==================== seg7_reader
**seg7_reader: met3 routing**

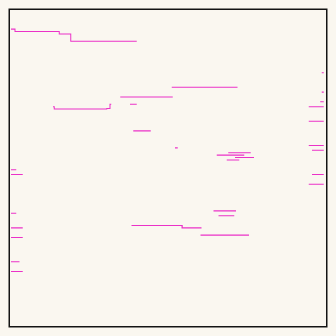
**seg7_reader: placed standard cells**

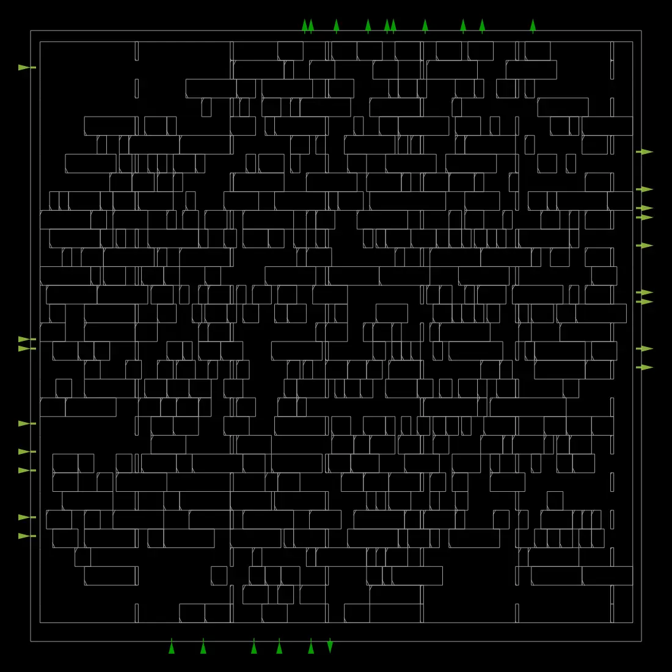
$ cat config.mk
export PLATFORM = sky130hd
export DESIGN_NAME = seg7_reader
export DESIGN_NICKNAME = d
export VERILOG_FILES = /design/src/rtl/seg7_pkg.sv /design/src/rtl/seg7_decode.sv /design/src/rtl/seg7_reader.sv
export SDC_FILE = /design/constraint.sdc
export NUM_CORES = 1
export LEC_CHECK = 0
export ABC_AREA = 0
export CORE_UTILIZATION = 45
export CTS_BUF_LIST = sky130_fd_sc_hd__clkbuf_4 sky130_fd_sc_hd__clkbuf_8 sky130_fd_sc_hd__clkbuf_16
export CTS_CLUSTER_SIZE = 25
export DETAILED_ROUTE_END_ITERATION = 16
export PLACE_DENSITY = 0.63
export SYNTH_ARGS = -nofsm -noshare
export SYNTH_HDL_FRONTEND = slang
export SYNTH_SLANG_ARGS = --single-unit
$ cat constraint.sdc
create_clock -name CLOCK_50 -period 4.2 [get_ports CLOCK_50]
set_input_delay 1.26 -clock CLOCK_50 [delete_from_list [all_inputs] [get_ports CLOCK_50]]
set_output_delay 1.26 -clock CLOCK_50 [all_outputs]
set_load 0.05 [all_outputs]
$ cat src/rtl/seg7_pkg.sv
// Shared definitions for the seven-segment display readers and decoders.
// Segment patterns are active-low, ordered abcdefg (bit6 = a, bit0 = g).
package seg7_pkg;

  localparam logic [6:0] SEG_0 = 7'b0000001;
  localparam logic [6:0] SEG_1 = 7'b1001111;
  localparam logic [6:0] SEG_2 = 7'b0010010;
  localparam logic [6:0] SEG_3 = 7'b0000110;
  localparam logic [6:0] SEG_4 = 7'b1001100;
  localparam logic [6:0] SEG_5 = 7'b0100100;
  localparam logic [6:0] SEG_6 = 7'b0100000;
  localparam logic [6:0] SEG_7 = 7'b0001111;
  localparam logic [6:0] SEG_8 = 7'b0000000;
  localparam logic [6:0] SEG_9 = 7'b0000100;

  // All segments off; also the idle value of the sampled segment bus.
  localparam logic [6:0] SEG_BLANK = 7'h7F;

  // Nibble reported for any pattern that is not a decimal digit.
  localparam logic [3:0] NIBBLE_INVALID = 4'hF;

  // Frame assembly state: waiting for digit0, or collecting digits 1..3.
  typedef enum logic {
    WAIT0   = 1'b0,
    COLLECT = 1'b1
  } state_t;

endpackage

$ cat src/rtl/seg7_decode.sv
// Combinational seven-segment to BCD decoder.
// Unknown patterns map to NIBBLE_INVALID and raise the invalid flag.
module seg7_decode
  import seg7_pkg::*;
(
  input  logic [6:0] pattern,
  output logic [3:0] nibble,
  output logic       invalid
);

  // Map the active-low abcdefg pattern to its decimal value.
  always_comb begin
    nibble  = NIBBLE_INVALID;
    invalid = 1'b0;
    case (pattern)
      SEG_0:   nibble = 4'd0;
      SEG_1:   nibble = 4'd1;
      SEG_2:   nibble = 4'd2;
      SEG_3:   nibble = 4'd3;
      SEG_4:   nibble = 4'd4;
      SEG_5:   nibble = 4'd5;
      SEG_6:   nibble = 4'd6;
      SEG_7:   nibble = 4'd7;
      SEG_8:   nibble = 4'd8;
      SEG_9:   nibble = 4'd9;
      default: invalid = 1'b1;
    endcase
  end

endmodule

$ cat src/rtl/seg7_reader.sv
// Reads a multiplexed 4-digit seven-segment display back into BCD.
// Each digit must be seen stable for STABLE_CYCLES samples before it is
// captured; digits 0..3 captured in order form one frame on VALUE.
module seg7_reader
  import seg7_pkg::*;
#(
  parameter int STABLE_CYCLES = 4,
  parameter int FRAME_TIMEOUT = 1024
) (
  input  logic        CLOCK_50,
  input  logic        reset,
  input  logic [6:0]  SEG,
  input  logic [3:0]  DIG,
  output logic [15:0] VALUE,
  output logic        VALID,
  output logic        ERR,
  output logic        TIMEOUT,
  output state_t      fsm_state
);

  localparam int          TW         = $clog2(FRAME_TIMEOUT + 1);
  localparam logic [3:0]  STABLE_MAX = 4'(STABLE_CYCLES);
  localparam logic [TW-1:0] TMO_LAST = TW'(FRAME_TIMEOUT - 1);

  logic [6:0]    seg_q, seg_prev;
  logic [3:0]    dig_q, dig_prev;
  logic [3:0]    stable_cnt, stable_next;
  logic          capture;
  logic [1:0]    digit_idx;
  logic [3:0]    dec_nibble;
  logic          dec_invalid;

  state_t        state;
  logic [1:0]    expected;
  logic [3:0]    nib0, nib1, nib2;
  logic          err_acc;
  logic [TW-1:0] tmo_cnt;

  assign fsm_state = state;

  // Single input register stage plus the previous sample for comparison.
  always_ff @(posedge CLOCK_50) begin
    if (reset) begin
      seg_q    <= SEG_BLANK;
      dig_q    <= 4'd0;
      seg_prev <= SEG_BLANK;
      dig_prev <= 4'd0;
    end else begin
      seg_q    <= SEG;
      dig_q    <= DIG;
      seg_prev <= seg_q;
      dig_prev <= dig_q;
    end
  end

  // Stability count and capture decision; capture fires only on the step
  // into STABLE_MAX, so a long hold yields a single capture.
  always_comb begin
    stable_next = 4'd0;
    digit_idx   = 2'd0;
    if ($onehot(dig_q)) begin
      if (seg_q == seg_prev && dig_q == dig_prev) begin
        stable_next = (stable_cnt == STABLE_MAX) ? STABLE_MAX : stable_cnt + 4'd1;
      end else begin
        stable_next = 4'd1;
      end
    end
    case (dig_q)
      4'b0010: digit_idx = 2'd1;
      4'b0100: digit_idx = 2'd2;
      4'b1000: digit_idx = 2'd3;
      default: digit_idx = 2'd0;
    endcase
    capture = (stable_next == STABLE_MAX) && (stable_cnt != STABLE_MAX);
  end

  // Stability counter register.
  always_ff @(posedge CLOCK_50) begin
    if (reset) stable_cnt <= 4'd0;
    else       stable_cnt <= stable_next;
  end

  seg7_decode u_decode (
    .pattern (seg_q),
    .nibble  (dec_nibble),
    .invalid (dec_invalid)
  );

  // Frame assembly FSM with registered VALUE/ERR/VALID/TIMEOUT.
  always_ff @(posedge CLOCK_50) begin
    if (reset) begin
      state    <= WAIT0;
      expected <= 2'd0;
      nib0     <= 4'd0;
      nib1     <= 4'd0;
      nib2     <= 4'd0;
      err_acc  <= 1'b0;
      tmo_cnt  <= '0;
      VALUE    <= 16'hFFFF;
      ERR      <= 1'b0;
      VALID    <= 1'b0;
      TIMEOUT  <= 1'b0;
    end else begin
      VALID   <= 1'b0;
      TIMEOUT <= 1'b0;
      case (state)
        WAIT0: begin
          tmo_cnt <= '0;
          if (capture && digit_idx == 2'd0) begin
            nib0     <= dec_nibble;
            err_acc  <= dec_invalid;
            expected <= 2'd1;
            state    <= COLLECT;
          end
        end
        COLLECT: begin
          if (capture) begin
            // A capture on the timeout cycle takes priority over abandoning.
            tmo_cnt <= '0;
            if (digit_idx == 2'd0) begin
              nib0     <= dec_nibble;
              err_acc  <= dec_invalid;
              expected <= 2'd1;
            end else if (digit_idx == expected) begin
              if (digit_idx == 2'd3) begin
                VALUE    <= {dec_nibble, nib2, nib1, nib0};
                ERR      <= err_acc | dec_invalid;
                VALID    <= 1'b1;
                expected <= 2'd0;
                state    <= WAIT0;
              end else begin
                if (digit_idx == 2'd1) nib1 <= dec_nibble;
                else                   nib2 <= dec_nibble;
                err_acc  <= err_acc | dec_invalid;
                expected <= expected + 2'd1;
              end
            end else begin
              expected <= 2'd0;
              state    <= WAIT0;
            end
          end else if (tmo_cnt == TMO_LAST) begin
            tmo_cnt  <= '0;
            expected <= 2'd0;
            TIMEOUT  <= 1'b1;
            state    <= WAIT0;
          end else begin
            tmo_cnt <= tmo_cnt + TW'(1);
          end
        end
        default: state <= WAIT0;
      endcase
    end
  end

endmodule

==> run notes <==
• **top power group** registers
• **WP depth** 10
• **Root Buffer** sky130_fd_sc_hd__clkbuf_8
• **HPWL after detailed placement** 4600 um
• **final-stage net count** 425
• **Setup Crit Path Kind** flip-flop to flip-flop
• **Clock Skew** 8.30 ps
• **post-synthesis instance area** 0.00338 mm2
• **switching power** 0.321 mW
• **detailed router's first-iteration violation count** 109
• **TritonCTS clock tree** built
• **Simple-Gate Fraction of Synth Area** 30.8%
• **# Cells Yosys** 377
• **cell-internal power** 1.12 mW
• **arrival time of data at the critical path endpoint** 3740 ps
• **r2r worst-path depth** 10
• **layout overhead on the synthesized area** 16.7%
• **minimum hold slack** 462 ps
• **setup TNS after final layout** 0 ps
• **clock transition at the registers of the reported paths** 80 ps
• **final number of max-transition violations** 0
• **clock-cell share of area** 5.96%
• **proportion of synthesized chip area in sequential cells** 42.7%
• **leakage power summed over all cells** 1.52 nW
• **path class of the lowest-slack min-delay path** flip-flop to flip-flop
• **met2 usage** 30.0%
• **registers with the most flip-flops** VALUE: 16 flops, tmo_cnt: 11 flops
• **final core utilization** 54.4%
• **status** complete, no violations
• **commonest cells after routing, fill and taps aside** 72 x sky130_fd_sc_hd__dfxtp_1, 50 x sky130_fd_sc_hd__nand2_1, 40 x sky130_fd_sc_hd__nor2_1, 32 x sky130_fd_sc_hd__clkdlybuf4s50_1
• **tally of yosys warning messages** 0
• **ys flops** 72
• **die extent in y** 88.7 um
Notes on 'met3 routing' of seg7_reader above:
- share of all routed wire: 3.1%
- wire length on this layer: 200 um
- main direction: horizontal
- longest straight run: 18.4 um

Notes on 'placed standard cells' of seg7_reader above:
area of the core region: 0.00725 mm2
FP Rows: 31


==================== display_scan_ctrl
**config.mk**
```make
export PLATFORM = sky130hd
export DESIGN_NAME = display_scan_ctrl
export DESIGN_NICKNAME = d
export VERILOG_FILES = /design/src/rtl/display_scan_ctrl.sv
export SDC_FILE = /design/constraint.sdc
export NUM_CORES = 1
export LEC_CHECK = 0
export CORE_AREA = 8 8 68 94
export DETAILED_ROUTE_END_ITERATION = 16
export DIE_AREA = 0 0 76 102
export PLACE_DENSITY = 0.78
export SLEW_MARGIN = 20
export SYNTH_ARGS = -nofsm -noshare
export SYNTH_HDL_FRONTEND = slang
export SYNTH_SLANG_ARGS = --single-unit
export TNS_END_PERCENT = 1
```
**constraint.sdc**
```tcl
create_clock -name clk -period 2.5 [get_ports clk]
set_input_delay 0.5 -clock clk [delete_from_list [all_inputs] [get_ports clk]]
set_output_delay 0.5 -clock clk [all_outputs]
set_load 0.05 [all_outputs]
```
**src/rtl/display_scan_ctrl.sv**
```systemverilog
// Time-multiplexed 4-digit hex display scanner with a frame-synchronous
// shadow register, so a new value never appears partway through a frame.
module display_scan_ctrl #(
  parameter int unsigned DIV = 50000
) (
  input  logic        clk,
  input  logic        rst,
  input  logic        en,
  input  logic        load,
  input  logic [15:0] din,
  input  logic        lzb,
  output logic [3:0]  nib,
  output logic [3:0]  an,
  output logic        frame,
  output logic        pend
);

  typedef enum logic {IDLE, SCAN} state_t;

  localparam logic [15:0] LAST = 16'(DIV - 1);

  state_t      state, state_d;
  logic [15:0] cnt, cnt_d;
  logic [1:0]  dig, dig_d;
  logic [15:0] disp, disp_d;
  logic [15:0] sh, sh_d;
  logic        pend_d;
  logic        frame_d;
  logic        tick;
  logic        boundary;

  assign tick     = (cnt == LAST);
  assign boundary = tick && (dig == 2'd3);

  always_ff @(posedge clk or posedge rst) begin
    if (rst) begin
      state <= IDLE;
      cnt   <= '0;
      dig   <= '0;
      disp  <= '0;
      sh    <= '0;
      pend  <= 1'b0;
      frame <= 1'b0;
    end else begin
      state <= state_d;
      cnt   <= cnt_d;
      dig   <= dig_d;
      disp  <= disp_d;
      sh    <= sh_d;
      pend  <= pend_d;
      frame <= frame_d;
    end
  end

  always_comb begin
    state_d = state;
    cnt_d   = cnt;
    dig_d   = dig;
    disp_d  = disp;
    sh_d    = sh;
    pend_d  = pend;
    frame_d = 1'b0;
    case (state)
      IDLE: begin
        // Nothing is on screen, so a load can go straight to the display.
        if (load) begin
          disp_d = din;
          sh_d   = din;
          pend_d = 1'b0;
        end
        if (en) begin
          state_d = SCAN;
          cnt_d   = '0;
          dig_d   = '0;
        end
      end
      SCAN: begin
        if (!en) begin
          state_d = IDLE;
          cnt_d   = '0;
          dig_d   = '0;
          pend_d  = 1'b0;
          if (load) begin
            disp_d = din;
            sh_d   = din;
          end else if (pend) begin
            disp_d = sh;
          end
        end else begin
          cnt_d = tick ? 16'd0 : cnt + 16'd1;
          if (tick) dig_d = dig + 2'd1;
          // Commit uses the old shadow; a coincident load re-arms pend.
          if (boundary) begin
            frame_d = 1'b1;
            if (pend) disp_d = sh;
            pend_d = 1'b0;
          end
          if (load) begin
            sh_d   = din;
            pend_d = 1'b1;
          end
        end
      end
      default: state_d = IDLE;
    endcase
  end

  logic [3:0] cur_nib;
  logic       blank;

  always_comb begin
    cur_nib = disp[3:0];
    blank   = 1'b0;
    case (dig)
      2'd0: cur_nib = disp[3:0];
      2'd1: begin
        cur_nib = disp[7:4];
        blank   = lzb && (disp[15:4] == 12'd0);
      end
      2'd2: begin
        cur_nib = disp[11:8];
        blank   = lzb && (disp[15:8] == 8'd0);
      end
      default: begin
        cur_nib = disp[15:12];
        blank   = lzb && (disp[15:12] == 4'd0);
      end
    endcase
  end

  always_comb begin
    nib = 4'b0000;
    an  = 4'b1111;
    if (state == SCAN) begin
      nib = cur_nib;
      if (!blank) an = ~(4'b0001 << dig);
    end
  end

endmodule

```
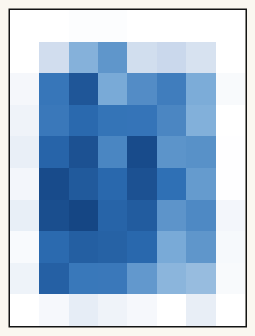
**Above:** display_scan_ctrl (placement density heat map).
8 x 10 tiles, from white (low) to dark blue (high), 0 to 100% covered.
- tiles over 75% full: 23%
- emptiest ninth of the die: upper right
- fullest tile: 91%
- densest ninth of the die: centre
- nearly empty tiles: 20%
final core utilization: 64.4%
starting density of the core: 54.2%
area of the core region: 0.00500 mm2

==> run notes <==
• **Clock Skew** 9.40 ps
• **switching part of the total power** 28.6%
• **worst path cell trace** or4_1 > o21ai_0 > nand4b_1 > nand3_1 > buf_12
• **Layout Cell Area excl Fill** 0.00322 mm2
• **final number of max-transition violations** 0
• **total via count after detailed routing** 2176
• **maximum cell stage delay along the critical path** 520 ps
• **area occupied by multi-input gates** 0.00130 mm2
• **share of power burned in the clock network** 26.7%
• **post-DR wirelength/cell** 17.8 um
• **Max Root-Sink Buffers** 2
• **horizontal die dimension** 76 um
• **Routed WL** 6210 um
• **pre-CTS WS** 280 ps
• **launch instance of the worst min-delay path** cnt[15]$_DFFE_PP0P_
• **kind of cell adding the most delay to the critical path** simple AND/OR/NAND/NOR gates
• **number of warning messages in the logs** 31
• **slew at the pin closest to its max-slew limit** 559 ps
• **clock-cell share of area** 2.91%
• **met1 routing resource usage after global routing** 17.6%
• **Well Taps** 66
• **path class of the lowest-slack min-delay path** flip-flop to flip-flop
• **seq pwr** 1.01 mW
• **worst flop-to-flop path startpoint** cnt[0]$_DFFE_PP0P_
• **proportion of cell area occupied by multi-input gates** 40.3%
• **power density over cell area** 573 mW/mm2
• **min cycle time layout** 2410 ps
• **share of the final layout cell area in sequential cells** 41.2%
• **final-stage net count** 309
• **post-synth top area cell** sky130_fd_sc_hd__dfrtp_1
• **Logic family by area** AND-OR/OR-AND gates
• **total of hold buffers inserted after clock tree synthesis** 0
• **area share of xor/xnor cells in the synthesized design** 0%
• **status** complete, no violations

==================== round_robin_arbiter_4
**round_robin_arbiter_4: routed clock nets over the placement**

Scale bar: 10 um.
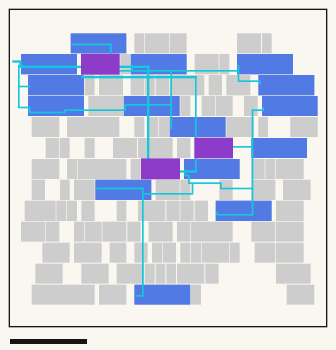
<file path="src/rtl/arb_pkg.sv">
// Shared definitions for the 4-way round-robin arbiter: FSM encoding,
// default hold limit and the rotating-priority pick function.
package arb_pkg;

    typedef enum logic {
        ST_IDLE  = 1'b0,
        ST_GRANT = 1'b1
    } arb_state_e;

    localparam int unsigned MAX_HOLD_DEFAULT = 8;
    localparam logic [1:0]  LAST_RESET       = 2'b11;

    // First set request bit scanning upward from last+1, wrapping 3->0.
    function automatic logic [1:0] rr_pick(input logic [3:0] req, input logic [1:0] last);
        logic [1:0] idx;
        logic       found;
        rr_pick = last;
        found   = 1'b0;
        for (int i = 1; i <= 4; i++) begin
            idx = last + i[1:0];
            if (!found && req[idx]) begin
                rr_pick = idx;
                found   = 1'b1;
            end else begin
                found   = found;
            end
        end
    endfunction

endpackage

</file>
<file path="src/rtl/round_robin_arbiter_4_dec.sv">
// 2-to-4 one-hot decoder with enable; output is all-zero when disabled.
module round_robin_arbiter_4_dec (
    input  logic [1:0] sel,
    input  logic       en,
    output logic [3:0] dec
);

    // Enable-gated one-hot decode of sel.
    always_comb begin
        dec = 4'b0000;
        if (en) begin
            case (sel)
                2'd0:    dec = 4'b0001;
                2'd1:    dec = 4'b0010;
                2'd2:    dec = 4'b0100;
                2'd3:    dec = 4'b1000;
                default: dec = 4'b0000;
            endcase
        end else begin
            dec = 4'b0000;
        end
    end

endmodule

</file>
<file path="src/rtl/round_robin_arbiter_4.sv">
// Four-requester round-robin arbiter with a per-owner hold limit; an owner
// kept for MAX_HOLD cycles is revoked and a one-cycle timeout pulse follows.
module round_robin_arbiter_4
    import arb_pkg::*;
#(
    parameter int unsigned MAX_HOLD = MAX_HOLD_DEFAULT
) (
    input  logic       clk,
    input  logic       rst_n,
    input  logic       en,
    input  logic [3:0] req,
    output logic [3:0] gnt,
    output logic [1:0] gnt_id,
    output logic       gnt_valid,
    output logic       timeout
);

    arb_state_e state_r;
    logic [7:0] hold_cnt_r;
    logic [1:0] last_r;
    logic [1:0] pick_s;

    assign pick_s = rr_pick(req, last_r);

    // Arbitration FSM; all outputs except gnt are registered here directly.
    always_ff @(posedge clk) begin
        if (!rst_n) begin
            state_r    <= ST_IDLE;
            gnt_id     <= 2'b00;
            gnt_valid  <= 1'b0;
            timeout    <= 1'b0;
            hold_cnt_r <= 8'd0;
            last_r     <= LAST_RESET;
        end else begin
            timeout <= 1'b0;
            case (state_r)
                ST_IDLE: begin
                    if (en && (req != 4'b0000)) begin
                        state_r    <= ST_GRANT;
                        gnt_id     <= pick_s;
                        gnt_valid  <= 1'b1;
                        hold_cnt_r <= 8'd1;
                    end else begin
                        state_r    <= ST_IDLE;
                        gnt_valid  <= 1'b0;
                        hold_cnt_r <= 8'd0;
                    end
                end
                ST_GRANT: begin
                    // Release wins over a coincident hold-limit expiry.
                    if (!req[gnt_id]) begin
                        state_r    <= ST_IDLE;
                        gnt_valid  <= 1'b0;
                        hold_cnt_r <= 8'd0;
                        last_r     <= gnt_id;
                    end else if (hold_cnt_r == MAX_HOLD[7:0]) begin
                        state_r    <= ST_IDLE;
                        gnt_valid  <= 1'b0;
                        hold_cnt_r <= 8'd0;
                        last_r     <= gnt_id;
                        timeout    <= 1'b1;
                    end else begin
                        hold_cnt_r <= hold_cnt_r + 8'd1;
                    end
                end
                default: begin
                    state_r    <= ST_IDLE;
                    gnt_valid  <= 1'b0;
                    hold_cnt_r <= 8'd0;
                end
            endcase
        end
    end

    round_robin_arbiter_4_dec u_dec (
        .sel (gnt_id),
        .en  (gnt_valid),
        .dec (gnt)
    );

endmodule
</file>
<file path="config.mk">
export PLATFORM = sky130hd
export DESIGN_NAME = round_robin_arbiter_4
export DESIGN_NICKNAME = d
export VERILOG_FILES = /design/src/rtl/arb_pkg.sv /design/src/rtl/round_robin_arbiter_4_dec.sv /design/src/rtl/round_robin_arbiter_4.sv
export SDC_FILE = /design/constraint.sdc
export NUM_CORES = 1
export LEC_CHECK = 0
export CORE_UTILIZATION = 55
export CTS_BUF_LIST = sky130_fd_sc_hd__clkbuf_8
export DETAILED_ROUTE_END_ITERATION = 10
export GPL_TIMING_DRIVEN = 0
export PLACE_DENSITY = 0.83
export SYNTH_ARGS = -nofsm -noshare
export SYNTH_HDL_FRONTEND = slang
export SYNTH_HIERARCHICAL = 1
export SYNTH_SLANG_ARGS = --single-unit
</file>
<file path="constraint.sdc">
create_clock -name clk -period 4.6 [get_ports clk]
set_input_delay 0.69 -clock clk [delete_from_list [all_inputs] [get_ports clk]]
set_output_delay 0.69 -clock clk [all_outputs]
set_load 0.05 [all_outputs]
</file>
==> run notes <==
• **status** complete, no violations
• **number of placed instances with taps included** 125
• **routed via count divided by cell count** 5.89
• **normalized max-slew margin** 67.1%
• **arrival time of data at the critical path endpoint** 1860 ps
• **drt pass-1 iters** 4
• **pin count of the biggest net entering global routing** 11
• **clock network power** 0.107 mW
• **top power group** registers
• **Sequential cell area** 300 um2
• **cell area after placement** 997 um2
• **met2 usage** 35.5%
• **layout overhead on the synthesized area** 24.5%
• **non-filler instance count after layout** 129
• **Sequential Power Share** 45.4%
• **Final Total Pwr** 0.326 mW
• **setup bufs post-CTS** 0
• **seq pwr** 0.148 mW
• **Largest register FFs** 8
• **Signal buffers** 15
• **DRC viols** 0
Notes on 'routed clock nets over the placement' of round_robin_arbiter_4 above:
- clock-net drivers: purple (count 3)
- clock wires: cyan (length 200 um)
- flip-flops: blue (count 15)
- routed clock nets: 4


==================== conv_sched
===== src/rtl/conv_sched_pkg.sv =====
// Shared types and constants for the two-port convolution job scheduler.
package conv_sched_pkg;

    localparam int NREQ = 2;

    // Encodings are fixed so downstream debug tooling can decode the raw state bits.
    localparam logic [2:0] ST_IDLE   = 3'd0;
    localparam logic [2:0] ST_LAUNCH = 3'd1;
    localparam logic [2:0] ST_RUN    = 3'd2;
    localparam logic [2:0] ST_RESP   = 3'd3;
    localparam logic [2:0] ST_ABORT  = 3'd4;
    localparam logic [2:0] ST_REJECT = 3'd5;

    typedef enum logic [2:0] {
        S_IDLE   = ST_IDLE,
        S_LAUNCH = ST_LAUNCH,
        S_RUN    = ST_RUN,
        S_RESP   = ST_RESP,
        S_ABORT  = ST_ABORT,
        S_REJECT = ST_REJECT
    } sched_state_t;

    // last=1 out of reset so port 0 wins the first contended pick.
    localparam logic LAST_RST  = 1'b1;
    localparam logic SHAPE_RST = 1'b0;

    function automatic logic [NREQ-1:0] port_onehot(input logic port);
        return port ? 2'b10 : 2'b01;
    endfunction

endpackage


===== src/rtl/conv_rr_pick.sv =====
// Combinational two-way round-robin picker: when both ports request, the one not served last wins.
module conv_rr_pick
    import conv_sched_pkg::*;
(
    input  logic [NREQ-1:0] req,
    input  logic            last,
    output logic            valid,
    output logic            pick
);

    assign valid = |req;
    assign pick  = (&req) ? ~last : req[1];

endmodule


===== src/rtl/conv_sched.sv =====
// Shares one convolution core between two requesters: arbitrates, launches, watches for
// completion or timeout, and returns a one-cycle ack/err to the owning port.
module conv_sched
    import conv_sched_pkg::*;
#(
    parameter int          SIZE_W    = 5,
    parameter int          TIMEOUT_W = 16,
    parameter int unsigned TIMEOUT   = 16'd4095
) (
    input  logic              clk,
    input  logic              rstn,
    input  logic [NREQ-1:0]   req_i,
    input  logic [SIZE_W-1:0] sizeX0_i,
    input  logic [SIZE_W-1:0] sizeY0_i,
    input  logic              shape0_i,
    input  logic [SIZE_W-1:0] sizeX1_i,
    input  logic [SIZE_W-1:0] sizeY1_i,
    input  logic              shape1_i,
    output logic [NREQ-1:0]   gnt_o,
    output logic [NREQ-1:0]   ack_o,
    output logic [NREQ-1:0]   err_o,
    output logic              sel_o,
    output logic              core_start_o,
    output logic [SIZE_W-1:0] core_sizeX_o,
    output logic [SIZE_W-1:0] core_sizeY_o,
    output logic              core_shape_o,
    output logic              core_clr_n_o,
    input  logic              core_busy_i,
    input  logic              core_done_i,
    output logic              busy_o
);

    localparam logic [TIMEOUT_W-1:0] WD_LAST = TIMEOUT_W'(TIMEOUT - 1);

    sched_state_t         state;
    logic                 last;
    logic [TIMEOUT_W-1:0] wd;

    logic                 pick_valid;
    logic                 pick;
    logic [SIZE_W-1:0]    pick_x;
    logic [SIZE_W-1:0]    pick_y;
    logic                 pick_shape;
    logic                 size_ok;

    conv_rr_pick u_pick (
        .req   (req_i),
        .last  (last),
        .valid (pick_valid),
        .pick  (pick)
    );

    assign pick_x     = pick ? sizeX1_i : sizeX0_i;
    assign pick_y     = pick ? sizeY1_i : sizeY0_i;
    assign pick_shape = pick ? shape1_i : shape0_i;
    assign size_ok    = (pick_x != '0) && (pick_y != '0);

    assign busy_o = (state != S_IDLE) || core_busy_i;

    // NOTE: sequential state uses non-blocking assignments so every register samples
    // pre-edge values regardless of statement order.
    always_ff @(posedge clk or negedge rstn) begin
        if (!rstn) begin
            state        <= S_IDLE;
            last         <= LAST_RST;
            wd           <= '0;
            gnt_o        <= '0;
            ack_o        <= '0;
            err_o        <= '0;
            sel_o        <= 1'b0;
            core_start_o <= 1'b0;
            core_sizeX_o <= '0;
            core_sizeY_o <= '0;
            core_shape_o <= SHAPE_RST;
            core_clr_n_o <= 1'b1;
        end else begin
            // NOTE: pulse outputs get their idle value first; the case below only raises
            // them for the single cycle they are meant to be active.
            core_start_o <= 1'b0;
            ack_o        <= '0;
            err_o        <= '0;
            core_clr_n_o <= 1'b1;

            case (state)
                S_IDLE: begin
                    if (pick_valid) begin
                        gnt_o <= port_onehot(pick);
                        sel_o <= pick;
                        last  <= pick;
                        if (size_ok) begin
                            core_sizeX_o <= pick_x;
                            core_sizeY_o <= pick_y;
                            core_shape_o <= pick_shape;
                            core_start_o <= 1'b1;
                            state        <= S_LAUNCH;
                        end else begin
                            err_o <= port_onehot(pick);
                            state <= S_REJECT;
                        end
                    end
                end
                S_LAUNCH: begin
                    wd    <= '0;
                    state <= S_RUN;
                end
                S_RUN: begin
                    wd <= wd + 1'b1;
                    // Done has priority over an expiry landing in the same cycle.
                    if (core_done_i) begin
                        ack_o <= port_onehot(sel_o);
                        state <= S_RESP;
                    end else if (wd == WD_LAST) begin
                        err_o        <= port_onehot(sel_o);
                        core_clr_n_o <= 1'b0;
                        state        <= S_ABORT;
                    end
                end
                S_RESP, S_ABORT, S_REJECT: begin
                    gnt_o <= '0;
                    state <= S_IDLE;
                end
                default: state <= S_IDLE;
            endcase
        end
    end

endmodule


===== config.mk =====
export PLATFORM = sky130hd
export DESIGN_NAME = conv_sched
export DESIGN_NICKNAME = d
export VERILOG_FILES = /design/src/rtl/conv_sched_pkg.sv /design/src/rtl/conv_rr_pick.sv /design/src/rtl/conv_sched.sv
export SDC_FILE = /design/constraint.sdc
export NUM_CORES = 1
export LEC_CHECK = 0
export ABC_AREA = 1
export CAP_MARGIN = 20
export CORE_MARGIN = 10
export CORE_UTILIZATION = 50
export CTS_CLUSTER_SIZE = 28
export DETAILED_ROUTE_END_ITERATION = 8
export DONT_BUFFER_PORTS = 1
export PLACE_DENSITY = 0.68
export SYNTH_ARGS = -nofsm -noshare
export SYNTH_HDL_FRONTEND = slang
export SYNTH_SLANG_ARGS = --single-unit

===== constraint.sdc =====
create_clock -name clk -period 2.14 [get_ports clk]
set_input_delay 0.428 -clock clk [delete_from_list [all_inputs] [get_ports clk]]
set_output_delay 0.428 -clock clk [all_outputs]
set_load 0.005 [all_outputs]

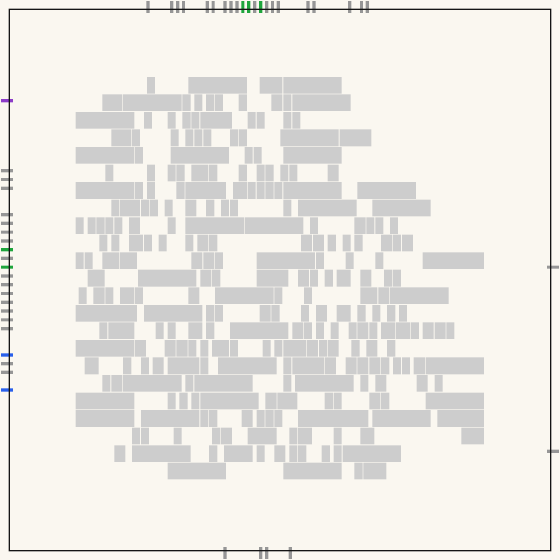
**Above:** conv_sched (I/O pins on the die edge).
Pins as bars across the die edge, other pins in grey.
- `sizeY0_i`: green (pins 5; direction input; edge 3 top, 2 left)
- `clk`: purple (pins 1; direction input; edge left)
- `gnt_o`: blue (pins 2; direction output; edge left)
number of buffers added on ports: 0
die extent in y: 83.8 um
horizontal die dimension: 83.8 um

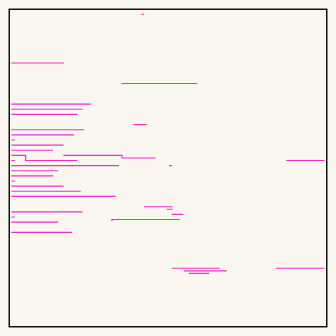
**Above:** conv_sched (met3 routing).
- longest straight run: 28.3 um
- share of all routed wire: 9.4%
- nets with wire on the layer: 31
- main direction: horizontal
met3 global-route usage: 6.74%
total via count after detailed routing: 1643
Routed WL: 4680 um

==> run notes <==
• **status** complete, no violations
• **Total GRT Usage** 13.5%
• **Die Footprint** 0.00701 mm2
• **slew at the pin closest to its max-slew limit** 434 ps
• **fmax** 0.545 GHz
• **Post-synth EDFFs** 0
• **WP depth** 11
• **unrepaired setup endpoints after global routing** false
• **Congestion Overflow GR** 0
• **Cells on Worst Hold Path** 2
• **r2r worst-path depth** 11
• **number of placed instances with taps included** 310
• **max capacitance violation total** 0
• **number of multi-input combinational cells** 182
• **Root Buffer** sky130_fd_sc_hd__clkbuf_8
• **first element of the critical path** last$_DFFE_PN1P_
• **number of instances in the synthesized netlist** 262
• **Signal buffers** 3
• **share of power burned in the clock network** 24.0%
• **number of antenna violations at the first check in global routing** 0
• **most used logic cell in the final layout** sky130_fd_sc_hd__nand2_1
• **Post-DRT Antenna Nets** 0
• **pin count of the biggest net entering global routing** 41
• **commonest register cell after synthesis** sky130_fd_sc_hd__dfrtp_1
• **tally of yosys warning messages** 0
• **fin crit share** 85.8%
• **met1 WL** 1920 um
• **top power group** registers
• **final weighted congestion in routability-driven placement** 0.869
• **Max Root-Sink Buffers** 2
• **clock-cell share of area** 5.03%
• **detailed router's first-iteration violation count** 87
• **switching power** 1.01 mW
• **path class of the lowest-slack min-delay path** input pin to flip-flop
• **Simple-Gate Fraction of Synth Area** 30.0%
• **Well Taps** 50
• **post-DR wirelength/cell** 14.6 um
• **via count of the first global-routing pass** 1676
• **minimum hold slack** 330 ps
• **top post-synthesis cells by count** 88 x sky130_fd_sc_hd__nand2_1, 38 x sky130_fd_sc_hd__dfrtp_1, 35 x sky130_fd_sc_hd__inv_1
• **cell types with the largest area share after synthesis** sky130_fd_sc_hd__dfrtp_1 47%, sky130_fd_sc_hd__nand2_1 16%, sky130_fd_sc_hd__inv_1 6.5%
• **crit path capture type** flip-flop
• **post-synth top area cell** sky130_fd_sc_hd__dfrtp_1

==================== uart_tx_arbiter_flat
### src/rtl/uart_tx_arbiter_if.sv
// Byte-source / transceiver handshake bundle shared by the TX arbiter.
// The master side is the environment (byte sources plus the transceiver's
// full flag); the slave side is the arbiter itself.
interface uart_tx_arbiter_if #(
    parameter int NREQ = 2
);
    logic [NREQ-1:0]   req_valid;
    logic [8*NREQ-1:0] req_data;
    logic [NREQ-1:0]   req_last;
    logic [NREQ-1:0]   req_ready;
    logic              txq_full;
    logic              send_req;
    logic [7:0]        send_data;

    modport master (
        output req_valid, req_data, req_last, txq_full,
        input  req_ready, send_req, send_data
    );

    modport slave (
        input  req_valid, req_data, req_last, txq_full,
        output req_ready, send_req, send_data
    );
endinterface

### src/rtl/uart_tx_arbiter.sv
// Packet-locked round-robin arbiter in front of the UART TX byte queue.
// The winner owns the queue until it sends a byte flagged last, or until it
// has been idle for TIMEOUT consecutive cycles (TIMEOUT = 0 disables that).
module uart_tx_arbiter #(
    parameter int NREQ    = 2,
    parameter int TIMEOUT = 1023
) (
    input  logic             clk,
    input  logic             rstn,
    uart_tx_arbiter_if.slave bus,
    output logic [NREQ-1:0]  grant,
    output logic             busy,
    output logic             timeout_evt
);
    localparam int OW = (NREQ > 1) ? $clog2(NREQ) : 1;
    localparam int CW = (TIMEOUT > 0) ? $clog2(TIMEOUT + 1) : 1;
    // Release happens on the edge that ends the TIMEOUT-th idle cycle, i.e.
    // when the counter is about to step from TIMEOUT-1 to TIMEOUT.
    localparam logic [CW-1:0] CNT_LAST  = (TIMEOUT > 0) ? CW'(TIMEOUT - 1) : '0;
    localparam logic [OW-1:0] OWNER_MAX = OW'(NREQ - 1);

    typedef enum logic {
        ST_IDLE   = 1'b0,
        ST_LOCKED = 1'b1
    } state_t;

    state_t          r_state, w_state_next;
    logic [OW-1:0]   r_owner, w_owner_next;
    logic [OW-1:0]   r_rr_ptr, w_rr_next;
    logic [CW-1:0]   r_cnt, w_cnt_next;
    logic [NREQ-1:0] r_grant, w_grant_next;
    logic            r_timeout_evt, w_timeout_evt_next;

    logic [7:0]      w_bytes    [NREQ];
    logic [OW-1:0]   w_scan_idx [NREQ];
    logic            w_found;
    logic [OW-1:0]   w_winner;
    logic [OW-1:0]   w_owner_inc;
    logic            w_owner_valid;
    logic            w_xfer;
    logic            w_timeout_hit;
    logic            w_send_req;
    logic [NREQ-1:0] w_req_ready;

    // Per-requester byte lanes and the rotated scan order starting at rr_ptr.
    for (genvar gi = 0; gi < NREQ; gi++) begin : g_req
        logic [OW:0] w_sum;
        assign w_bytes[gi]    = bus.req_data[8*gi +: 8];
        assign w_sum          = {1'b0, r_rr_ptr} + (OW+1)'(gi);
        assign w_scan_idx[gi] = (w_sum >= (OW+1)'(NREQ)) ? OW'(w_sum - (OW+1)'(NREQ))
                                                          : w_sum[OW-1:0];
    end

    assign w_owner_inc   = (r_owner == OWNER_MAX) ? '0 : r_owner + OW'(1);
    assign w_owner_valid = bus.req_valid[r_owner];
    // txq_full reflects a write one cycle later, so gating on it directly is
    // enough to never push into a full FIFO.
    assign w_xfer        = (r_state == ST_LOCKED) && w_owner_valid && !bus.txq_full;
    assign w_timeout_hit = (TIMEOUT != 0) && (r_cnt == CNT_LAST);

    // Round-robin pick: walk the rotated order backwards so the first valid
    // requester at or after rr_ptr is the one left standing.
    always_comb begin
        w_found  = 1'b0;
        w_winner = '0;
        for (int i = NREQ - 1; i >= 0; i--) begin
            if (bus.req_valid[w_scan_idx[i]]) begin
                w_found  = 1'b1;
                w_winner = w_scan_idx[i];
            end
        end
    end

    // Next-state and handshake outputs for the IDLE/LOCKED machine.
    always_comb begin
        w_state_next       = r_state;
        w_owner_next       = r_owner;
        w_rr_next          = r_rr_ptr;
        w_cnt_next         = r_cnt;
        w_grant_next       = r_grant;
        w_timeout_evt_next = 1'b0;
        w_send_req         = 1'b0;
        w_req_ready        = '0;
        case (r_state)
            ST_IDLE: begin
                w_cnt_next = '0;
                if (w_found) begin
                    w_owner_next = w_winner;
                    w_grant_next = NREQ'(1) << w_winner;
                    w_state_next = ST_LOCKED;
                end
            end
            ST_LOCKED: begin
                if (w_xfer) begin
                    w_send_req  = 1'b1;
                    w_req_ready = NREQ'(1) << r_owner;
                    w_cnt_next  = '0;
                    if (bus.req_last[r_owner]) begin
                        w_state_next = ST_IDLE;
                        w_rr_next    = w_owner_inc;
                        w_grant_next = '0;
                    end
                end else if (!w_owner_valid) begin
                    if (w_timeout_hit) begin
                        w_state_next       = ST_IDLE;
                        w_rr_next          = w_owner_inc;
                        w_grant_next       = '0;
                        w_cnt_next         = '0;
                        w_timeout_evt_next = 1'b1;
                    end else if (r_cnt != {CW{1'b1}}) begin
                        w_cnt_next = r_cnt + CW'(1);
                    end
                end
                // Owner valid but FIFO full: backpressure, counter holds.
            end
            default: w_state_next = ST_IDLE;
        endcase
    end

    // State registers; reset abandons any packet in flight.
    always_ff @(posedge clk or negedge rstn) begin
        if (!rstn) begin
            r_state       <= ST_IDLE;
            r_owner       <= '0;
            r_rr_ptr      <= '0;
            r_cnt         <= '0;
            r_grant       <= '0;
            r_timeout_evt <= 1'b0;
        end else begin
            r_state       <= w_state_next;
            r_owner       <= w_owner_next;
            r_rr_ptr      <= w_rr_next;
            r_cnt         <= w_cnt_next;
            r_grant       <= w_grant_next;
            r_timeout_evt <= w_timeout_evt_next;
        end
    end

    assign bus.send_req  = w_send_req;
    assign bus.req_ready = w_req_ready;
    assign bus.send_data = (r_state == ST_LOCKED) ? w_bytes[r_owner] : 8'h00;
    assign grant         = r_grant;
    assign busy          = (r_state == ST_LOCKED);
    assign timeout_evt   = r_timeout_evt;
endmodule
### src/flat_wrapper.sv
// flat-port wrapper written by rule: the top's interface ports become plain ports
module uart_tx_arbiter_flat 
#(
    parameter int NREQ    = 2,
    parameter int TIMEOUT = 1023
)
  (clk, rstn, grant, busy, timeout_evt, bus_req_valid, bus_req_data, bus_req_last, bus_txq_full, bus_req_ready, bus_send_req, bus_send_data);
  uart_tx_arbiter_if #(.NREQ(NREQ)) bus_i ();
  input  logic clk;
  input  logic rstn;
  output logic [NREQ-1:0] grant;
  output logic busy;
  output logic timeout_evt;
  input wire logic [$bits(bus_i.req_valid)-1:0] bus_req_valid;
  input wire logic [$bits(bus_i.req_data)-1:0] bus_req_data;
  input wire logic [$bits(bus_i.req_last)-1:0] bus_req_last;
  input wire logic [$bits(bus_i.txq_full)-1:0] bus_txq_full;
  output wire logic [$bits(bus_i.req_ready)-1:0] bus_req_ready;
  output wire logic [$bits(bus_i.send_req)-1:0] bus_send_req;
  output wire logic [$bits(bus_i.send_data)-1:0] bus_send_data;
  assign bus_i.req_valid = bus_req_valid;
  assign bus_i.req_data = bus_req_data;
  assign bus_i.req_last = bus_req_last;
  assign bus_i.txq_full = bus_txq_full;
  assign bus_req_ready = bus_i.req_ready;
  assign bus_send_req = bus_i.send_req;
  assign bus_send_data = bus_i.send_data;
  uart_tx_arbiter #(.NREQ(NREQ), .TIMEOUT(TIMEOUT)) u_core (.clk(clk), .rstn(rstn), .bus(bus_i), .grant(grant), .busy(busy), .timeout_evt(timeout_evt));
endmodule
### config.mk
export PLATFORM = sky130hd
export DESIGN_NAME = uart_tx_arbiter_flat
export DESIGN_NICKNAME = d
export VERILOG_FILES = /design/src/rtl/uart_tx_arbiter_if.sv /design/src/rtl/uart_tx_arbiter.sv /design/src/flat_wrapper.sv
export SDC_FILE = /design/constraint.sdc
export NUM_CORES = 1
export LEC_CHECK = 0
export ABC_AREA = 0
export CAP_MARGIN = 20
export CELL_PAD_IN_SITES_DETAIL_PLACEMENT = 1
export CELL_PAD_IN_SITES_GLOBAL_PLACEMENT = 2
export CORE_UTILIZATION = 28
export CTS_BUF_LIST = sky130_fd_sc_hd__clkbuf_16
export CTS_CLUSTER_SIZE = 28
export DETAILED_ROUTE_END_ITERATION = 12
export PLACE_DENSITY = 0.8
export SLEW_MARGIN = 20
export SYNTH_ARGS = -nofsm -noshare
export SYNTH_HDL_FRONTEND = slang
export SYNTH_SLANG_ARGS = --single-unit
export TNS_END_PERCENT = 100
### constraint.sdc
create_clock -name clk -period 4.2 [get_ports clk]
set_clock_uncertainty 0.1 [all_clocks]
set_input_delay 0.42 -clock clk [delete_from_list [all_inputs] [get_ports clk]]
set_output_delay 0.42 -clock clk [all_outputs]
set_load 0.03 [all_outputs]
==> run notes <==
• **WP data required** 3680 ps
• **Setup crit end** bus_req_ready[1]
• **Routed WL** 3600 um
• **routed via count divided by cell count** 5.57
• **worst IR drop on VDD** 0.209 mV
• **length of routed met2 wiring** 1820 um
• **share of power burned in the clock network** 21.5%
• **met1 routing resource usage after global routing** 20.8%
• **Buf/Inv on CP** 1
• **Congestion Overflow GR** 0
• **number of antenna violations at the first check in global routing** 0
• **fraction of layout cells with a size suffix above 1** 5.00%
• **layout overhead on the synthesized area** 39.6%
• **top power group** combinational cells
• **Reg with most FFs** u_core.r_cnt
• **combinational cell fraction of total power** 47.5%
• **total of hold buffers inserted after clock tree synthesis** 0
• **post-DR wirelength/cell** 17.3 um
• **hold path endpoint** u_core.grant[0]$_DFFE_PN0P_
• **average cell area after synthesis** 9.01 um2
• **switching part of the total power** 42.3%
• **cell-internal power** 0.510 mW
• **detailed router's first-iteration violation count** 33
• **fmax** 0.344 GHz
• **worst path cell trace** mux2_2 > nand2_1 > nor2_1 > and2_1 > clkdlybuf4s50_1
• **endpoint of the lowest-slack register-to-register path** u_core.grant[1]$_DFFE_PN0P_
• **final number of max-transition violations** 0
• **most used logic cell in the final layout** sky130_fd_sc_hd__clkdlybuf4s50_1
• **number of instances in the synthesized netlist** 128
• **status** complete, no violations
• **critical path launch point type** flip-flop
• **fin crit share** 69.2%
• **post-synthesis instance area** 0.00115 mm2
• **unrepaired setup endpoints after global routing** false
• **maximum cell stage delay along the critical path** 740 ps
• **Largest register FFs** 10
• **post-synth top area cell** sky130_fd_sc_hd__dfrtp_1
• **total via count after detailed routing** 1158
• **seq pwr** 0.274 mW
• **setup violators final** 0
• **quantity of gates resized following cts** 0
• **Adders+Majority by Area** 2.17%
• **CTS sink count** 16
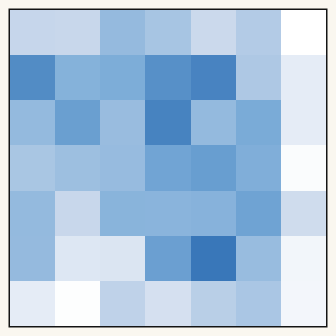
**Above:** uart_tx_arbiter_flat (placement density heat map).
7 x 7 tiles, from white (low) to dark blue (high), 0 to 100% covered.
- fullest tile: 71%
- nearly empty tiles: 4.1%
- mean over tiles: 35%
- emptiest ninth of the die: lower left

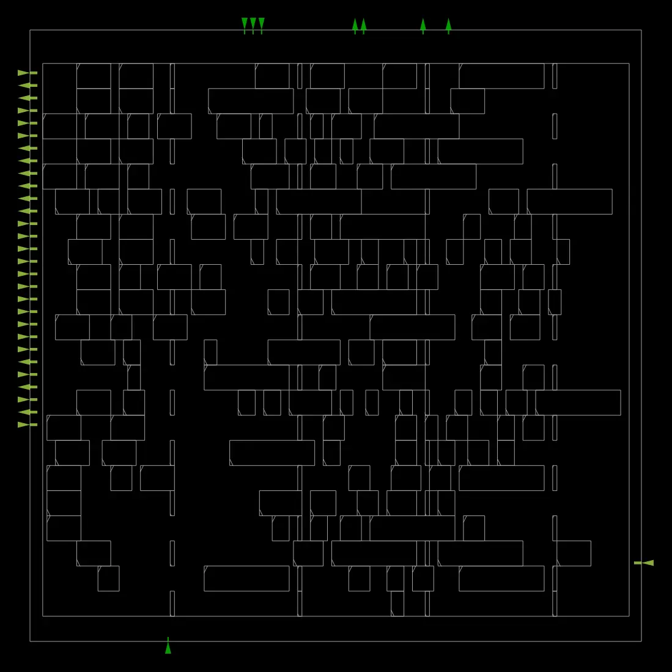
**Above:** uart_tx_arbiter_flat (placed standard cells).
area of the core region: 0.00380 mm2
FP Rows: 22
non-filler instance count after layout: 208
count of fill cells added during filler insertion: 426
Well Taps: 48


==================== decode_stage
`src/rtl/decode_stage.sv`:
```
// decode_stage: registered instruction decoder with fetch/execute handshakes, flush and load-use bubbles
package opcodes_pkg;
  localparam int OPCODES_WIDTH = 4;
  typedef enum logic [OPCODES_WIDTH-1:0] {
    NOP_OP, ADD_OP, SUB_OP, AND_OP, OR_OP, MUL_OP, DIV_OP, XOR_OP,
    LW_OP, SW_OP, BEQ_OP, BLT_OP, BLE_OP, JMP_OP
  } opcode_e;
endpackage

package cmp_pkg;
  typedef enum logic [1:0] {CMP_NOP, CMP_BEQ, CMP_BLT, CMP_BLE} cmp_op_e;
endpackage

package alu_pkg;
  typedef enum logic [2:0] {ALU_ADD, ALU_SUB, ALU_AND, ALU_OR, ALU_MUL, ALU_DIV, ALU_XOR} alu_op_e;
endpackage

module decode_stage
  import opcodes_pkg::*, cmp_pkg::*, alu_pkg::*;
#(
  parameter int REG_WIDTH = 32,
  parameter int NUM_REG = 32,
  parameter int CNT_WIDTH = 16,
  localparam int REG_SELECT = $clog2(NUM_REG)
) (
  input  logic                  i_clk,
  input  logic                  i_rst,
  input  logic                  i_flush,
  input  logic                  i_valid,
  output logic                  o_ready,
  input  logic [REG_WIDTH-1:0]  i_instruction,
  input  logic [REG_WIDTH-1:0]  i_pc,
  input  logic                  i_nop,
  output logic                  o_valid,
  input  logic                  i_ready,
  output logic [REG_WIDTH-1:0]  o_pc,
  output logic [REG_SELECT-1:0] o_select_a,
  output logic [REG_SELECT-1:0] o_select_b,
  output logic [REG_SELECT-1:0] o_select_c,
  output logic                  o_is_write,
  output logic                  o_is_load,
  output logic                  o_is_store,
  output logic                  o_is_cmp,
  output cmp_op_e               o_cmp_op,
  output alu_op_e               o_alu_op,
  output logic [REG_WIDTH-1:0]  o_offset,
  output logic [CNT_WIDTH-1:0]  o_stall_count
);
  localparam int OW = OPCODES_WIDTH;
  localparam int IMM_WIDTH = REG_WIDTH - OW - 2*REG_SELECT;
  if (IMM_WIDTH <= REG_SELECT) begin : g_imm_chk
    $error("decode_stage: IMM_WIDTH must exceed REG_SELECT");
  end
  if (REG_WIDTH != 32 && REG_WIDTH != 64) begin : g_width_chk
    $error("decode_stage: REG_WIDTH must be 32 or 64");
  end
  logic [OW-1:0] op;
  logic [REG_SELECT-1:0] fa, fb, fc, ld_dest;
  logic [IMM_WIDTH-1:0] imm, lw_imm;
  logic [REG_WIDTH-1:0] sx_lw, sx_sw, sx_br, sx_jmp, offset;
  logic is_alu, is_br, is_write, is_cmp, rd_a, rd_b, ld_pending, hazard, accept, bubble;
  cmp_op_e cmp_op;
  alu_op_e alu_op;
  assign op = i_nop ? OW'(NOP_OP) : i_instruction[REG_WIDTH-1 -: OW];
  assign fa = i_instruction[REG_WIDTH-OW-1 -: REG_SELECT];
  assign fb = i_instruction[REG_WIDTH-OW-REG_SELECT-1 -: REG_SELECT];
  assign imm = i_instruction[IMM_WIDTH-1:0];
  assign fc = imm[IMM_WIDTH-1 -: REG_SELECT];
  assign lw_imm = {fb, imm[IMM_WIDTH-REG_SELECT-1:0]};
  assign sx_lw = {{(REG_WIDTH-IMM_WIDTH){lw_imm[IMM_WIDTH-1]}}, lw_imm};
  assign sx_sw = {{(REG_WIDTH-IMM_WIDTH){imm[IMM_WIDTH-1]}}, imm};
  assign sx_br = {{(REG_WIDTH-IMM_WIDTH-2){imm[IMM_WIDTH-1]}}, imm, 2'b00};
  assign sx_jmp = {{(OW-2){i_instruction[REG_WIDTH-OW-1]}}, i_instruction[REG_WIDTH-OW-1:0], 2'b00};
  assign is_alu = op inside {ADD_OP, SUB_OP, AND_OP, OR_OP, MUL_OP, DIV_OP, XOR_OP};
  assign is_br = op inside {BEQ_OP, BLT_OP, BLE_OP};
  assign is_write = is_alu | (op == LW_OP);
  assign is_cmp = is_br | (op == JMP_OP);
  assign rd_a = is_alu | is_br | (op == SW_OP) | (op == LW_OP);
  assign rd_b = is_alu | is_br | (op == SW_OP);
  always_comb begin
    cmp_op = op == BEQ_OP ? CMP_BEQ : op == BLT_OP ? CMP_BLT :
             (op == BLE_OP || op == JMP_OP) ? CMP_BLE : CMP_NOP;
    offset = op == LW_OP ? sx_lw : op == SW_OP ? sx_sw : is_br ? sx_br :
             op == JMP_OP ? sx_jmp : '0;
    case (op)
      ADD_OP: alu_op = ALU_ADD;
      SUB_OP: alu_op = ALU_SUB;
      AND_OP: alu_op = ALU_AND;
      OR_OP:  alu_op = ALU_OR;
      MUL_OP: alu_op = ALU_MUL;
      DIV_OP: alu_op = ALU_DIV;
      XOR_OP: alu_op = ALU_XOR;
      LW_OP, SW_OP, BEQ_OP, BLT_OP, BLE_OP, JMP_OP: alu_op = ALU_ADD;
      default: alu_op = ALU_OR;
    endcase
  end
  assign hazard = i_valid & ld_pending & ((rd_a & (fa == ld_dest)) | (rd_b & (fb == ld_dest)));
  assign o_ready = (!o_valid | i_ready) & !hazard & !i_flush;
  assign accept = i_valid & o_ready;
  assign bubble = hazard & (!o_valid | i_ready) & !i_flush;
  always_ff @(posedge i_clk or posedge i_rst)
    if (i_rst) begin
      o_valid <= 1'b0;
      ld_pending <= 1'b0;
      ld_dest <= '0;
      o_stall_count <= '0;
      o_pc <= '0;
      o_select_a <= '0;
      o_select_b <= '0;
      o_select_c <= '0;
      o_is_write <= 1'b0;
      o_is_load <= 1'b0;
      o_is_store <= 1'b0;
      o_is_cmp <= 1'b0;
      o_cmp_op <= CMP_NOP;
      o_alu_op <= ALU_OR;
      o_offset <= '0;
    end else begin
      if (bubble && o_stall_count != '1) o_stall_count <= o_stall_count + 1'b1;
      if (i_flush) begin
        o_valid <= 1'b0;
        ld_pending <= 1'b0;
      end else if (accept) begin
        o_valid <= 1'b1;
        ld_pending <= op == LW_OP;
        if (op == LW_OP) ld_dest <= fc;
        o_pc <= i_pc;
        o_select_a <= fa;
        o_select_b <= fb;
        o_select_c <= fc;
        o_is_write <= is_write;
        o_is_load <= op == LW_OP;
        o_is_store <= op == SW_OP;
        o_is_cmp <= is_cmp;
        o_cmp_op <= cmp_op;
        o_alu_op <= alu_op;
        o_offset <= offset;
      end else if (o_valid && i_ready) begin
        o_valid <= 1'b0;
        ld_pending <= 1'b0;
      end
    end
endmodule

```
`config.mk`:
```
export PLATFORM = sky130hd
export DESIGN_NAME = decode_stage
export DESIGN_NICKNAME = d
export VERILOG_FILES = /design/src/rtl/decode_stage.sv
export SDC_FILE = /design/constraint.sdc
export NUM_CORES = 1
export LEC_CHECK = 0
export CORE_MARGIN = 1.5
export CORE_UTILIZATION = 25
export CTS_CLUSTER_DIAMETER = 100
export CTS_CLUSTER_SIZE = 16
export DETAILED_ROUTE_END_ITERATION = 6
export SYNTH_ARGS = -nofsm -noshare
export SYNTH_HDL_FRONTEND = slang
export SYNTH_SLANG_ARGS = --single-unit
```
`constraint.sdc`:
```
create_clock -name i_clk -period 4.79 [get_ports i_clk]
set_input_delay 1.437 -clock i_clk [delete_from_list [all_inputs] [get_ports i_clk]]
set_output_delay 1.437 -clock i_clk [all_outputs]
set_load 0.02 [all_outputs]
```
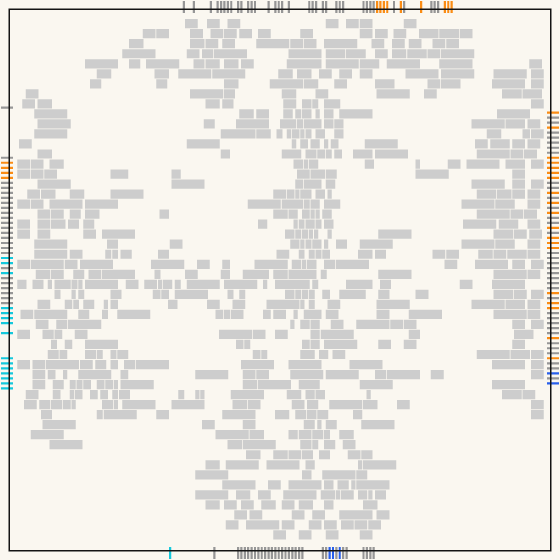
**Above:** decode_stage (I/O pins on the die edge).
Pins as bars across the die edge, other pins in grey.
- `o_select_a`: blue (pins 5; direction output; edge 3 bottom, 2 right)
- `o_pc`: orange (pins 32; direction output; edge 19 right, 9 top, 4 left)
- `o_stall_count`: cyan (pins 16; direction output; edge 15 left, 1 bottom)
- all pins by edge: 55 right, 44 top, 43 left, 34 bottom

==> run notes <==
• **status** complete, no violations
• **post-DR wirelength/cell** 17.4 um
• **final weighted congestion in routability-driven placement** 0.805
• **share of the final layout cell area in sequential cells** 35.3%
• **post-synthesis instance area** 0.00515 mm2
• **unrepaired setup endpoints after global routing** false
• **Sequential Power Share** 42.9%
• **number of buffers added on ports** 175
• **quantity of gates resized following cts** 7
• **Max Root-Sink Buffers** 2
• **cell types with the largest area share after synthesis** sky130_fd_sc_hd__dfrtp_1 52%, sky130_fd_sc_hd__mux2_2 10%, sky130_fd_sc_hd__mux2_4 7.3%
• **Congestion Overflow GR** 0
• **path class of the lowest-slack min-delay path** flip-flop to flip-flop
• **final-stage net count** 681
• **Layout Cell Area excl Fill** 0.00774 mm2
• **clk_buf instances** 12
• **register-to-register path setup slack** 2140 ps
• **routed via count divided by cell count** 4.72
• **power in combinational cells** 0.753 mW
• **Total GRT Usage** 14.6%
• **standard cell with the maximum stage delay on the critical path** sky130_fd_sc_hd__clkdlybuf4s50_1
• **Setup Crit Path Kind** input pin to output pin
• **Largest register FFs** 32
• **number of multi-input combinational cells** 264
• **CTS sink count** 109
• **DRC viols** 0
• **Sequential cell area** 0.00273 mm2
• **ports placed on the boundary** 176
• **Buf/Inv on CP** 3
• **cell-internal power** 1.81 mW
• **via count of the first global-routing pass** 4349
• **Adders+Majority by Area** 0.923%
• **top power group** registers
• **launch instance of the worst min-delay path** o_offset[0]$_DFFE_PP0P_
• **non-filler instance count after layout** 884
• **maximum level of the CTS H-tree** 3
• **maximum cell stage delay along the critical path** 500 ps

==================== coin_acceptor_flat
**coin_acceptor_flat: placement density heat map**

12 x 12 tiles, from white (low) to dark blue (high), 0 to 100% covered.
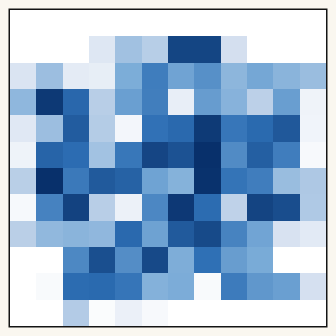
<file path="src/rtl/coin_pkg.sv">
// Shared types and constants for the coin acceptor: coin codes, emitter
// states and the unit value of each coin.
package coin_pkg;

    typedef enum logic [1:0] {
        NONE     = 2'b00,
        CIRCLE   = 2'b01,
        TRIANGLE = 2'b10,
        PENTAGON = 2'b11
    } coin_t;

    typedef enum logic [1:0] {
        ST_IDLE = 2'd0,
        ST_EMIT = 2'd1,
        ST_GAP  = 2'd2
    } emit_state_t;

    localparam int unsigned UNIT_CIRCLE   = 1;
    localparam int unsigned UNIT_TRIANGLE = 3;
    localparam int unsigned UNIT_PENTAGON = 5;

    function automatic logic [2:0] coin_units(coin_t code);
        case (code)
            CIRCLE:   return 3'(UNIT_CIRCLE);
            TRIANGLE: return 3'(UNIT_TRIANGLE);
            PENTAGON: return 3'(UNIT_PENTAGON);
            default:  return 3'd0;
        endcase
    endfunction

endpackage

</file>
<file path="src/rtl/coin_acceptor_if.sv">
// Sensor-in / coin-code-out bundle of the coin acceptor.
// tally is present only when COIN_ACCEPTOR_TALLY_EN is defined.
interface coin_acceptor_if;
    import coin_pkg::*;

    logic  sense_circle;
    logic  sense_triangle;
    logic  sense_pentagon;
    coin_t coin;
    logic  busy;
    logic  full;
    logic  reject;
`ifdef COIN_ACCEPTOR_TALLY_EN
    logic [7:0] tally;

    modport master (
        input  sense_circle, sense_triangle, sense_pentagon,
        output coin, busy, full, reject, tally
    );

    modport slave (
        output sense_circle, sense_triangle, sense_pentagon,
        input  coin, busy, full, reject, tally
    );
`else
    modport master (
        input  sense_circle, sense_triangle, sense_pentagon,
        output coin, busy, full, reject
    );

    modport slave (
        output sense_circle, sense_triangle, sense_pentagon,
        input  coin, busy, full, reject
    );
`endif

endinterface

</file>
<file path="src/rtl/coin_debounce.sv">
// One sensor line: input sample register, stability counter and debounced
// level. rise is high in the cycle whose edge flips the level 0->1.
module coin_debounce #(
    parameter int unsigned DEBOUNCE = 4
) (
    input  logic clock,
    input  logic reset,
    input  logic sense,
    output logic rise
);

    localparam int unsigned CW = (DEBOUNCE > 1) ? $clog2(DEBOUNCE) : 1;

    logic          sample;
    logic          level;
    logic [CW-1:0] cnt;
    logic          differ;
    logic          flip;

    assign differ = (sample != level);
    // Counter would reach DEBOUNCE on this edge: flip instead of counting.
    assign flip   = differ && (cnt == CW'(DEBOUNCE - 1));
    assign rise   = flip && !level;

    always_ff @(posedge clock) begin
        if (reset) begin
            sample <= 1'b0;
            level  <= 1'b0;
            cnt    <= '0;
        end else begin
            sample <= sense;
            if (flip) begin
                level <= ~level;
                cnt   <= '0;
            end else if (differ) begin
                cnt <= cnt + CW'(1);
            end else begin
                cnt <= '0;
            end
        end
    end

endmodule

</file>
<file path="src/rtl/coin_acceptor.sv">
// Coin acceptor top: debounces three coin sensors, queues accepted coins and
// emits each as a one-cycle code followed by an idle gap.
// Optional unit counter on the tally port: define COIN_ACCEPTOR_TALLY_EN.
module coin_acceptor
    import coin_pkg::*;
#(
    parameter int unsigned DEBOUNCE = 4,
    parameter int unsigned GAP      = 1,
    parameter int unsigned DEPTH    = 4
) (
    input  logic            clock,
    input  logic            reset,
    coin_acceptor_if.master bus
);

    localparam int unsigned AW = $clog2(DEPTH);
    localparam int unsigned PW = AW + 1;
    localparam int unsigned GW = (GAP > 1) ? $clog2(GAP) : 1;

    logic rise_circle;
    logic rise_triangle;
    logic rise_pentagon;

    coin_debounce #(.DEBOUNCE(DEBOUNCE)) u_deb_circle (
        .clock (clock),
        .reset (reset),
        .sense (bus.sense_circle),
        .rise  (rise_circle)
    );

    coin_debounce #(.DEBOUNCE(DEBOUNCE)) u_deb_triangle (
        .clock (clock),
        .reset (reset),
        .sense (bus.sense_triangle),
        .rise  (rise_triangle)
    );

    coin_debounce #(.DEBOUNCE(DEBOUNCE)) u_deb_pentagon (
        .clock (clock),
        .reset (reset),
        .sense (bus.sense_pentagon),
        .rise  (rise_pentagon)
    );

    logic [2:0] events;
    logic       one_event;
    logic       multi_event;
    coin_t      event_code;

    assign events      = {rise_pentagon, rise_triangle, rise_circle};
    assign one_event   = $onehot(events);
    assign multi_event = (events != 3'b000) && !one_event;

    always_comb begin
        event_code = NONE;
        case (events)
            3'b001:  event_code = CIRCLE;
            3'b010:  event_code = TRIANGLE;
            3'b100:  event_code = PENTAGON;
            default: event_code = NONE;
        endcase
    end

    // Coin queue; the extra pointer MSB separates full from empty.
    coin_t         q_mem [DEPTH];
    logic [PW-1:0] wr_ptr;
    logic [PW-1:0] rd_ptr;
    logic [PW-1:0] wr_ptr_d;
    logic [PW-1:0] rd_ptr_d;
    logic          q_empty;
    logic          q_full;
    logic          push;
    logic          pop;
    logic          drop;

    assign q_empty = (wr_ptr == rd_ptr);
    assign q_full  = (wr_ptr[AW] != rd_ptr[AW]) && (wr_ptr[AW-1:0] == rd_ptr[AW-1:0]);

    // A full queue still accepts a coin when the emitter pops in the same cycle.
    assign push     = one_event && (!q_full || pop);
    assign drop     = one_event && q_full && !pop;
    assign wr_ptr_d = wr_ptr + PW'(push);
    assign rd_ptr_d = rd_ptr + PW'(pop);

    always_ff @(posedge clock) begin
        if (push) begin
            q_mem[wr_ptr[AW-1:0]] <= event_code;
        end
    end

    emit_state_t   state;
    emit_state_t   state_d;
    coin_t         coin_d;
    logic [GW-1:0] gap_cnt;
    logic [GW-1:0] gap_cnt_d;

    // Emitter next-state: pop in IDLE, one code cycle in EMIT, then GAP idles.
    always_comb begin
        state_d   = state;
        coin_d    = NONE;
        gap_cnt_d = gap_cnt;
        pop       = 1'b0;
        case (state)
            ST_IDLE: begin
                if (!q_empty) begin
                    pop     = 1'b1;
                    coin_d  = q_mem[rd_ptr[AW-1:0]];
                    state_d = ST_EMIT;
                end
            end
            ST_EMIT: begin
                gap_cnt_d = GW'(GAP - 1);
                state_d   = ST_GAP;
            end
            ST_GAP: begin
                if (gap_cnt == '0) begin
                    state_d = ST_IDLE;
                end else begin
                    gap_cnt_d = gap_cnt - GW'(1);
                end
            end
            default: state_d = ST_IDLE;
        endcase
    end

    always_ff @(posedge clock) begin
        if (reset) begin
            state      <= ST_IDLE;
            gap_cnt    <= '0;
            wr_ptr     <= '0;
            rd_ptr     <= '0;
            bus.coin   <= NONE;
            bus.busy   <= 1'b0;
            bus.full   <= 1'b0;
            bus.reject <= 1'b0;
        end else begin
            state      <= state_d;
            gap_cnt    <= gap_cnt_d;
            wr_ptr     <= wr_ptr_d;
            rd_ptr     <= rd_ptr_d;
            bus.coin   <= coin_d;
            bus.busy   <= (wr_ptr_d != rd_ptr_d) || (state_d != ST_IDLE);
            bus.full   <= (wr_ptr_d[AW] != rd_ptr_d[AW]) &&
                          (wr_ptr_d[AW-1:0] == rd_ptr_d[AW-1:0]);
            bus.reject <= multi_event || drop;
        end
    end

`ifdef COIN_ACCEPTOR_TALLY_EN
    logic [8:0] tally_sum;

    assign tally_sum = 9'(bus.tally) + 9'(coin_units(coin_d));

    // Saturating count of units handed to the vending FSM.
    always_ff @(posedge clock) begin
        if (reset) begin
            bus.tally <= 8'd0;
        end else if (pop) begin
            bus.tally <= tally_sum[8] ? 8'hFF : tally_sum[7:0];
        end
    end
`endif

endmodule

</file>
<file path="src/flat_wrapper.sv">
// flat-port wrapper written by rule: the top's interface ports become plain ports
module coin_acceptor_flat import coin_pkg::*;
#(
    parameter int unsigned DEBOUNCE = 4,
    parameter int unsigned GAP      = 1,
    parameter int unsigned DEPTH    = 4
)
  (clock, reset, bus_sense_circle, bus_sense_triangle, bus_sense_pentagon, bus_coin, bus_busy, bus_full, bus_reject);
  coin_acceptor_if bus_i ();
  input  logic clock;
  input  logic reset;
  input wire logic [$bits(bus_i.sense_circle)-1:0] bus_sense_circle;
  input wire logic [$bits(bus_i.sense_triangle)-1:0] bus_sense_triangle;
  input wire logic [$bits(bus_i.sense_pentagon)-1:0] bus_sense_pentagon;
  output wire logic [$bits(bus_i.coin)-1:0] bus_coin;
  output wire logic [$bits(bus_i.busy)-1:0] bus_busy;
  output wire logic [$bits(bus_i.full)-1:0] bus_full;
  output wire logic [$bits(bus_i.reject)-1:0] bus_reject;
  assign bus_i.sense_circle = bus_sense_circle;
  assign bus_i.sense_triangle = bus_sense_triangle;
  assign bus_i.sense_pentagon = bus_sense_pentagon;
  assign bus_coin = bus_i.coin;
  assign bus_busy = bus_i.busy;
  assign bus_full = bus_i.full;
  assign bus_reject = bus_i.reject;
  coin_acceptor #(.DEBOUNCE(DEBOUNCE), .GAP(GAP), .DEPTH(DEPTH)) u_core (.clock(clock), .reset(reset), .bus(bus_i));
endmodule
</file>
<file path="config.mk">
export PLATFORM = sky130hd
export DESIGN_NAME = coin_acceptor_flat
export DESIGN_NICKNAME = d
export VERILOG_FILES = /design/src/rtl/coin_pkg.sv /design/src/rtl/coin_acceptor_if.sv /design/src/rtl/coin_debounce.sv /design/src/rtl/coin_acceptor.sv /design/src/flat_wrapper.sv
export SDC_FILE = /design/constraint.sdc
export NUM_CORES = 1
export LEC_CHECK = 0
export CORE_UTILIZATION = 40
export CTS_CLUSTER_DIAMETER = 30
export DETAILED_ROUTE_END_ITERATION = 10
export GPL_TIMING_DRIVEN = 0
export HOLD_SLACK_MARGIN = 0.15
export PLACE_DENSITY = 0.66
export SLEW_MARGIN = 25
export SYNTH_ARGS = -nofsm -noshare
export SYNTH_HDL_FRONTEND = slang
export SYNTH_SLANG_ARGS = --single-unit
</file>
<file path="constraint.sdc">
create_clock -name clock -period 7.9 [get_ports clock]
set_clock_uncertainty 0.15 [all_clocks]
set_input_delay 1.58 -clock clock [delete_from_list [all_inputs] [get_ports clock]]
set_output_delay 1.58 -clock clock [all_outputs]
set_load 0.02 [all_outputs]
</file>
==> run notes <==
• **tally of yosys warning messages** 0
• **WP depth** 1
• **status** complete, no violations
• **seq_cells** 33
• **dominant cell by count in the synthesized netlist** sky130_fd_sc_hd__dfxtp_1
• **Routed WL** 1970 um
• **normalized max-slew margin** 68.6%
• **hold path endpoint** u_core.u_deb_triangle.cnt[0]$_SDFF_PP0_
• **endpoint of the lowest-slack register-to-register path** u_core.bus.busy$_SDFF_PP0_
• **first-pass GRT wire length** 3620 um
• **most used logic cell in the final layout** sky130_fd_sc_hd__dfxtp_1
• **first element of the critical path** u_core.bus.coin[1]$_SDFF_PP0_
• **Die Footprint** 0.00358 mm2
• **post-DR wirelength/cell** 11.1 um
• **length of routed met2 wiring** 952 um
• **worst-path fanout max** 1
• **Final Total Pwr** 0.294 mW
• **commonest register cell after synthesis** sky130_fd_sc_hd__dfxtp_1
• **total via count after detailed routing** 830
• **met1 WL** 867 um
• **clk_buf instances** 8
• **number of nets produced by synthesis** 129
• **HPWL after detailed placement** 1410 um
• **met3 global-route usage** 4.55%
• **top cell category** sequential cells
• **horizontal die dimension** 59.8 um
• **fin crit share** 37.6%
• **CTS sink count** 33
• **proportion of synthesized chip area in sequential cells** 55.4%
• **highest routing layer actually used** met4
• **post-synthesis instance area** 0.00134 mm2
• **worst flop-to-flop path startpoint** u_core.u_deb_circle.cnt[0]$_SDFF_PP0_
• **clock transition at the registers of the reported paths** 90 ps
• **proportion of cell area occupied by multi-input gates** 37.2%
Notes on 'placement density heat map' of coin_acceptor_flat above:
- densest ninth of the die: centre
- tiles over 75% full: 22%
- mean over tiles: 41%
- nearly empty tiles: 22%
- fullest tile: 100%
area of the core region: 0.00310 mm2
starting density of the core: 43.1%


==================== qpsk_run_ctrl_flat
**qpsk_run_ctrl_flat: I/O pins on the die edge**

Pins as bars across the die edge, other pins in grey.
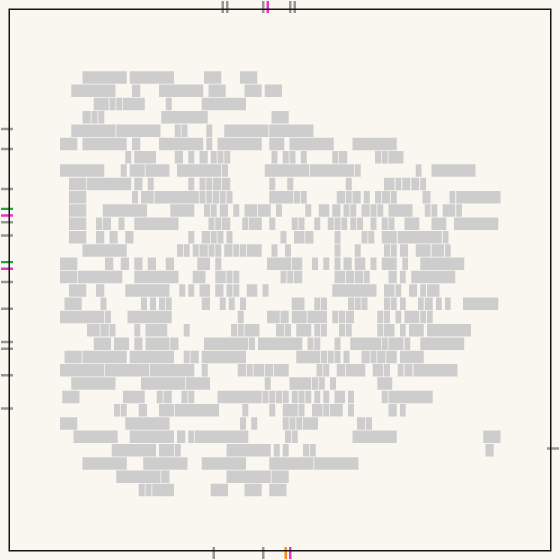
**qpsk_run_ctrl_flat: placement density heat map**

11 x 11 tiles, from white (low) to dark blue (high), 0 to 100% covered.
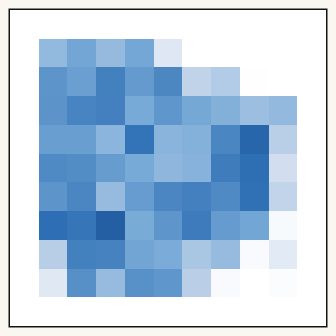
<file path="config.mk">
export PLATFORM = sky130hd
export DESIGN_NAME = qpsk_run_ctrl_flat
export DESIGN_NICKNAME = d
export VERILOG_FILES = /design/src/rtl/qpsk_ctrl_pkg.sv /design/src/rtl/qpsk_run_ctrl_if.sv /design/src/rtl/sync_debounce.sv /design/src/rtl/qpsk_run_ctrl.sv /design/src/flat_wrapper.sv
export SDC_FILE = /design/constraint.sdc
export NUM_CORES = 1
export LEC_CHECK = 0
export ABC_AREA = 1
export CORE_MARGIN = 10
export CORE_UTILIZATION = 40
export DETAILED_ROUTE_END_ITERATION = 10
export HOLD_SLACK_MARGIN = 0.03
export SLEW_MARGIN = 20
export SYNTH_ARGS = -nofsm -noshare
export SYNTH_HDL_FRONTEND = slang
export SYNTH_SLANG_ARGS = --single-unit
</file>
<file path="constraint.sdc">
create_clock -name i_clk -period 2.2 [get_ports i_clk]
set_input_delay 0.22 -clock i_clk [delete_from_list [all_inputs] [get_ports i_clk]]
set_output_delay 0.22 -clock i_clk [all_outputs]
set_load 0.01 [all_outputs]
</file>
<file path="src/rtl/qpsk_ctrl_pkg.sv">
`default_nettype none
// +----------------------------------------------------------------------------+
// | Module   : qpsk_ctrl_pkg                                                   |
// | Purpose  : Shared types and constants for the QPSK run controller:         |
// |            FSM state encoding, control-word bit map and source select.     |
// | Ports    : none (package)                                                  |
// | Revision : 1.0  initial release                                            |
// +----------------------------------------------------------------------------+
package qpsk_ctrl_pkg;

  typedef enum logic [2:0] {
    ST_IDLE     = 3'd0,
    ST_RST_HOLD = 3'd1,
    ST_TX_ON    = 3'd2,
    ST_RX_ON    = 3'd3,
    ST_MEAS     = 3'd4,
    ST_DONE     = 3'd5
  } state_t;

  // Control word layout, shared by the VIO word and the board switches.
  localparam int SW_W         = 4;
  localparam int SW_PHASE_LSB = 0;
  localparam int SW_PHASE_MSB = 1;
  localparam int SW_CONT      = 2;
  localparam int SW_STOP      = 3;

  localparam logic SRC_BOARD = 1'b0;
  localparam logic SRC_VIO   = 1'b1;

  // A run is in progress from reset hold up to the end of the measurement.
  function automatic logic is_busy(input state_t s);
    return (s == ST_RST_HOLD) || (s == ST_TX_ON) || (s == ST_RX_ON) || (s == ST_MEAS);
  endfunction

endpackage
`default_nettype wire

</file>
<file path="src/rtl/qpsk_run_ctrl_if.sv">
`default_nettype none
// +----------------------------------------------------------------------------+
// | Module   : qpsk_run_ctrl_if                                                |
// | Purpose  : Control/status bundle between the VIO + board inputs and the    |
// |            run controller.                                                 |
// | Ports    : i_sel_vio, i_vio_sw[3:0], i_vio_start, i_board_sw[3:0],         |
// |            i_board_btn (controller inputs); o_sys_reset, o_tx_enb,         |
// |            o_rx_enb, o_ber_enb, o_phase[1:0], o_win_pulse, o_busy, o_done, |
// |            o_led[3:0] (controller outputs).                                |
// |            slave modport = controller side, master = driver side.          |
// | Revision : 1.0  initial release                                            |
// +----------------------------------------------------------------------------+
interface qpsk_run_ctrl_if;
  import qpsk_ctrl_pkg::*;

  logic            i_sel_vio;
  logic [SW_W-1:0] i_vio_sw;
  logic            i_vio_start;
  logic [SW_W-1:0] i_board_sw;
  logic            i_board_btn;

  logic            o_sys_reset;
  logic            o_tx_enb;
  logic            o_rx_enb;
  logic            o_ber_enb;
  logic [1:0]      o_phase;
  logic            o_win_pulse;
  logic            o_busy;
  logic            o_done;
  logic [3:0]      o_led;

  modport master (
    output i_sel_vio, i_vio_sw, i_vio_start, i_board_sw, i_board_btn,
    input  o_sys_reset, o_tx_enb, o_rx_enb, o_ber_enb, o_phase,
           o_win_pulse, o_busy, o_done, o_led
  );

  modport slave (
    input  i_sel_vio, i_vio_sw, i_vio_start, i_board_sw, i_board_btn,
    output o_sys_reset, o_tx_enb, o_rx_enb, o_ber_enb, o_phase,
           o_win_pulse, o_busy, o_done, o_led
  );

endinterface
`default_nettype wire

</file>
<file path="src/rtl/sync_debounce.sv">
`default_nettype none
// +----------------------------------------------------------------------------+
// | Module   : sync_debounce                                                   |
// | Purpose  : 2-FF synchroniser followed by a per-bit stability filter. A new |
// |            level is accepted after DB_CYCLES consecutive synchronised      |
// |            samples that differ from the current output.                    |
// | Ports    : i_clk, i_reset (async, active-low), i_din[W-1:0] (async),       |
// |            o_dout[W-1:0] (filtered, i_clk domain, resets to 0)             |
// | Revision : 1.0  initial release                                            |
// +----------------------------------------------------------------------------+
module sync_debounce #(
  parameter int DB_CYCLES = 4,
  parameter int W         = 1
) (
  input  logic         i_clk,
  input  logic         i_reset,
  input  logic [W-1:0] i_din,
  output logic [W-1:0] o_dout
);

  localparam int CW = (DB_CYCLES > 1) ? $clog2(DB_CYCLES) : 1;

  logic [W-1:0] r_meta;
  logic [W-1:0] r_sync;

  always_ff @(posedge i_clk or negedge i_reset) begin
    if (!i_reset) begin
      r_meta <= '0;
      r_sync <= '0;
    end else begin
      r_meta <= i_din;
      r_sync <= r_meta;
    end
  end

  for (genvar g = 0; g < W; g++) begin : g_bit
    logic [CW-1:0] r_cnt;
    logic          r_q;

    // Any sample equal to the accepted level restarts the run, so only an
    // unbroken run of the opposite level gets through.
    always_ff @(posedge i_clk or negedge i_reset) begin
      if (!i_reset) begin
        r_cnt <= '0;
        r_q   <= 1'b0;
      end else if (r_sync[g] == r_q) begin
        r_cnt <= '0;
      end else if (r_cnt == CW'(DB_CYCLES - 1)) begin
        r_cnt <= '0;
        r_q   <= r_sync[g];
      end else begin
        r_cnt <= r_cnt + CW'(1);
      end
    end

    assign o_dout[g] = r_q;
  end

endmodule
`default_nettype wire

</file>
<file path="src/rtl/qpsk_run_ctrl.sv">
`default_nettype none
// +----------------------------------------------------------------------------+
// | Module   : qpsk_run_ctrl                                                   |
// | Purpose  : Run controller for qpsk_comm_sys. Selects VIO or board as the   |
// |            control source and sequences one measurement run:             |
// |            reset hold -> TX on -> RX on -> BER window (optionally looped).|
// | Ports    : i_clk   - system clock                                          |
// |            i_reset - asynchronous active-low reset                         |
// |            ctrl    - qpsk_run_ctrl_if.slave (source inputs, run outputs)   |
// | Revision : 1.0  initial release                                            |
// +----------------------------------------------------------------------------+
module qpsk_run_ctrl
  import qpsk_ctrl_pkg::*;
#(
  parameter int RST_CYCLES    = 16,
  parameter int SETTLE_CYCLES = 1024,
  parameter int MEAS_CYCLES   = 1048576,
  parameter int DB_CYCLES     = 4,
  parameter int CNT_W         = 24
) (
  input  logic           i_clk,
  input  logic           i_reset,
  qpsk_run_ctrl_if.slave ctrl
);

  localparam longint MAX_A = (RST_CYCLES > SETTLE_CYCLES) ? longint'(RST_CYCLES)
                                                          : longint'(SETTLE_CYCLES);
  localparam longint MAX_N = (MAX_A > longint'(MEAS_CYCLES)) ? MAX_A : longint'(MEAS_CYCLES);

  if ((MAX_N - 1) >= (longint'(1) << CNT_W)) begin : g_cnt_w_check
    $error("qpsk_run_ctrl: CNT_W too small for the longest phase");
  end

  // Board inputs: {button, switches} through sync + debounce.
  logic [SW_W:0] w_board_db;

  sync_debounce #(
    .DB_CYCLES (DB_CYCLES),
    .W         (SW_W + 1)
  ) u_board_db (
    .i_clk  (i_clk),
    .i_reset(i_reset),
    .i_din  ({ctrl.i_board_btn, ctrl.i_board_sw}),
    .o_dout (w_board_db)
  );

  state_t           r_state;
  state_t           w_state_nx;
  logic [CNT_W-1:0] r_cnt;
  logic [CNT_W-1:0] w_cnt_nx;
  logic             r_src;
  logic             r_vio_start_d;
  logic             r_btn_d;
  logic [1:0]       r_phase;
  logic [1:0]       w_phase_nx;
  logic             r_cont;
  logic             w_cont_nx;
  logic             r_sys_reset;
  logic             r_tx_enb;
  logic             r_rx_enb;
  logic             r_ber_enb;
  logic             r_win_pulse;
  logic             w_win_nx;
  logic             r_busy;
  logic             r_done;

  logic [SW_W-1:0]  w_sw;
  logic             w_start;
  logic             w_stop;
  logic             w_idle_like;

  // Separate edge detectors per source so a source switch never looks like an edge.
  assign w_sw        = (r_src == SRC_VIO) ? ctrl.i_vio_sw : w_board_db[SW_W-1:0];
  assign w_start     = (r_src == SRC_VIO) ? (ctrl.i_vio_start & ~r_vio_start_d)
                                          : (w_board_db[SW_W] & ~r_btn_d);
  assign w_stop      = w_sw[SW_STOP];
  assign w_idle_like = (r_state == ST_IDLE) || (r_state == ST_DONE);

  always_comb begin
    w_state_nx = r_state;
    w_cnt_nx   = r_cnt;
    w_phase_nx = r_phase;
    w_cont_nx  = r_cont;
    w_win_nx   = 1'b0;

    if (w_stop) begin
      // Stop overrides everything, including a start in the same cycle.
      w_state_nx = ST_IDLE;
      w_cnt_nx   = '0;
      w_phase_nx = 2'b00;
      w_cont_nx  = 1'b0;
    end else begin
      case (r_state)
        ST_IDLE, ST_DONE: begin
          if (w_start) begin
            w_state_nx = ST_RST_HOLD;
            w_cnt_nx   = CNT_W'(RST_CYCLES - 1);
            w_phase_nx = w_sw[SW_PHASE_MSB:SW_PHASE_LSB];
            w_cont_nx  = w_sw[SW_CONT];
          end
        end
        ST_RST_HOLD: begin
          if (r_cnt == '0) begin
            w_state_nx = ST_TX_ON;
            w_cnt_nx   = CNT_W'(SETTLE_CYCLES - 1);
          end else begin
            w_cnt_nx = r_cnt - CNT_W'(1);
          end
        end
        ST_TX_ON: begin
          if (r_cnt == '0) begin
            w_state_nx = ST_RX_ON;
            w_cnt_nx   = CNT_W'(SETTLE_CYCLES - 1);
          end else begin
            w_cnt_nx = r_cnt - CNT_W'(1);
          end
        end
        ST_RX_ON: begin
          if (r_cnt == '0) begin
            w_state_nx = ST_MEAS;
            w_cnt_nx   = CNT_W'(MEAS_CYCLES - 1);
          end else begin
            w_cnt_nx = r_cnt - CNT_W'(1);
          end
        end
        ST_MEAS: begin
          if (r_cnt == '0) begin
            w_win_nx = 1'b1;
            if (r_cont) begin
              w_cnt_nx = CNT_W'(MEAS_CYCLES - 1);
            end else begin
              w_state_nx = ST_DONE;
            end
          end else begin
            w_cnt_nx = r_cnt - CNT_W'(1);
          end
        end
        default: begin
          w_state_nx = ST_IDLE;
          w_cnt_nx   = '0;
        end
      endcase
    end
  end

  // Outputs are decoded from the next state so they line up with the state register.
  always_ff @(posedge i_clk or negedge i_reset) begin
    if (!i_reset) begin
      r_state       <= ST_IDLE;
      r_cnt         <= '0;
      r_src         <= SRC_BOARD;
      r_vio_start_d <= 1'b0;
      r_btn_d       <= 1'b0;
      r_phase       <= 2'b00;
      r_cont        <= 1'b0;
      r_sys_reset   <= 1'b1;
      r_tx_enb      <= 1'b0;
      r_rx_enb      <= 1'b0;
      r_ber_enb     <= 1'b0;
      r_win_pulse   <= 1'b0;
      r_busy        <= 1'b0;
      r_done        <= 1'b0;
    end else begin
      r_state       <= w_state_nx;
      r_cnt         <= w_cnt_nx;
      r_vio_start_d <= ctrl.i_vio_start;
      r_btn_d       <= w_board_db[SW_W];
      r_phase       <= w_phase_nx;
      r_cont        <= w_cont_nx;
      r_sys_reset   <= (w_state_nx == ST_IDLE) || (w_state_nx == ST_RST_HOLD);
      r_tx_enb      <= (w_state_nx == ST_TX_ON) || (w_state_nx == ST_RX_ON) ||
                       (w_state_nx == ST_MEAS)  || (w_state_nx == ST_DONE);
      r_rx_enb      <= (w_state_nx == ST_RX_ON) || (w_state_nx == ST_MEAS) ||
                       (w_state_nx == ST_DONE);
      r_ber_enb     <= (w_state_nx == ST_MEAS);
      r_win_pulse   <= w_win_nx;
      r_busy        <= is_busy(w_state_nx);
      r_done        <= (w_state_nx == ST_DONE);
      // A source change requested mid-run waits until the run has ended.
      if (w_idle_like) begin
        r_src <= ctrl.i_sel_vio;
      end
    end
  end

  assign ctrl.o_sys_reset = r_sys_reset;
  assign ctrl.o_tx_enb    = r_tx_enb;
  assign ctrl.o_rx_enb    = r_rx_enb;
  assign ctrl.o_ber_enb   = r_ber_enb;
  assign ctrl.o_phase     = r_phase;
  assign ctrl.o_win_pulse = r_win_pulse;
  assign ctrl.o_busy      = r_busy;
  assign ctrl.o_done      = r_done;
  assign ctrl.o_led       = {r_busy, r_done, r_phase};

endmodule
`default_nettype wire

</file>
<file path="src/flat_wrapper.sv">
// flat-port wrapper written by rule: the top's interface ports become plain ports
module qpsk_run_ctrl_flat import qpsk_ctrl_pkg::*;
#(
  parameter int RST_CYCLES    = 16,
  parameter int SETTLE_CYCLES = 1024,
  parameter int MEAS_CYCLES   = 1048576,
  parameter int DB_CYCLES     = 4,
  parameter int CNT_W         = 24
)
  (i_clk, i_reset, ctrl_i_sel_vio, ctrl_i_vio_sw, ctrl_i_vio_start, ctrl_i_board_sw, ctrl_i_board_btn, ctrl_o_sys_reset, ctrl_o_tx_enb, ctrl_o_rx_enb, ctrl_o_ber_enb, ctrl_o_phase, ctrl_o_win_pulse, ctrl_o_busy, ctrl_o_done, ctrl_o_led);
  qpsk_run_ctrl_if ctrl_i ();
  input  logic i_clk;
  input  logic i_reset;
  input wire logic [$bits(ctrl_i.i_sel_vio)-1:0] ctrl_i_sel_vio;
  input wire logic [$bits(ctrl_i.i_vio_sw)-1:0] ctrl_i_vio_sw;
  input wire logic [$bits(ctrl_i.i_vio_start)-1:0] ctrl_i_vio_start;
  input wire logic [$bits(ctrl_i.i_board_sw)-1:0] ctrl_i_board_sw;
  input wire logic [$bits(ctrl_i.i_board_btn)-1:0] ctrl_i_board_btn;
  output wire logic [$bits(ctrl_i.o_sys_reset)-1:0] ctrl_o_sys_reset;
  output wire logic [$bits(ctrl_i.o_tx_enb)-1:0] ctrl_o_tx_enb;
  output wire logic [$bits(ctrl_i.o_rx_enb)-1:0] ctrl_o_rx_enb;
  output wire logic [$bits(ctrl_i.o_ber_enb)-1:0] ctrl_o_ber_enb;
  output wire logic [$bits(ctrl_i.o_phase)-1:0] ctrl_o_phase;
  output wire logic [$bits(ctrl_i.o_win_pulse)-1:0] ctrl_o_win_pulse;
  output wire logic [$bits(ctrl_i.o_busy)-1:0] ctrl_o_busy;
  output wire logic [$bits(ctrl_i.o_done)-1:0] ctrl_o_done;
  output wire logic [$bits(ctrl_i.o_led)-1:0] ctrl_o_led;
  assign ctrl_i.i_sel_vio = ctrl_i_sel_vio;
  assign ctrl_i.i_vio_sw = ctrl_i_vio_sw;
  assign ctrl_i.i_vio_start = ctrl_i_vio_start;
  assign ctrl_i.i_board_sw = ctrl_i_board_sw;
  assign ctrl_i.i_board_btn = ctrl_i_board_btn;
  assign ctrl_o_sys_reset = ctrl_i.o_sys_reset;
  assign ctrl_o_tx_enb = ctrl_i.o_tx_enb;
  assign ctrl_o_rx_enb = ctrl_i.o_rx_enb;
  assign ctrl_o_ber_enb = ctrl_i.o_ber_enb;
  assign ctrl_o_phase = ctrl_i.o_phase;
  assign ctrl_o_win_pulse = ctrl_i.o_win_pulse;
  assign ctrl_o_busy = ctrl_i.o_busy;
  assign ctrl_o_done = ctrl_i.o_done;
  assign ctrl_o_led = ctrl_i.o_led;
  qpsk_run_ctrl #(.RST_CYCLES(RST_CYCLES), .SETTLE_CYCLES(SETTLE_CYCLES), .MEAS_CYCLES(MEAS_CYCLES), .DB_CYCLES(DB_CYCLES), .CNT_W(CNT_W)) u_core (.i_clk(i_clk), .i_reset(i_reset), .ctrl(ctrl_i));
endmodule
</file>
==> run notes <==
• **power density over cell area** 1680 mW/mm2
• **Setup crit end** u_core.r_cnt[12]$_DFFE_PN0P_
• **launch instance of the worst min-delay path** ctrl_i_board_btn
• **top post-synthesis cells by count** 123 x sky130_fd_sc_hd__nand2_1, 64 x sky130_fd_sc_hd__dfrtp_1, 59 x sky130_fd_sc_hd__nor2_1
• **Final Total Pwr** 6.41 mW
• **routed via count divided by cell count** 4.77
• **post-DR wirelength/cell** 12.0 um
• **most used logic cell in the final layout** sky130_fd_sc_hd__nand2_1
• **number of antenna violations at the first check in global routing** 0
• **Well Taps** 102
• **r2r worst-path depth** 11
• **registers with the most flip-flops** u_core.r_cnt: 24 flops, u_core.u_board_db.g_bit.r_cnt: 10 flops
• **Sequential Power Share** 29.8%
• **status** complete, no violations
• **leakage power summed over all cells** 1.98 nW
## Picture notes: 'I/O pins on the die edge' of qpsk_run_ctrl_flat
- `ctrl_o_led`: magenta (pins 4; direction output; edge 2 left, 1 top, 1 bottom)
- `ctrl_o_phase`: green (pins 2; direction output; edge left)
- `ctrl_o_busy`: orange (pins 1; direction output; edge bottom)
- all pins by edge: 15 left, 6 top, 4 bottom, 1 right
number of buffers added on ports: 25
die extent in y: 110 um
horizontal die dimension: 110 um

## Picture notes: 'placement density heat map' of qpsk_run_ctrl_flat
- mean over tiles: 30%
- nearly empty tiles: 40%
- fullest tile: 81%
- emptiest ninth of the die: upper right
area of the core region: 0.00785 mm2
final core utilization: 48.8%
starting density of the core: 41.6%


==================== output_channel_rr_buffered
$ cat src/rtl/output_channel_rr_buffered.sv
// ---------------------------------------------------------------------------
// output_channel_rr_buffered
//
// Router output port with packet-granular round-robin arbitration among
// NUMBER_CHANNELS crossbar inputs. The granted channel's words are written
// into an internal first-word-fall-through FIFO, and the FIFO head is
// presented downstream on a valid/ack interface. Because of the FIFO, the
// downstream ack does not stall the crossbar combinationally.
//
// Flit format: bit DATA_WIDTH-1 = bop, bit DATA_WIDTH-2 = eop.
//
// Ports:
//   clk        : clock, all state updates on the rising edge
//   rst        : asynchronous active-high reset
//   x_req      : per-channel request for this output
//   x_rok      : per-channel word available
//   x_din      : channel i data at bits [i*DATA_WIDTH +: DATA_WIDTH]
//   x_gnt      : one-hot grant, held for a whole packet
//   x_rd       : one-hot read strobe, a word is consumed from channel i
//   out_data   : FIFO head word (0 while the FIFO is empty)
//   out_val    : FIFO non-empty
//   out_ack    : downstream accepts out_data this cycle
//   idle       : arbiter holds no grant
//   fifo_count : current FIFO occupancy
//   pkt_count  : packets delivered downstream (optional feature)
//
// Optional feature macro: OUTPUT_CHANNEL_PKT_COUNT_EN
//   defined     : pkt_count counts pops of eop words (16-bit, wrapping)
//   not defined : pkt_count is tied to 0, port list unchanged
// ---------------------------------------------------------------------------
module output_channel_rr_buffered #(
    parameter int DATA_WIDTH      = 70,
    parameter int NUMBER_CHANNELS = 5,
    parameter int FIFO_DEPTH      = 16,
    parameter int FIFO_ADDR_WIDTH = 4
) (
    input  logic                                  clk,
    input  logic                                  rst,
    input  logic [NUMBER_CHANNELS-1:0]            x_req,
    input  logic [NUMBER_CHANNELS-1:0]            x_rok,
    input  logic [NUMBER_CHANNELS*DATA_WIDTH-1:0] x_din,
    output logic [NUMBER_CHANNELS-1:0]            x_gnt,
    output logic [NUMBER_CHANNELS-1:0]            x_rd,
    output logic [DATA_WIDTH-1:0]                 out_data,
    output logic                                  out_val,
    input  logic                                  out_ack,
    output logic                                  idle,
    output logic [FIFO_ADDR_WIDTH:0]              fifo_count,
    output logic [15:0]                           pkt_count
);

    localparam int CH_W = (NUMBER_CHANNELS > 1) ? $clog2(NUMBER_CHANNELS) : 1;
    localparam logic [FIFO_ADDR_WIDTH:0] FULL_COUNT = (FIFO_ADDR_WIDTH+1)'(FIFO_DEPTH);
    localparam logic [CH_W-1:0] LAST_CH = CH_W'(NUMBER_CHANNELS - 1);

    typedef enum logic {
        IDLE = 1'b0,
        BUSY = 1'b1
    } state_t;

    state_t                     state;
    state_t                     next_state;
    logic [CH_W-1:0]            ptr;
    logic [CH_W-1:0]            next_ptr;
    logic [CH_W-1:0]            gnt_idx;
    logic [CH_W-1:0]            next_gnt_idx;
    logic [NUMBER_CHANNELS-1:0] next_gnt;
    logic [CH_W-1:0]            pick_idx;
    logic                       pick_found;

    logic                       full;
    logic                       push;
    logic                       pop;
    logic                       push_eop;
    logic [DATA_WIDTH-1:0]      push_data;

    logic [DATA_WIDTH-1:0]      mem [FIFO_DEPTH];
    logic [FIFO_ADDR_WIDTH-1:0] wr_ptr;
    logic [FIFO_ADDR_WIDTH-1:0] rd_ptr;

    // Round-robin search: first requesting channel at or after the pointer,
    // wrapping modulo NUMBER_CHANNELS.
    always_comb begin
        logic [CH_W-1:0] cand_idx;
        pick_found = 1'b0;
        pick_idx   = '0;
        cand_idx   = '0;
        for (int k = 0; k < NUMBER_CHANNELS; k++) begin
            cand_idx = CH_W'((int'(ptr) + k) % NUMBER_CHANNELS);
            if (!pick_found && x_req[cand_idx]) begin
                pick_found = 1'b1;
                pick_idx   = cand_idx;
            end
        end
    end

    // Write path. A write on a full FIFO is refused even when a pop happens
    // in the same cycle, so the read strobe depends only on the registered
    // occupancy and never on out_ack.
    assign full      = (fifo_count == FULL_COUNT);
    assign x_rd      = (state == BUSY) ? (x_gnt & x_rok & {NUMBER_CHANNELS{~full}})
                                       : '0;
    assign push      = |x_rd;
    assign push_data = x_din[int'(gnt_idx)*DATA_WIDTH +: DATA_WIDTH];
    assign push_eop  = push & push_data[DATA_WIDTH-2];
    assign pop       = out_val & out_ack;

    assign idle      = (state == IDLE);

    // Arbiter state register.
    always_ff @(posedge clk or posedge rst) begin
        if (rst) begin
            state   <= IDLE;
            x_gnt   <= '0;
            ptr     <= '0;
            gnt_idx <= '0;
        end else begin
            state   <= next_state;
            x_gnt   <= next_gnt;
            ptr     <= next_ptr;
            gnt_idx <= next_gnt_idx;
        end
    end

    // Arbiter next state. The grant is released only when the eop word has
    // actually been written; dropping x_req mid-packet is ignored.
    always_comb begin
        next_state   = state;
        next_gnt     = x_gnt;
        next_ptr     = ptr;
        next_gnt_idx = gnt_idx;
        case (state)
            IDLE: begin
                if (pick_found) begin
                    next_state             = BUSY;
                    next_gnt               = '0;
                    next_gnt[pick_idx]     = 1'b1;
                    next_gnt_idx           = pick_idx;
                end
            end
            BUSY: begin
                if (push_eop) begin
                    next_state = IDLE;
                    next_gnt   = '0;
                    next_ptr   = (gnt_idx == LAST_CH) ? '0 : gnt_idx + 1'b1;
                end
            end
            default: begin
                next_state = IDLE;
                next_gnt   = '0;
            end
        endcase
    end

    // FIFO pointers and occupancy. Pointers wrap naturally because the depth
    // is a power of two; occupancy is tracked separately so full and empty
    // are never ambiguous.
    always_ff @(posedge clk or posedge rst) begin
        if (rst) begin
            wr_ptr     <= '0;
            rd_ptr     <= '0;
            fifo_count <= '0;
        end else begin
            if (push) begin
                wr_ptr <= wr_ptr + 1'b1;
            end
            if (pop) begin
                rd_ptr <= rd_ptr + 1'b1;
            end
            case ({push, pop})
                2'b10:   fifo_count <= fifo_count + 1'b1;
                2'b01:   fifo_count <= fifo_count - 1'b1;
                default: fifo_count <= fifo_count;
            endcase
        end
    end

    // Storage is not reset; stale contents are hidden by the occupancy.
    always_ff @(posedge clk) begin
        if (push) begin
            mem[wr_ptr] <= push_data;
        end
    end

    // First-word-fall-through head, forced to zero while empty.
    assign out_val  = (fifo_count != '0);
    assign out_data = out_val ? mem[rd_ptr] : '0;

`ifdef OUTPUT_CHANNEL_PKT_COUNT_EN
    logic [15:0] pkt_count_q;

    // Counts packets as their eop word leaves the FIFO downstream.
    always_ff @(posedge clk or posedge rst) begin
        if (rst) begin
            pkt_count_q <= '0;
        end else if (pop && out_data[DATA_WIDTH-2]) begin
            pkt_count_q <= pkt_count_q + 16'd1;
        end
    end

    assign pkt_count = pkt_count_q;
`else
    assign pkt_count = '0;
`endif

endmodule

$ cat config.mk
export PLATFORM = sky130hd
export DESIGN_NAME = output_channel_rr_buffered
export DESIGN_NICKNAME = d
export VERILOG_FILES = /design/src/rtl/output_channel_rr_buffered.sv
export SDC_FILE = /design/constraint.sdc
export NUM_CORES = 1
export LEC_CHECK = 0
export CORE_MARGIN = 2
export CORE_UTILIZATION = 30
export CTS_CLUSTER_SIZE = 14
export DETAILED_ROUTE_END_ITERATION = 16
export PLACE_DENSITY = 0.51
export SLEW_MARGIN = 20
export SYNTH_ARGS = -nofsm -noshare
export SYNTH_HDL_FRONTEND = slang
export SYNTH_SLANG_ARGS = --single-unit
$ cat constraint.sdc
create_clock -name clk -period 16.4 [get_ports clk]
set_input_delay 1.64 -clock clk [delete_from_list [all_inputs] [get_ports clk]]
set_output_delay 1.64 -clock clk [all_outputs]
set_load 0.005 [all_outputs]
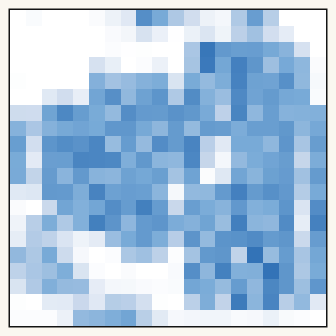
**Above:** output_channel_rr_buffered (placement density heat map).
20 x 20 tiles, from white (low) to dark blue (high), 0 to 100% covered.
- fullest tile: 73%
- nearly empty tiles: 15%
- mean over tiles: 35%
- emptiest ninth of the die: upper left

==> run notes <==
• **status** complete, no violations
• **final number of max-transition violations** 0
• **Signal buffers** 536
• **maximum level of the CTS H-tree** 3
• **dominant cell by count in the synthesized netlist** sky130_fd_sc_hd__edfxtp_1
• **DRC viols** 0
• **Total GRT Usage** 16.6%
• **share of power burned in the clock network** 23.1%
• **Post-synth EDFFs** 1120
• **fin crit share** 46.1%
• **tally of yosys warning messages** 0
• **Post-DRT Antenna Nets** 0
• **path class of the lowest-slack min-delay path** flip-flop to flip-flop
• **die extent in y** 405 um
• **average cell area after synthesis** 19.9 um2
• **top power group** combinational cells
• **power in combinational cells** 4.57 mW
• **Setup Crit Path Kind** flip-flop to output pin
• **fraction of layout cells with a size suffix above 1** 23.3%
• **fmax** 0.132 GHz
• **starting density of the core** 30.1%
• **max capacitance violation total** 0
• **setup TNS after final layout** 0 ps
• **cell area after placement** 0.0555 mm2
• **first element of the critical path** rd_ptr[0]$_DFFE_PP0P_
• **number of buffers added on ports** 449
• **crit path capture type** output pin
• **combinational cell fraction of total power** 39.8%
• **number of warning messages in the logs** 41
• **switching part of the total power** 33.6%
• **worst flop-to-flop path startpoint** ptr[0]$_DFFE_PP0P_
• **area occupied by multi-input gates** 0.0135 mm2
• **arrival time of data at the critical path endpoint** 5910 ps
• **cell types with the largest area share after synthesis** sky130_fd_sc_hd__edfxtp_1 70%, sky130_fd_sc_hd__mux4_2 16%, sky130_fd_sc_hd__mux2i_1 3.2%
• **top cell category** sequential cells
• **non-filler instance count after layout** 5108
• **post-synth top area cell** sky130_fd_sc_hd__edfxtp_1
• **Max Root-Sink Buffers** 3
• **Setup crit end** out_data[6]
• **proportion of cell area occupied by multi-input gates** 22.7%
• **post-DR wirelength/cell** 27.2 um
• **kind of cell adding the most delay to the critical path** buffers and inverters

==================== alu_reservation_station_flat
**alu_reservation_station_flat: routed clock nets over the placement**

Scale bar: 100 um.
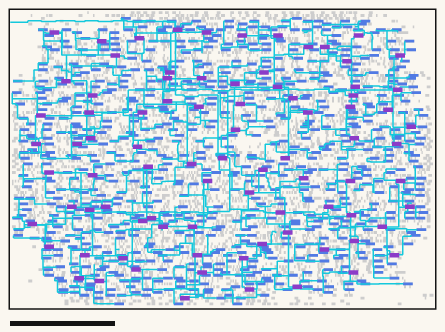
==> config.mk <==
export PLATFORM = sky130hd
export DESIGN_NAME = alu_reservation_station_flat
export DESIGN_NICKNAME = d
export VERILOG_FILES = /design/src/rtl/alu_reservation_station_if.sv /design/src/rtl/alu_reservation_station.sv /design/src/flat_wrapper.sv
export SDC_FILE = /design/constraint.sdc
export NUM_CORES = 2
export LEC_CHECK = 0
export CELL_PAD_IN_SITES_DETAIL_PLACEMENT = 1
export CELL_PAD_IN_SITES_GLOBAL_PLACEMENT = 1
export CORE_ASPECT_RATIO = 0.7
export CORE_UTILIZATION = 35
export DETAILED_ROUTE_END_ITERATION = 7
export GPL_TIMING_DRIVEN = 0
export MAX_ROUTING_LAYER = met4
export PLACE_DENSITY_LB_ADDON = 0.12
export RECOVER_POWER = 100
export SYNTH_ARGS = -nofsm -noshare
export SYNTH_HDL_FRONTEND = slang
export SYNTH_SLANG_ARGS = --single-unit
==> constraint.sdc <==
create_clock -name clk_i -period 5 [get_ports clk_i]
set_input_delay 0.5 -clock clk_i [delete_from_list [all_inputs] [get_ports clk_i]]
set_output_delay 0.5 -clock clk_i [all_outputs]
set_load 0.03 [all_outputs]
==> src/rtl/alu_reservation_station_if.sv <==
// Dispatch, CDB, stall/flush and issue bundle between the ALU reservation station
// and its neighbours (slave = station side, master = dispatch/CDB/ALU side).
interface alu_reservation_station_if #(
  parameter int unsigned ROBsizeLog   = 6,
  parameter int unsigned RSentriesLog = 3
);
  logic                    flush_i;
  logic                    dispatchValid_i;
  logic [9:0]              dispatchCommands_i;
  logic [ROBsizeLog-1:0]   dispatchTag_i;
  logic [63:0]             dispatchVal1_i;
  logic                    dispatchRdy1_i;
  logic [ROBsizeLog-1:0]   dispatchSrc1_i;
  logic [63:0]             dispatchVal2_i;
  logic                    dispatchRdy2_i;
  logic [ROBsizeLog-1:0]   dispatchSrc2_i;
  logic                    rsFull_o;
  logic [RSentriesLog-1:0] rsCount_o;
  logic                    cdbValid_i;
  logic [ROBsizeLog-1:0]   cdbTag_i;
  logic [63:0]             cdbVal_i;
  logic                    stallRS_i;
  logic [63:0]             reservationStationVal1_o;
  logic [63:0]             reservationStationVal2_o;
  logic [9:0]              reservationStationCommands_o;
  logic [ROBsizeLog-1:0]   reservationStationTag_o;
  logic                    readyRS_o;

  modport slave (
    input  flush_i, dispatchValid_i, dispatchCommands_i, dispatchTag_i,
           dispatchVal1_i, dispatchRdy1_i, dispatchSrc1_i,
           dispatchVal2_i, dispatchRdy2_i, dispatchSrc2_i,
           cdbValid_i, cdbTag_i, cdbVal_i, stallRS_i,
    output rsFull_o, rsCount_o, reservationStationVal1_o, reservationStationVal2_o,
           reservationStationCommands_o, reservationStationTag_o, readyRS_o
  );

  modport master (
    output flush_i, dispatchValid_i, dispatchCommands_i, dispatchTag_i,
           dispatchVal1_i, dispatchRdy1_i, dispatchSrc1_i,
           dispatchVal2_i, dispatchRdy2_i, dispatchSrc2_i,
           cdbValid_i, cdbTag_i, cdbVal_i, stallRS_i,
    input  rsFull_o, rsCount_o, reservationStationVal1_o, reservationStationVal2_o,
           reservationStationCommands_o, reservationStationTag_o, readyRS_o
  );
endinterface

==> src/rtl/alu_reservation_station.sv <==
// ALU reservation station: holds dispatched ops until both operands arrive on the CDB,
// then issues the lowest-index ready op per unstalled cycle through a registered port.
module alu_reservation_station #(
  parameter int unsigned ROBsize      = 32,
  parameter int unsigned ROBsizeLog   = $clog2(ROBsize + 1),
  parameter int unsigned RSentries    = 4,
  parameter int unsigned RSentriesLog = $clog2(RSentries + 1)
) (
  input  logic                     clk_i,
  input  logic                     reset_i,
  alu_reservation_station_if.slave rs
);
  localparam int unsigned IDX_W = $clog2(RSentries);

  if (RSentries < 2 || (1 << IDX_W) != RSentries) begin : g_bad_entries
    $error("RSentries must be a power of two and at least 2");
  end
  if ((1 << ROBsizeLog) <= ROBsize) begin : g_bad_tag
    $error("ROBsizeLog too narrow for ROBsize");
  end

  logic [RSentries-1:0]  r_valid;
  logic [RSentries-1:0]  r_rdy1;
  logic [RSentries-1:0]  r_rdy2;
  logic [9:0]            r_cmd  [RSentries];
  logic [ROBsizeLog-1:0] r_tag  [RSentries];
  logic [63:0]           r_val1 [RSentries];
  logic [63:0]           r_val2 [RSentries];
  logic [ROBsizeLog-1:0] r_src1 [RSentries];
  logic [ROBsizeLog-1:0] r_src2 [RSentries];

  logic [RSentriesLog-1:0] r_count;
  logic                    r_ready;
  logic [63:0]             r_iss_val1;
  logic [63:0]             r_iss_val2;
  logic [9:0]              r_iss_cmd;
  logic [ROBsizeLog-1:0]   r_iss_tag;

  logic                 w_full;
  logic [RSentries-1:0] w_elig;
  logic                 w_has_sel;
  logic [IDX_W-1:0]     w_sel_idx;
  logic [IDX_W-1:0]     w_free_idx;
  logic                 w_issue;
  logic                 w_disp;
  logic                 w_byp1;
  logic                 w_byp2;
  logic                 w_drdy1;
  logic                 w_drdy2;
  logic [63:0]          w_dval1;
  logic [63:0]          w_dval2;

  // Select uses start-of-cycle ready bits, so a same-edge wakeup waits a cycle.
  always_comb begin
    w_full     = &r_valid;
    w_elig     = r_valid & r_rdy1 & r_rdy2;
    w_has_sel  = |w_elig;
    w_sel_idx  = '0;
    w_free_idx = '0;
    for (int i = RSentries - 1; i >= 0; i--) begin
      if (w_elig[i])   w_sel_idx  = IDX_W'(i);
      if (!r_valid[i]) w_free_idx = IDX_W'(i);
    end
    w_issue = !rs.flush_i && !rs.stallRS_i && w_has_sel;
    w_disp  = !rs.flush_i && rs.dispatchValid_i && !w_full;
  end

  // Dispatch-cycle bypass from the CDB for operands that are not yet ready.
  always_comb begin
    w_byp1  = rs.cdbValid_i && !rs.dispatchRdy1_i && (rs.cdbTag_i == rs.dispatchSrc1_i);
    w_byp2  = rs.cdbValid_i && !rs.dispatchRdy2_i && (rs.cdbTag_i == rs.dispatchSrc2_i);
    w_drdy1 = rs.dispatchRdy1_i || w_byp1;
    w_drdy2 = rs.dispatchRdy2_i || w_byp2;
    w_dval1 = w_byp1 ? rs.cdbVal_i : rs.dispatchVal1_i;
    w_dval2 = w_byp2 ? rs.cdbVal_i : rs.dispatchVal2_i;
  end

  // Entry storage: wakeup, issue invalidate, then dispatch into a free slot.
  always_ff @(posedge clk_i or negedge reset_i) begin
    if (!reset_i) begin
      r_valid <= '0;
      r_rdy1  <= '0;
      r_rdy2  <= '0;
      for (int i = 0; i < RSentries; i++) begin
        r_cmd[i]  <= '0;
        r_tag[i]  <= '0;
        r_val1[i] <= '0;
        r_val2[i] <= '0;
        r_src1[i] <= '0;
        r_src2[i] <= '0;
      end
    end else if (rs.flush_i) begin
      r_valid <= '0;
    end else begin
      for (int i = 0; i < RSentries; i++) begin
        if (r_valid[i] && rs.cdbValid_i) begin
          if (!r_rdy1[i] && (r_src1[i] == rs.cdbTag_i)) begin
            r_val1[i] <= rs.cdbVal_i;
            r_rdy1[i] <= 1'b1;
          end
          if (!r_rdy2[i] && (r_src2[i] == rs.cdbTag_i)) begin
            r_val2[i] <= rs.cdbVal_i;
            r_rdy2[i] <= 1'b1;
          end
        end
      end
      if (w_issue) r_valid[w_sel_idx] <= 1'b0;
      if (w_disp) begin
        r_valid[w_free_idx] <= 1'b1;
        r_cmd[w_free_idx]   <= rs.dispatchCommands_i;
        r_tag[w_free_idx]   <= rs.dispatchTag_i;
        r_val1[w_free_idx]  <= w_dval1;
        r_val2[w_free_idx]  <= w_dval2;
        r_rdy1[w_free_idx]  <= w_drdy1;
        r_rdy2[w_free_idx]  <= w_drdy2;
        r_src1[w_free_idx]  <= rs.dispatchSrc1_i;
        r_src2[w_free_idx]  <= rs.dispatchSrc2_i;
      end
    end
  end

  // Issue register: data holds when idle or stalled; flush drops the valid bit.
  always_ff @(posedge clk_i or negedge reset_i) begin
    if (!reset_i) begin
      r_ready    <= 1'b0;
      r_iss_val1 <= '0;
      r_iss_val2 <= '0;
      r_iss_cmd  <= '0;
      r_iss_tag  <= '0;
    end else if (rs.flush_i) begin
      r_ready <= 1'b0;
    end else if (!rs.stallRS_i) begin
      r_ready <= w_has_sel;
      if (w_has_sel) begin
        r_iss_val1 <= r_val1[w_sel_idx];
        r_iss_val2 <= r_val2[w_sel_idx];
        r_iss_cmd  <= r_cmd[w_sel_idx];
        r_iss_tag  <= r_tag[w_sel_idx];
      end
    end
  end

  always_ff @(posedge clk_i or negedge reset_i) begin
    if (!reset_i) begin
      r_count <= '0;
    end else if (rs.flush_i) begin
      r_count <= '0;
    end else begin
      r_count <= r_count + RSentriesLog'(w_disp) - RSentriesLog'(w_issue);
    end
  end

  assign rs.rsFull_o                     = w_full;
  assign rs.rsCount_o                    = r_count;
  assign rs.readyRS_o                    = r_ready;
  assign rs.reservationStationVal1_o     = r_iss_val1;
  assign rs.reservationStationVal2_o     = r_iss_val2;
  assign rs.reservationStationCommands_o = r_iss_cmd;
  assign rs.reservationStationTag_o      = r_iss_tag;
endmodule

==> src/flat_wrapper.sv <==
// flat-port wrapper written by rule: the top's interface ports become plain ports
module alu_reservation_station_flat 
#(
  parameter int unsigned ROBsize      = 32,
  parameter int unsigned ROBsizeLog   = $clog2(ROBsize + 1),
  parameter int unsigned RSentries    = 4,
  parameter int unsigned RSentriesLog = $clog2(RSentries + 1)
)
  (clk_i, reset_i, rs_flush_i, rs_dispatchValid_i, rs_dispatchCommands_i, rs_dispatchTag_i, rs_dispatchVal1_i, rs_dispatchRdy1_i, rs_dispatchSrc1_i, rs_dispatchVal2_i, rs_dispatchRdy2_i, rs_dispatchSrc2_i, rs_cdbValid_i, rs_cdbTag_i, rs_cdbVal_i, rs_stallRS_i, rs_rsFull_o, rs_rsCount_o, rs_reservationStationVal1_o, rs_reservationStationVal2_o, rs_reservationStationCommands_o, rs_reservationStationTag_o, rs_readyRS_o);
  alu_reservation_station_if #(.ROBsizeLog(ROBsizeLog), .RSentriesLog(RSentriesLog)) rs_i ();
  input  logic clk_i;
  input  logic reset_i;
  input wire logic [$bits(rs_i.flush_i)-1:0] rs_flush_i;
  input wire logic [$bits(rs_i.dispatchValid_i)-1:0] rs_dispatchValid_i;
  input wire logic [$bits(rs_i.dispatchCommands_i)-1:0] rs_dispatchCommands_i;
  input wire logic [$bits(rs_i.dispatchTag_i)-1:0] rs_dispatchTag_i;
  input wire logic [$bits(rs_i.dispatchVal1_i)-1:0] rs_dispatchVal1_i;
  input wire logic [$bits(rs_i.dispatchRdy1_i)-1:0] rs_dispatchRdy1_i;
  input wire logic [$bits(rs_i.dispatchSrc1_i)-1:0] rs_dispatchSrc1_i;
  input wire logic [$bits(rs_i.dispatchVal2_i)-1:0] rs_dispatchVal2_i;
  input wire logic [$bits(rs_i.dispatchRdy2_i)-1:0] rs_dispatchRdy2_i;
  input wire logic [$bits(rs_i.dispatchSrc2_i)-1:0] rs_dispatchSrc2_i;
  input wire logic [$bits(rs_i.cdbValid_i)-1:0] rs_cdbValid_i;
  input wire logic [$bits(rs_i.cdbTag_i)-1:0] rs_cdbTag_i;
  input wire logic [$bits(rs_i.cdbVal_i)-1:0] rs_cdbVal_i;
  input wire logic [$bits(rs_i.stallRS_i)-1:0] rs_stallRS_i;
  output wire logic [$bits(rs_i.rsFull_o)-1:0] rs_rsFull_o;
  output wire logic [$bits(rs_i.rsCount_o)-1:0] rs_rsCount_o;
  output wire logic [$bits(rs_i.reservationStationVal1_o)-1:0] rs_reservationStationVal1_o;
  output wire logic [$bits(rs_i.reservationStationVal2_o)-1:0] rs_reservationStationVal2_o;
  output wire logic [$bits(rs_i.reservationStationCommands_o)-1:0] rs_reservationStationCommands_o;
  output wire logic [$bits(rs_i.reservationStationTag_o)-1:0] rs_reservationStationTag_o;
  output wire logic [$bits(rs_i.readyRS_o)-1:0] rs_readyRS_o;
  assign rs_i.flush_i = rs_flush_i;
  assign rs_i.dispatchValid_i = rs_dispatchValid_i;
  assign rs_i.dispatchCommands_i = rs_dispatchCommands_i;
  assign rs_i.dispatchTag_i = rs_dispatchTag_i;
  assign rs_i.dispatchVal1_i = rs_dispatchVal1_i;
  assign rs_i.dispatchRdy1_i = rs_dispatchRdy1_i;
  assign rs_i.dispatchSrc1_i = rs_dispatchSrc1_i;
  assign rs_i.dispatchVal2_i = rs_dispatchVal2_i;
  assign rs_i.dispatchRdy2_i = rs_dispatchRdy2_i;
  assign rs_i.dispatchSrc2_i = rs_dispatchSrc2_i;
  assign rs_i.cdbValid_i = rs_cdbValid_i;
  assign rs_i.cdbTag_i = rs_cdbTag_i;
  assign rs_i.cdbVal_i = rs_cdbVal_i;
  assign rs_i.stallRS_i = rs_stallRS_i;
  assign rs_rsFull_o = rs_i.rsFull_o;
  assign rs_rsCount_o = rs_i.rsCount_o;
  assign rs_reservationStationVal1_o = rs_i.reservationStationVal1_o;
  assign rs_reservationStationVal2_o = rs_i.reservationStationVal2_o;
  assign rs_reservationStationCommands_o = rs_i.reservationStationCommands_o;
  assign rs_reservationStationTag_o = rs_i.reservationStationTag_o;
  assign rs_readyRS_o = rs_i.readyRS_o;
  alu_reservation_station #(.ROBsize(ROBsize), .ROBsizeLog(ROBsizeLog), .RSentries(RSentries), .RSentriesLog(RSentriesLog)) u_core (.clk_i(clk_i), .reset_i(reset_i), .rs(rs_i));
endmodule
==> run notes <==
• **status** complete, but fails checks
• **violations in the final reports** max-capacitance violations, max-slew violations
• **number of endpoints with negative hold slack in the final report** 0
• **number of placed instances with taps included** 5801
• **Post-synth ARST share** 100%
• **first-pass GRT wire length** 271000 um
• **Root Buffer** sky130_fd_sc_hd__clkbuf_16
• **clock transition at the registers of the reported paths** 70 ps
• **register-to-register path setup slack** 50 ps
• **most used logic cell in the final layout** sky130_fd_sc_hd__dfrtp_1
• **WP depth** 9
• **proportion of synthesized chip area in sequential cells** 49.3%
• **Setup crit end** u_core.rs.reservationStationVal2_o[52]$_DFFE_PN0N_
• **Signal buffers** 776
• **area reported by Yosys stat** 0.0398 mm2
• **max capacitance violation total** 12
• **WP data required** 5610 ps
• **clock-cell share of area** 5.87%
• **number of warning messages in the logs** 38
• **Antenna Cells** 11
• **final number of max-transition violations** 382
• **cell types with the largest area share after synthesis** sky130_fd_sc_hd__dfrtp_1 49%, sky130_fd_sc_hd__o221a_2 8.0%, sky130_fd_sc_hd__a221oi_1 3.9%
## Picture notes: 'routed clock nets over the placement' of alu_reservation_station_flat
- clock-net drivers: purple (count 85)
- flip-flops: blue (count 784)
- clock wires: cyan (length 12500 um)
- flops lie: spread over the die
- routed clock nets: 86


==================== fetch_unit_flat
**fetch_unit_flat: routed clock nets over the placement**

Scale bar: 20 um.
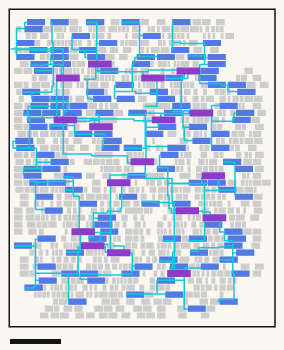
**fetch_unit_flat: I/O pins on the die edge**

Pins as bars across the die edge, other pins in grey.
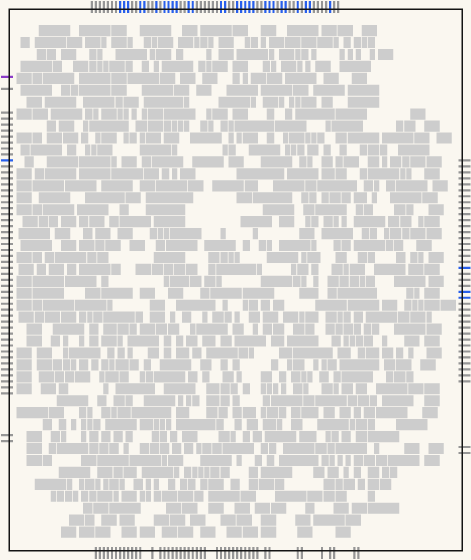
`config.mk`:
```
export PLATFORM = sky130hd
export DESIGN_NAME = fetch_unit_flat
export DESIGN_NICKNAME = d
export VERILOG_FILES = /design/src/rtl/fetch_unit_if.sv /design/src/rtl/fetch_unit.sv /design/src/flat_wrapper.sv
export SDC_FILE = /design/constraint.sdc
export NUM_CORES = 1
export LEC_CHECK = 0
export CORE_ASPECT_RATIO = 1.2
export CORE_UTILIZATION = 45
export DETAILED_ROUTE_END_ITERATION = 10
export GPL_TIMING_DRIVEN = 1
export PLACE_DENSITY = 0.81
export RECOVER_POWER = 100
export SYNTH_ARGS = -nofsm -noshare
export SYNTH_HDL_FRONTEND = slang
export SYNTH_SLANG_ARGS = --single-unit
```
`constraint.sdc`:
```
create_clock -name clk -period 3.43 [get_ports clk]
set_input_delay 1.029 -clock clk [delete_from_list [all_inputs] [get_ports clk]]
set_output_delay 1.029 -clock clk [all_outputs]
set_load 0.01 [all_outputs]
```
`src/rtl/fetch_unit_if.sv`:
```
// IF/ID handshake between the fetch stage (master) and decode (slave).
interface fetch_unit_if;
  logic        out_valid;
  logic        out_ready;
  logic [31:0] out_instruction;
  logic [31:0] out_pc;

  modport master (
    output out_valid,
    output out_instruction,
    output out_pc,
    input  out_ready
  );

  modport slave (
    input  out_valid,
    input  out_instruction,
    input  out_pc,
    output out_ready
  );
endinterface

```
`src/rtl/fetch_unit.sv`:
```
// Instruction-fetch stage: owns the PC, reads instruction_memory combinationally and
// presents each fetched instruction with its PC to decode through a valid/ready IF/ID register.
module fetch_unit #(
  parameter logic [31:0] RESET_PC  = 32'd0,
  parameter int unsigned MEM_BYTES = 32,
  parameter int unsigned PC_STEP   = 4
) (
  input  logic               clk,
  input  logic               reset,
  output logic [31:0]        imem_pc,
  input  logic [31:0]        imem_instruction,
  input  logic               redirect_valid,
  input  logic [31:0]        redirect_target,
  fetch_unit_if.master       out_if,
  output logic               halted,
  output logic               fetch_error,
  output logic [31:0]        fetch_count
);

  localparam logic [31:0] MemEnd = 32'(MEM_BYTES);
  localparam logic [31:0] LastPc = 32'(MEM_BYTES - 4);
  localparam logic [31:0] Step   = 32'(PC_STEP);

  typedef enum logic [1:0] {StRun, StHalt, StError} state_e;

  state_e      state_q, state_d;
  logic [31:0] pc_q, pc_d;
  logic        valid_q, valid_d;
  logic [31:0] instr_q, instr_d;
  logic [31:0] opc_q, opc_d;
  logic [31:0] count_q, count_d;

  logic redirect_act;
  logic load_act;

  // Redirects are dropped once in ERROR; only reset leaves that state.
  assign redirect_act = redirect_valid && (state_q != StError);
  assign load_act     = !redirect_act && (state_q == StRun) && (pc_q <= LastPc) &&
                        (!valid_q || out_if.out_ready);

  always_comb begin
    state_d = state_q;
    pc_d    = pc_q;
    valid_d = valid_q;
    instr_d = instr_q;
    opc_d   = opc_q;
    count_d = count_q;

    if (redirect_act) begin
      valid_d = 1'b0;
      if (redirect_target[1:0] != 2'b00) begin
        state_d = StError;
      end else if (redirect_target >= MemEnd) begin
        pc_d    = redirect_target;
        state_d = StHalt;
      end else begin
        pc_d    = redirect_target;
        state_d = StRun;
      end
    end else if (load_act) begin
      valid_d = 1'b1;
      instr_d = imem_instruction;
      opc_d   = pc_q;
      pc_d    = pc_q + Step;
      count_d = count_q + 32'd1;
    end else begin
      if (out_if.out_ready) begin
        valid_d = 1'b0;
      end
      if ((state_q == StRun) && (pc_q > LastPc)) begin
        state_d = StHalt;
      end
    end
  end

  always_ff @(posedge clk) begin
    if (reset) begin
      state_q <= StRun;
      pc_q    <= RESET_PC;
      valid_q <= 1'b0;
      instr_q <= 32'd0;
      opc_q   <= 32'd0;
      count_q <= 32'd0;
    end else begin
      state_q <= state_d;
      pc_q    <= pc_d;
      valid_q <= valid_d;
      instr_q <= instr_d;
      opc_q   <= opc_d;
      count_q <= count_d;
    end
  end

  // Hold the memory address at the reset PC for the whole reset window, not just after the first edge.
  assign imem_pc                = reset ? RESET_PC : pc_q;
  assign out_if.out_valid       = valid_q;
  assign out_if.out_instruction = instr_q;
  assign out_if.out_pc          = opc_q;
  assign halted                 = (state_q == StHalt);
  assign fetch_error            = (state_q == StError);
  assign fetch_count            = count_q;

endmodule

```
`src/flat_wrapper.sv`:
```
// flat-port wrapper written by rule: the top's interface ports become plain ports
module fetch_unit_flat 
#(
  parameter logic [31:0] RESET_PC  = 32'd0,
  parameter int unsigned MEM_BYTES = 32,
  parameter int unsigned PC_STEP   = 4
)
  (clk, reset, imem_pc, imem_instruction, redirect_valid, redirect_target, halted, fetch_error, fetch_count, out_if_out_valid, out_if_out_instruction, out_if_out_pc, out_if_out_ready);
  fetch_unit_if out_if_i ();
  input  logic clk;
  input  logic reset;
  output logic [31:0] imem_pc;
  input  logic [31:0] imem_instruction;
  input  logic redirect_valid;
  input  logic [31:0] redirect_target;
  output logic halted;
  output logic fetch_error;
  output logic [31:0] fetch_count;
  output wire logic [$bits(out_if_i.out_valid)-1:0] out_if_out_valid;
  output wire logic [$bits(out_if_i.out_instruction)-1:0] out_if_out_instruction;
  output wire logic [$bits(out_if_i.out_pc)-1:0] out_if_out_pc;
  input wire logic [$bits(out_if_i.out_ready)-1:0] out_if_out_ready;
  assign out_if_out_valid = out_if_i.out_valid;
  assign out_if_out_instruction = out_if_i.out_instruction;
  assign out_if_out_pc = out_if_i.out_pc;
  assign out_if_i.out_ready = out_if_out_ready;
  fetch_unit #(.RESET_PC(RESET_PC), .MEM_BYTES(MEM_BYTES), .PC_STEP(PC_STEP)) u_core (.clk(clk), .reset(reset), .imem_pc(imem_pc), .imem_instruction(imem_instruction), .redirect_valid(redirect_valid), .redirect_target(redirect_target), .out_if(out_if_i), .halted(halted), .fetch_error(fetch_error), .fetch_count(fetch_count));
endmodule
```
==> run notes <==
• **Setup crit end** u_core.fetch_count[27]$_SDFFE_PP0P_
• **area of the core region** 0.0117 mm2
• **power in combinational cells** 0.666 mW
• **number of warning messages in the logs** 26
• **ys flops** 131
• **top cell category** multi-input combinational cells
• **setup violators final** 0
• **cell area after placement** 0.00771 mm2
• **unrepaired setup endpoints after global routing** false
• **path class of the lowest-slack min-delay path** flip-flop to flip-flop
• **met1 WL** 6760 um
• **seq_cells** 131
• **endpoint of the lowest-slack register-to-register path** u_core.fetch_count[27]$_SDFFE_PP0P_
• **status** complete, no violations
• **Simple-Gate Fraction of Synth Area** 31.4%
• **Logic family by area** simple AND/OR/NAND/NOR gates
• **fmax** 0.307 GHz
• **pin count of the biggest net entering global routing** 64
Notes on 'routed clock nets over the placement' of fetch_unit_flat above:
- clock-net drivers: purple (count 17)
- clock wires: cyan (length 1570 um)
- flip-flops: blue (count 131)
- routed clock nets: 18

Notes on 'I/O pins on the die edge' of fetch_unit_flat above:
- `clk`: purple (pins 1; direction input; edge left)
- `out_if_out_instruction`: blue (pins 32; direction output; edge 28 top, 3 right, 1 left)
- all pins by edge: 62 top, 52 left, 45 bottom, 40 right
die extent in y: 123 um
number of buffers added on ports: 198
horizontal die dimension: 103 um



## Gallery

I/O pins on the die edge.
Pins as bars across the die edge, other pins in grey.
panel A
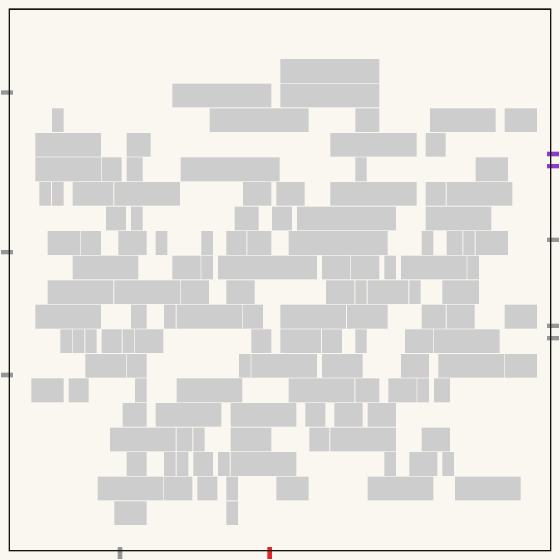
panel B
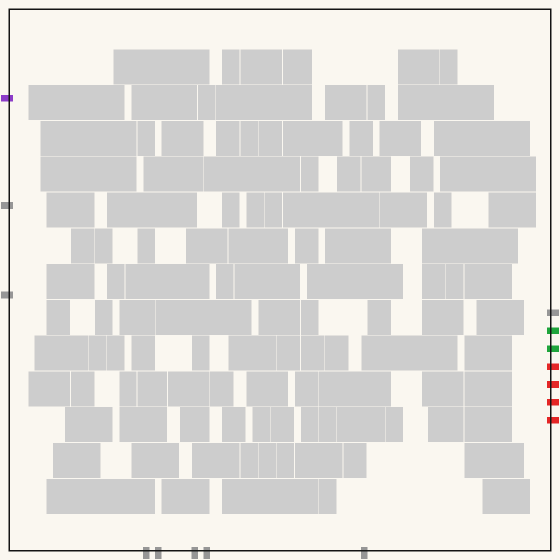
panel C
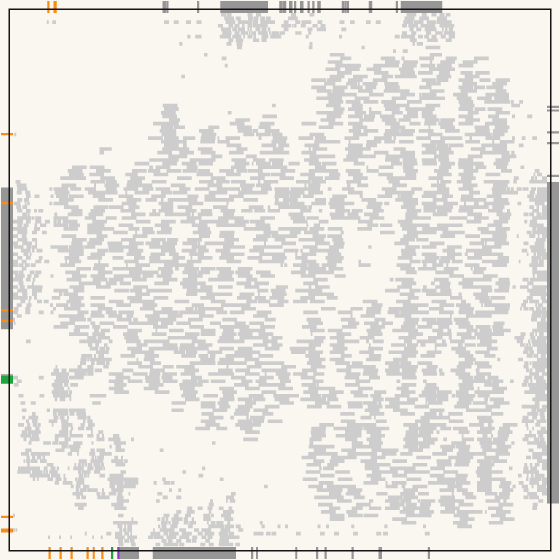
panel D
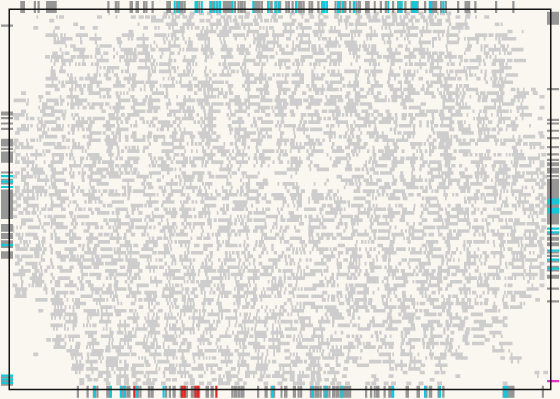
panel E
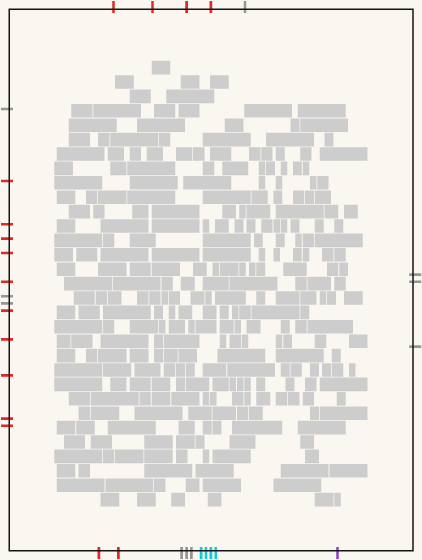
panel F
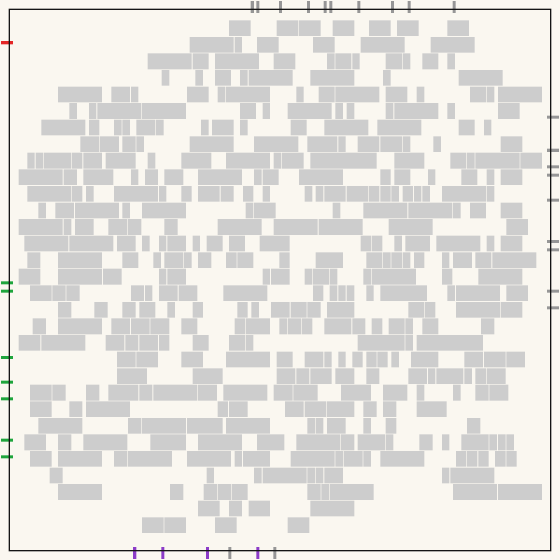
Panel B comes from round_robin_arbiter_4.
Panel F comes from seg7_reader.
Panel D comes from alu_reservation_station_flat.
Panel C comes from output_channel_rr_buffered.
Panel A comes from coin_acceptor_flat.
Panel E comes from display_scan_ctrl.
- fewest pins: panel A
- most pins: panel C

Key to panel C:
- `fifo_count`: green (pins 5; direction output; edge 4 left, 1 bottom)
- `pkt_count`: orange (pins 16; direction output; edge 7 left, 6 bottom, 3 top)
- `rst`: purple (pins 1; direction input; edge bottom)


==> screenshots <==
Met3 routing.
image #1
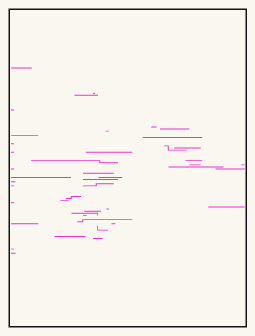
image #2
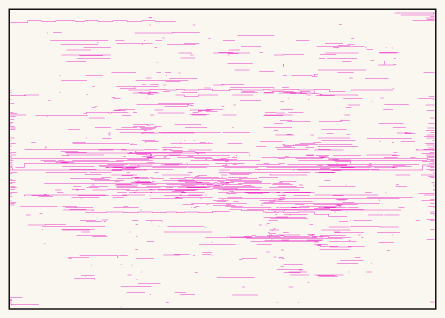
image #3
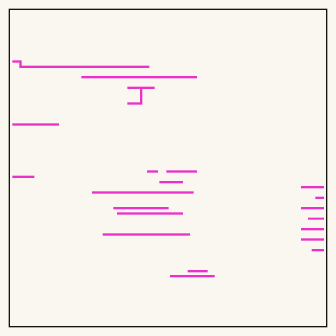
image #4
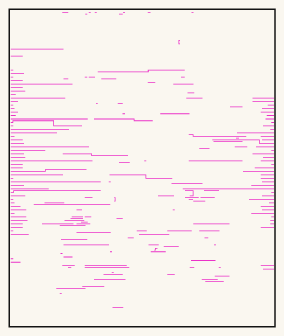
image #5
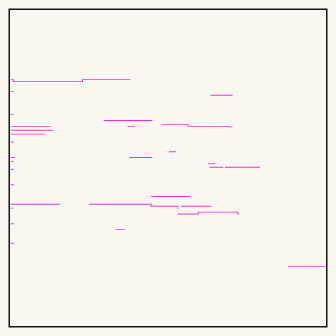
image #6
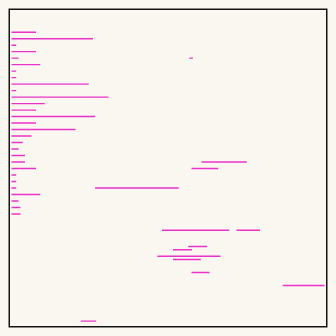
alu_reservation_station_flat is image #2.
uart_tx_arbiter_flat is image #6.
round_robin_arbiter_4 is image #3.
fetch_unit_flat is image #4.
qpsk_run_ctrl_flat is image #5.
display_scan_ctrl is image #1.

Key to image #6:
- wire length on this layer: 239 um
- main direction: horizontal
- nets with wire on the layer: 39
- longest straight run: 20.0 um

No activity file was given, so power comes from the tool's default toggle rates.
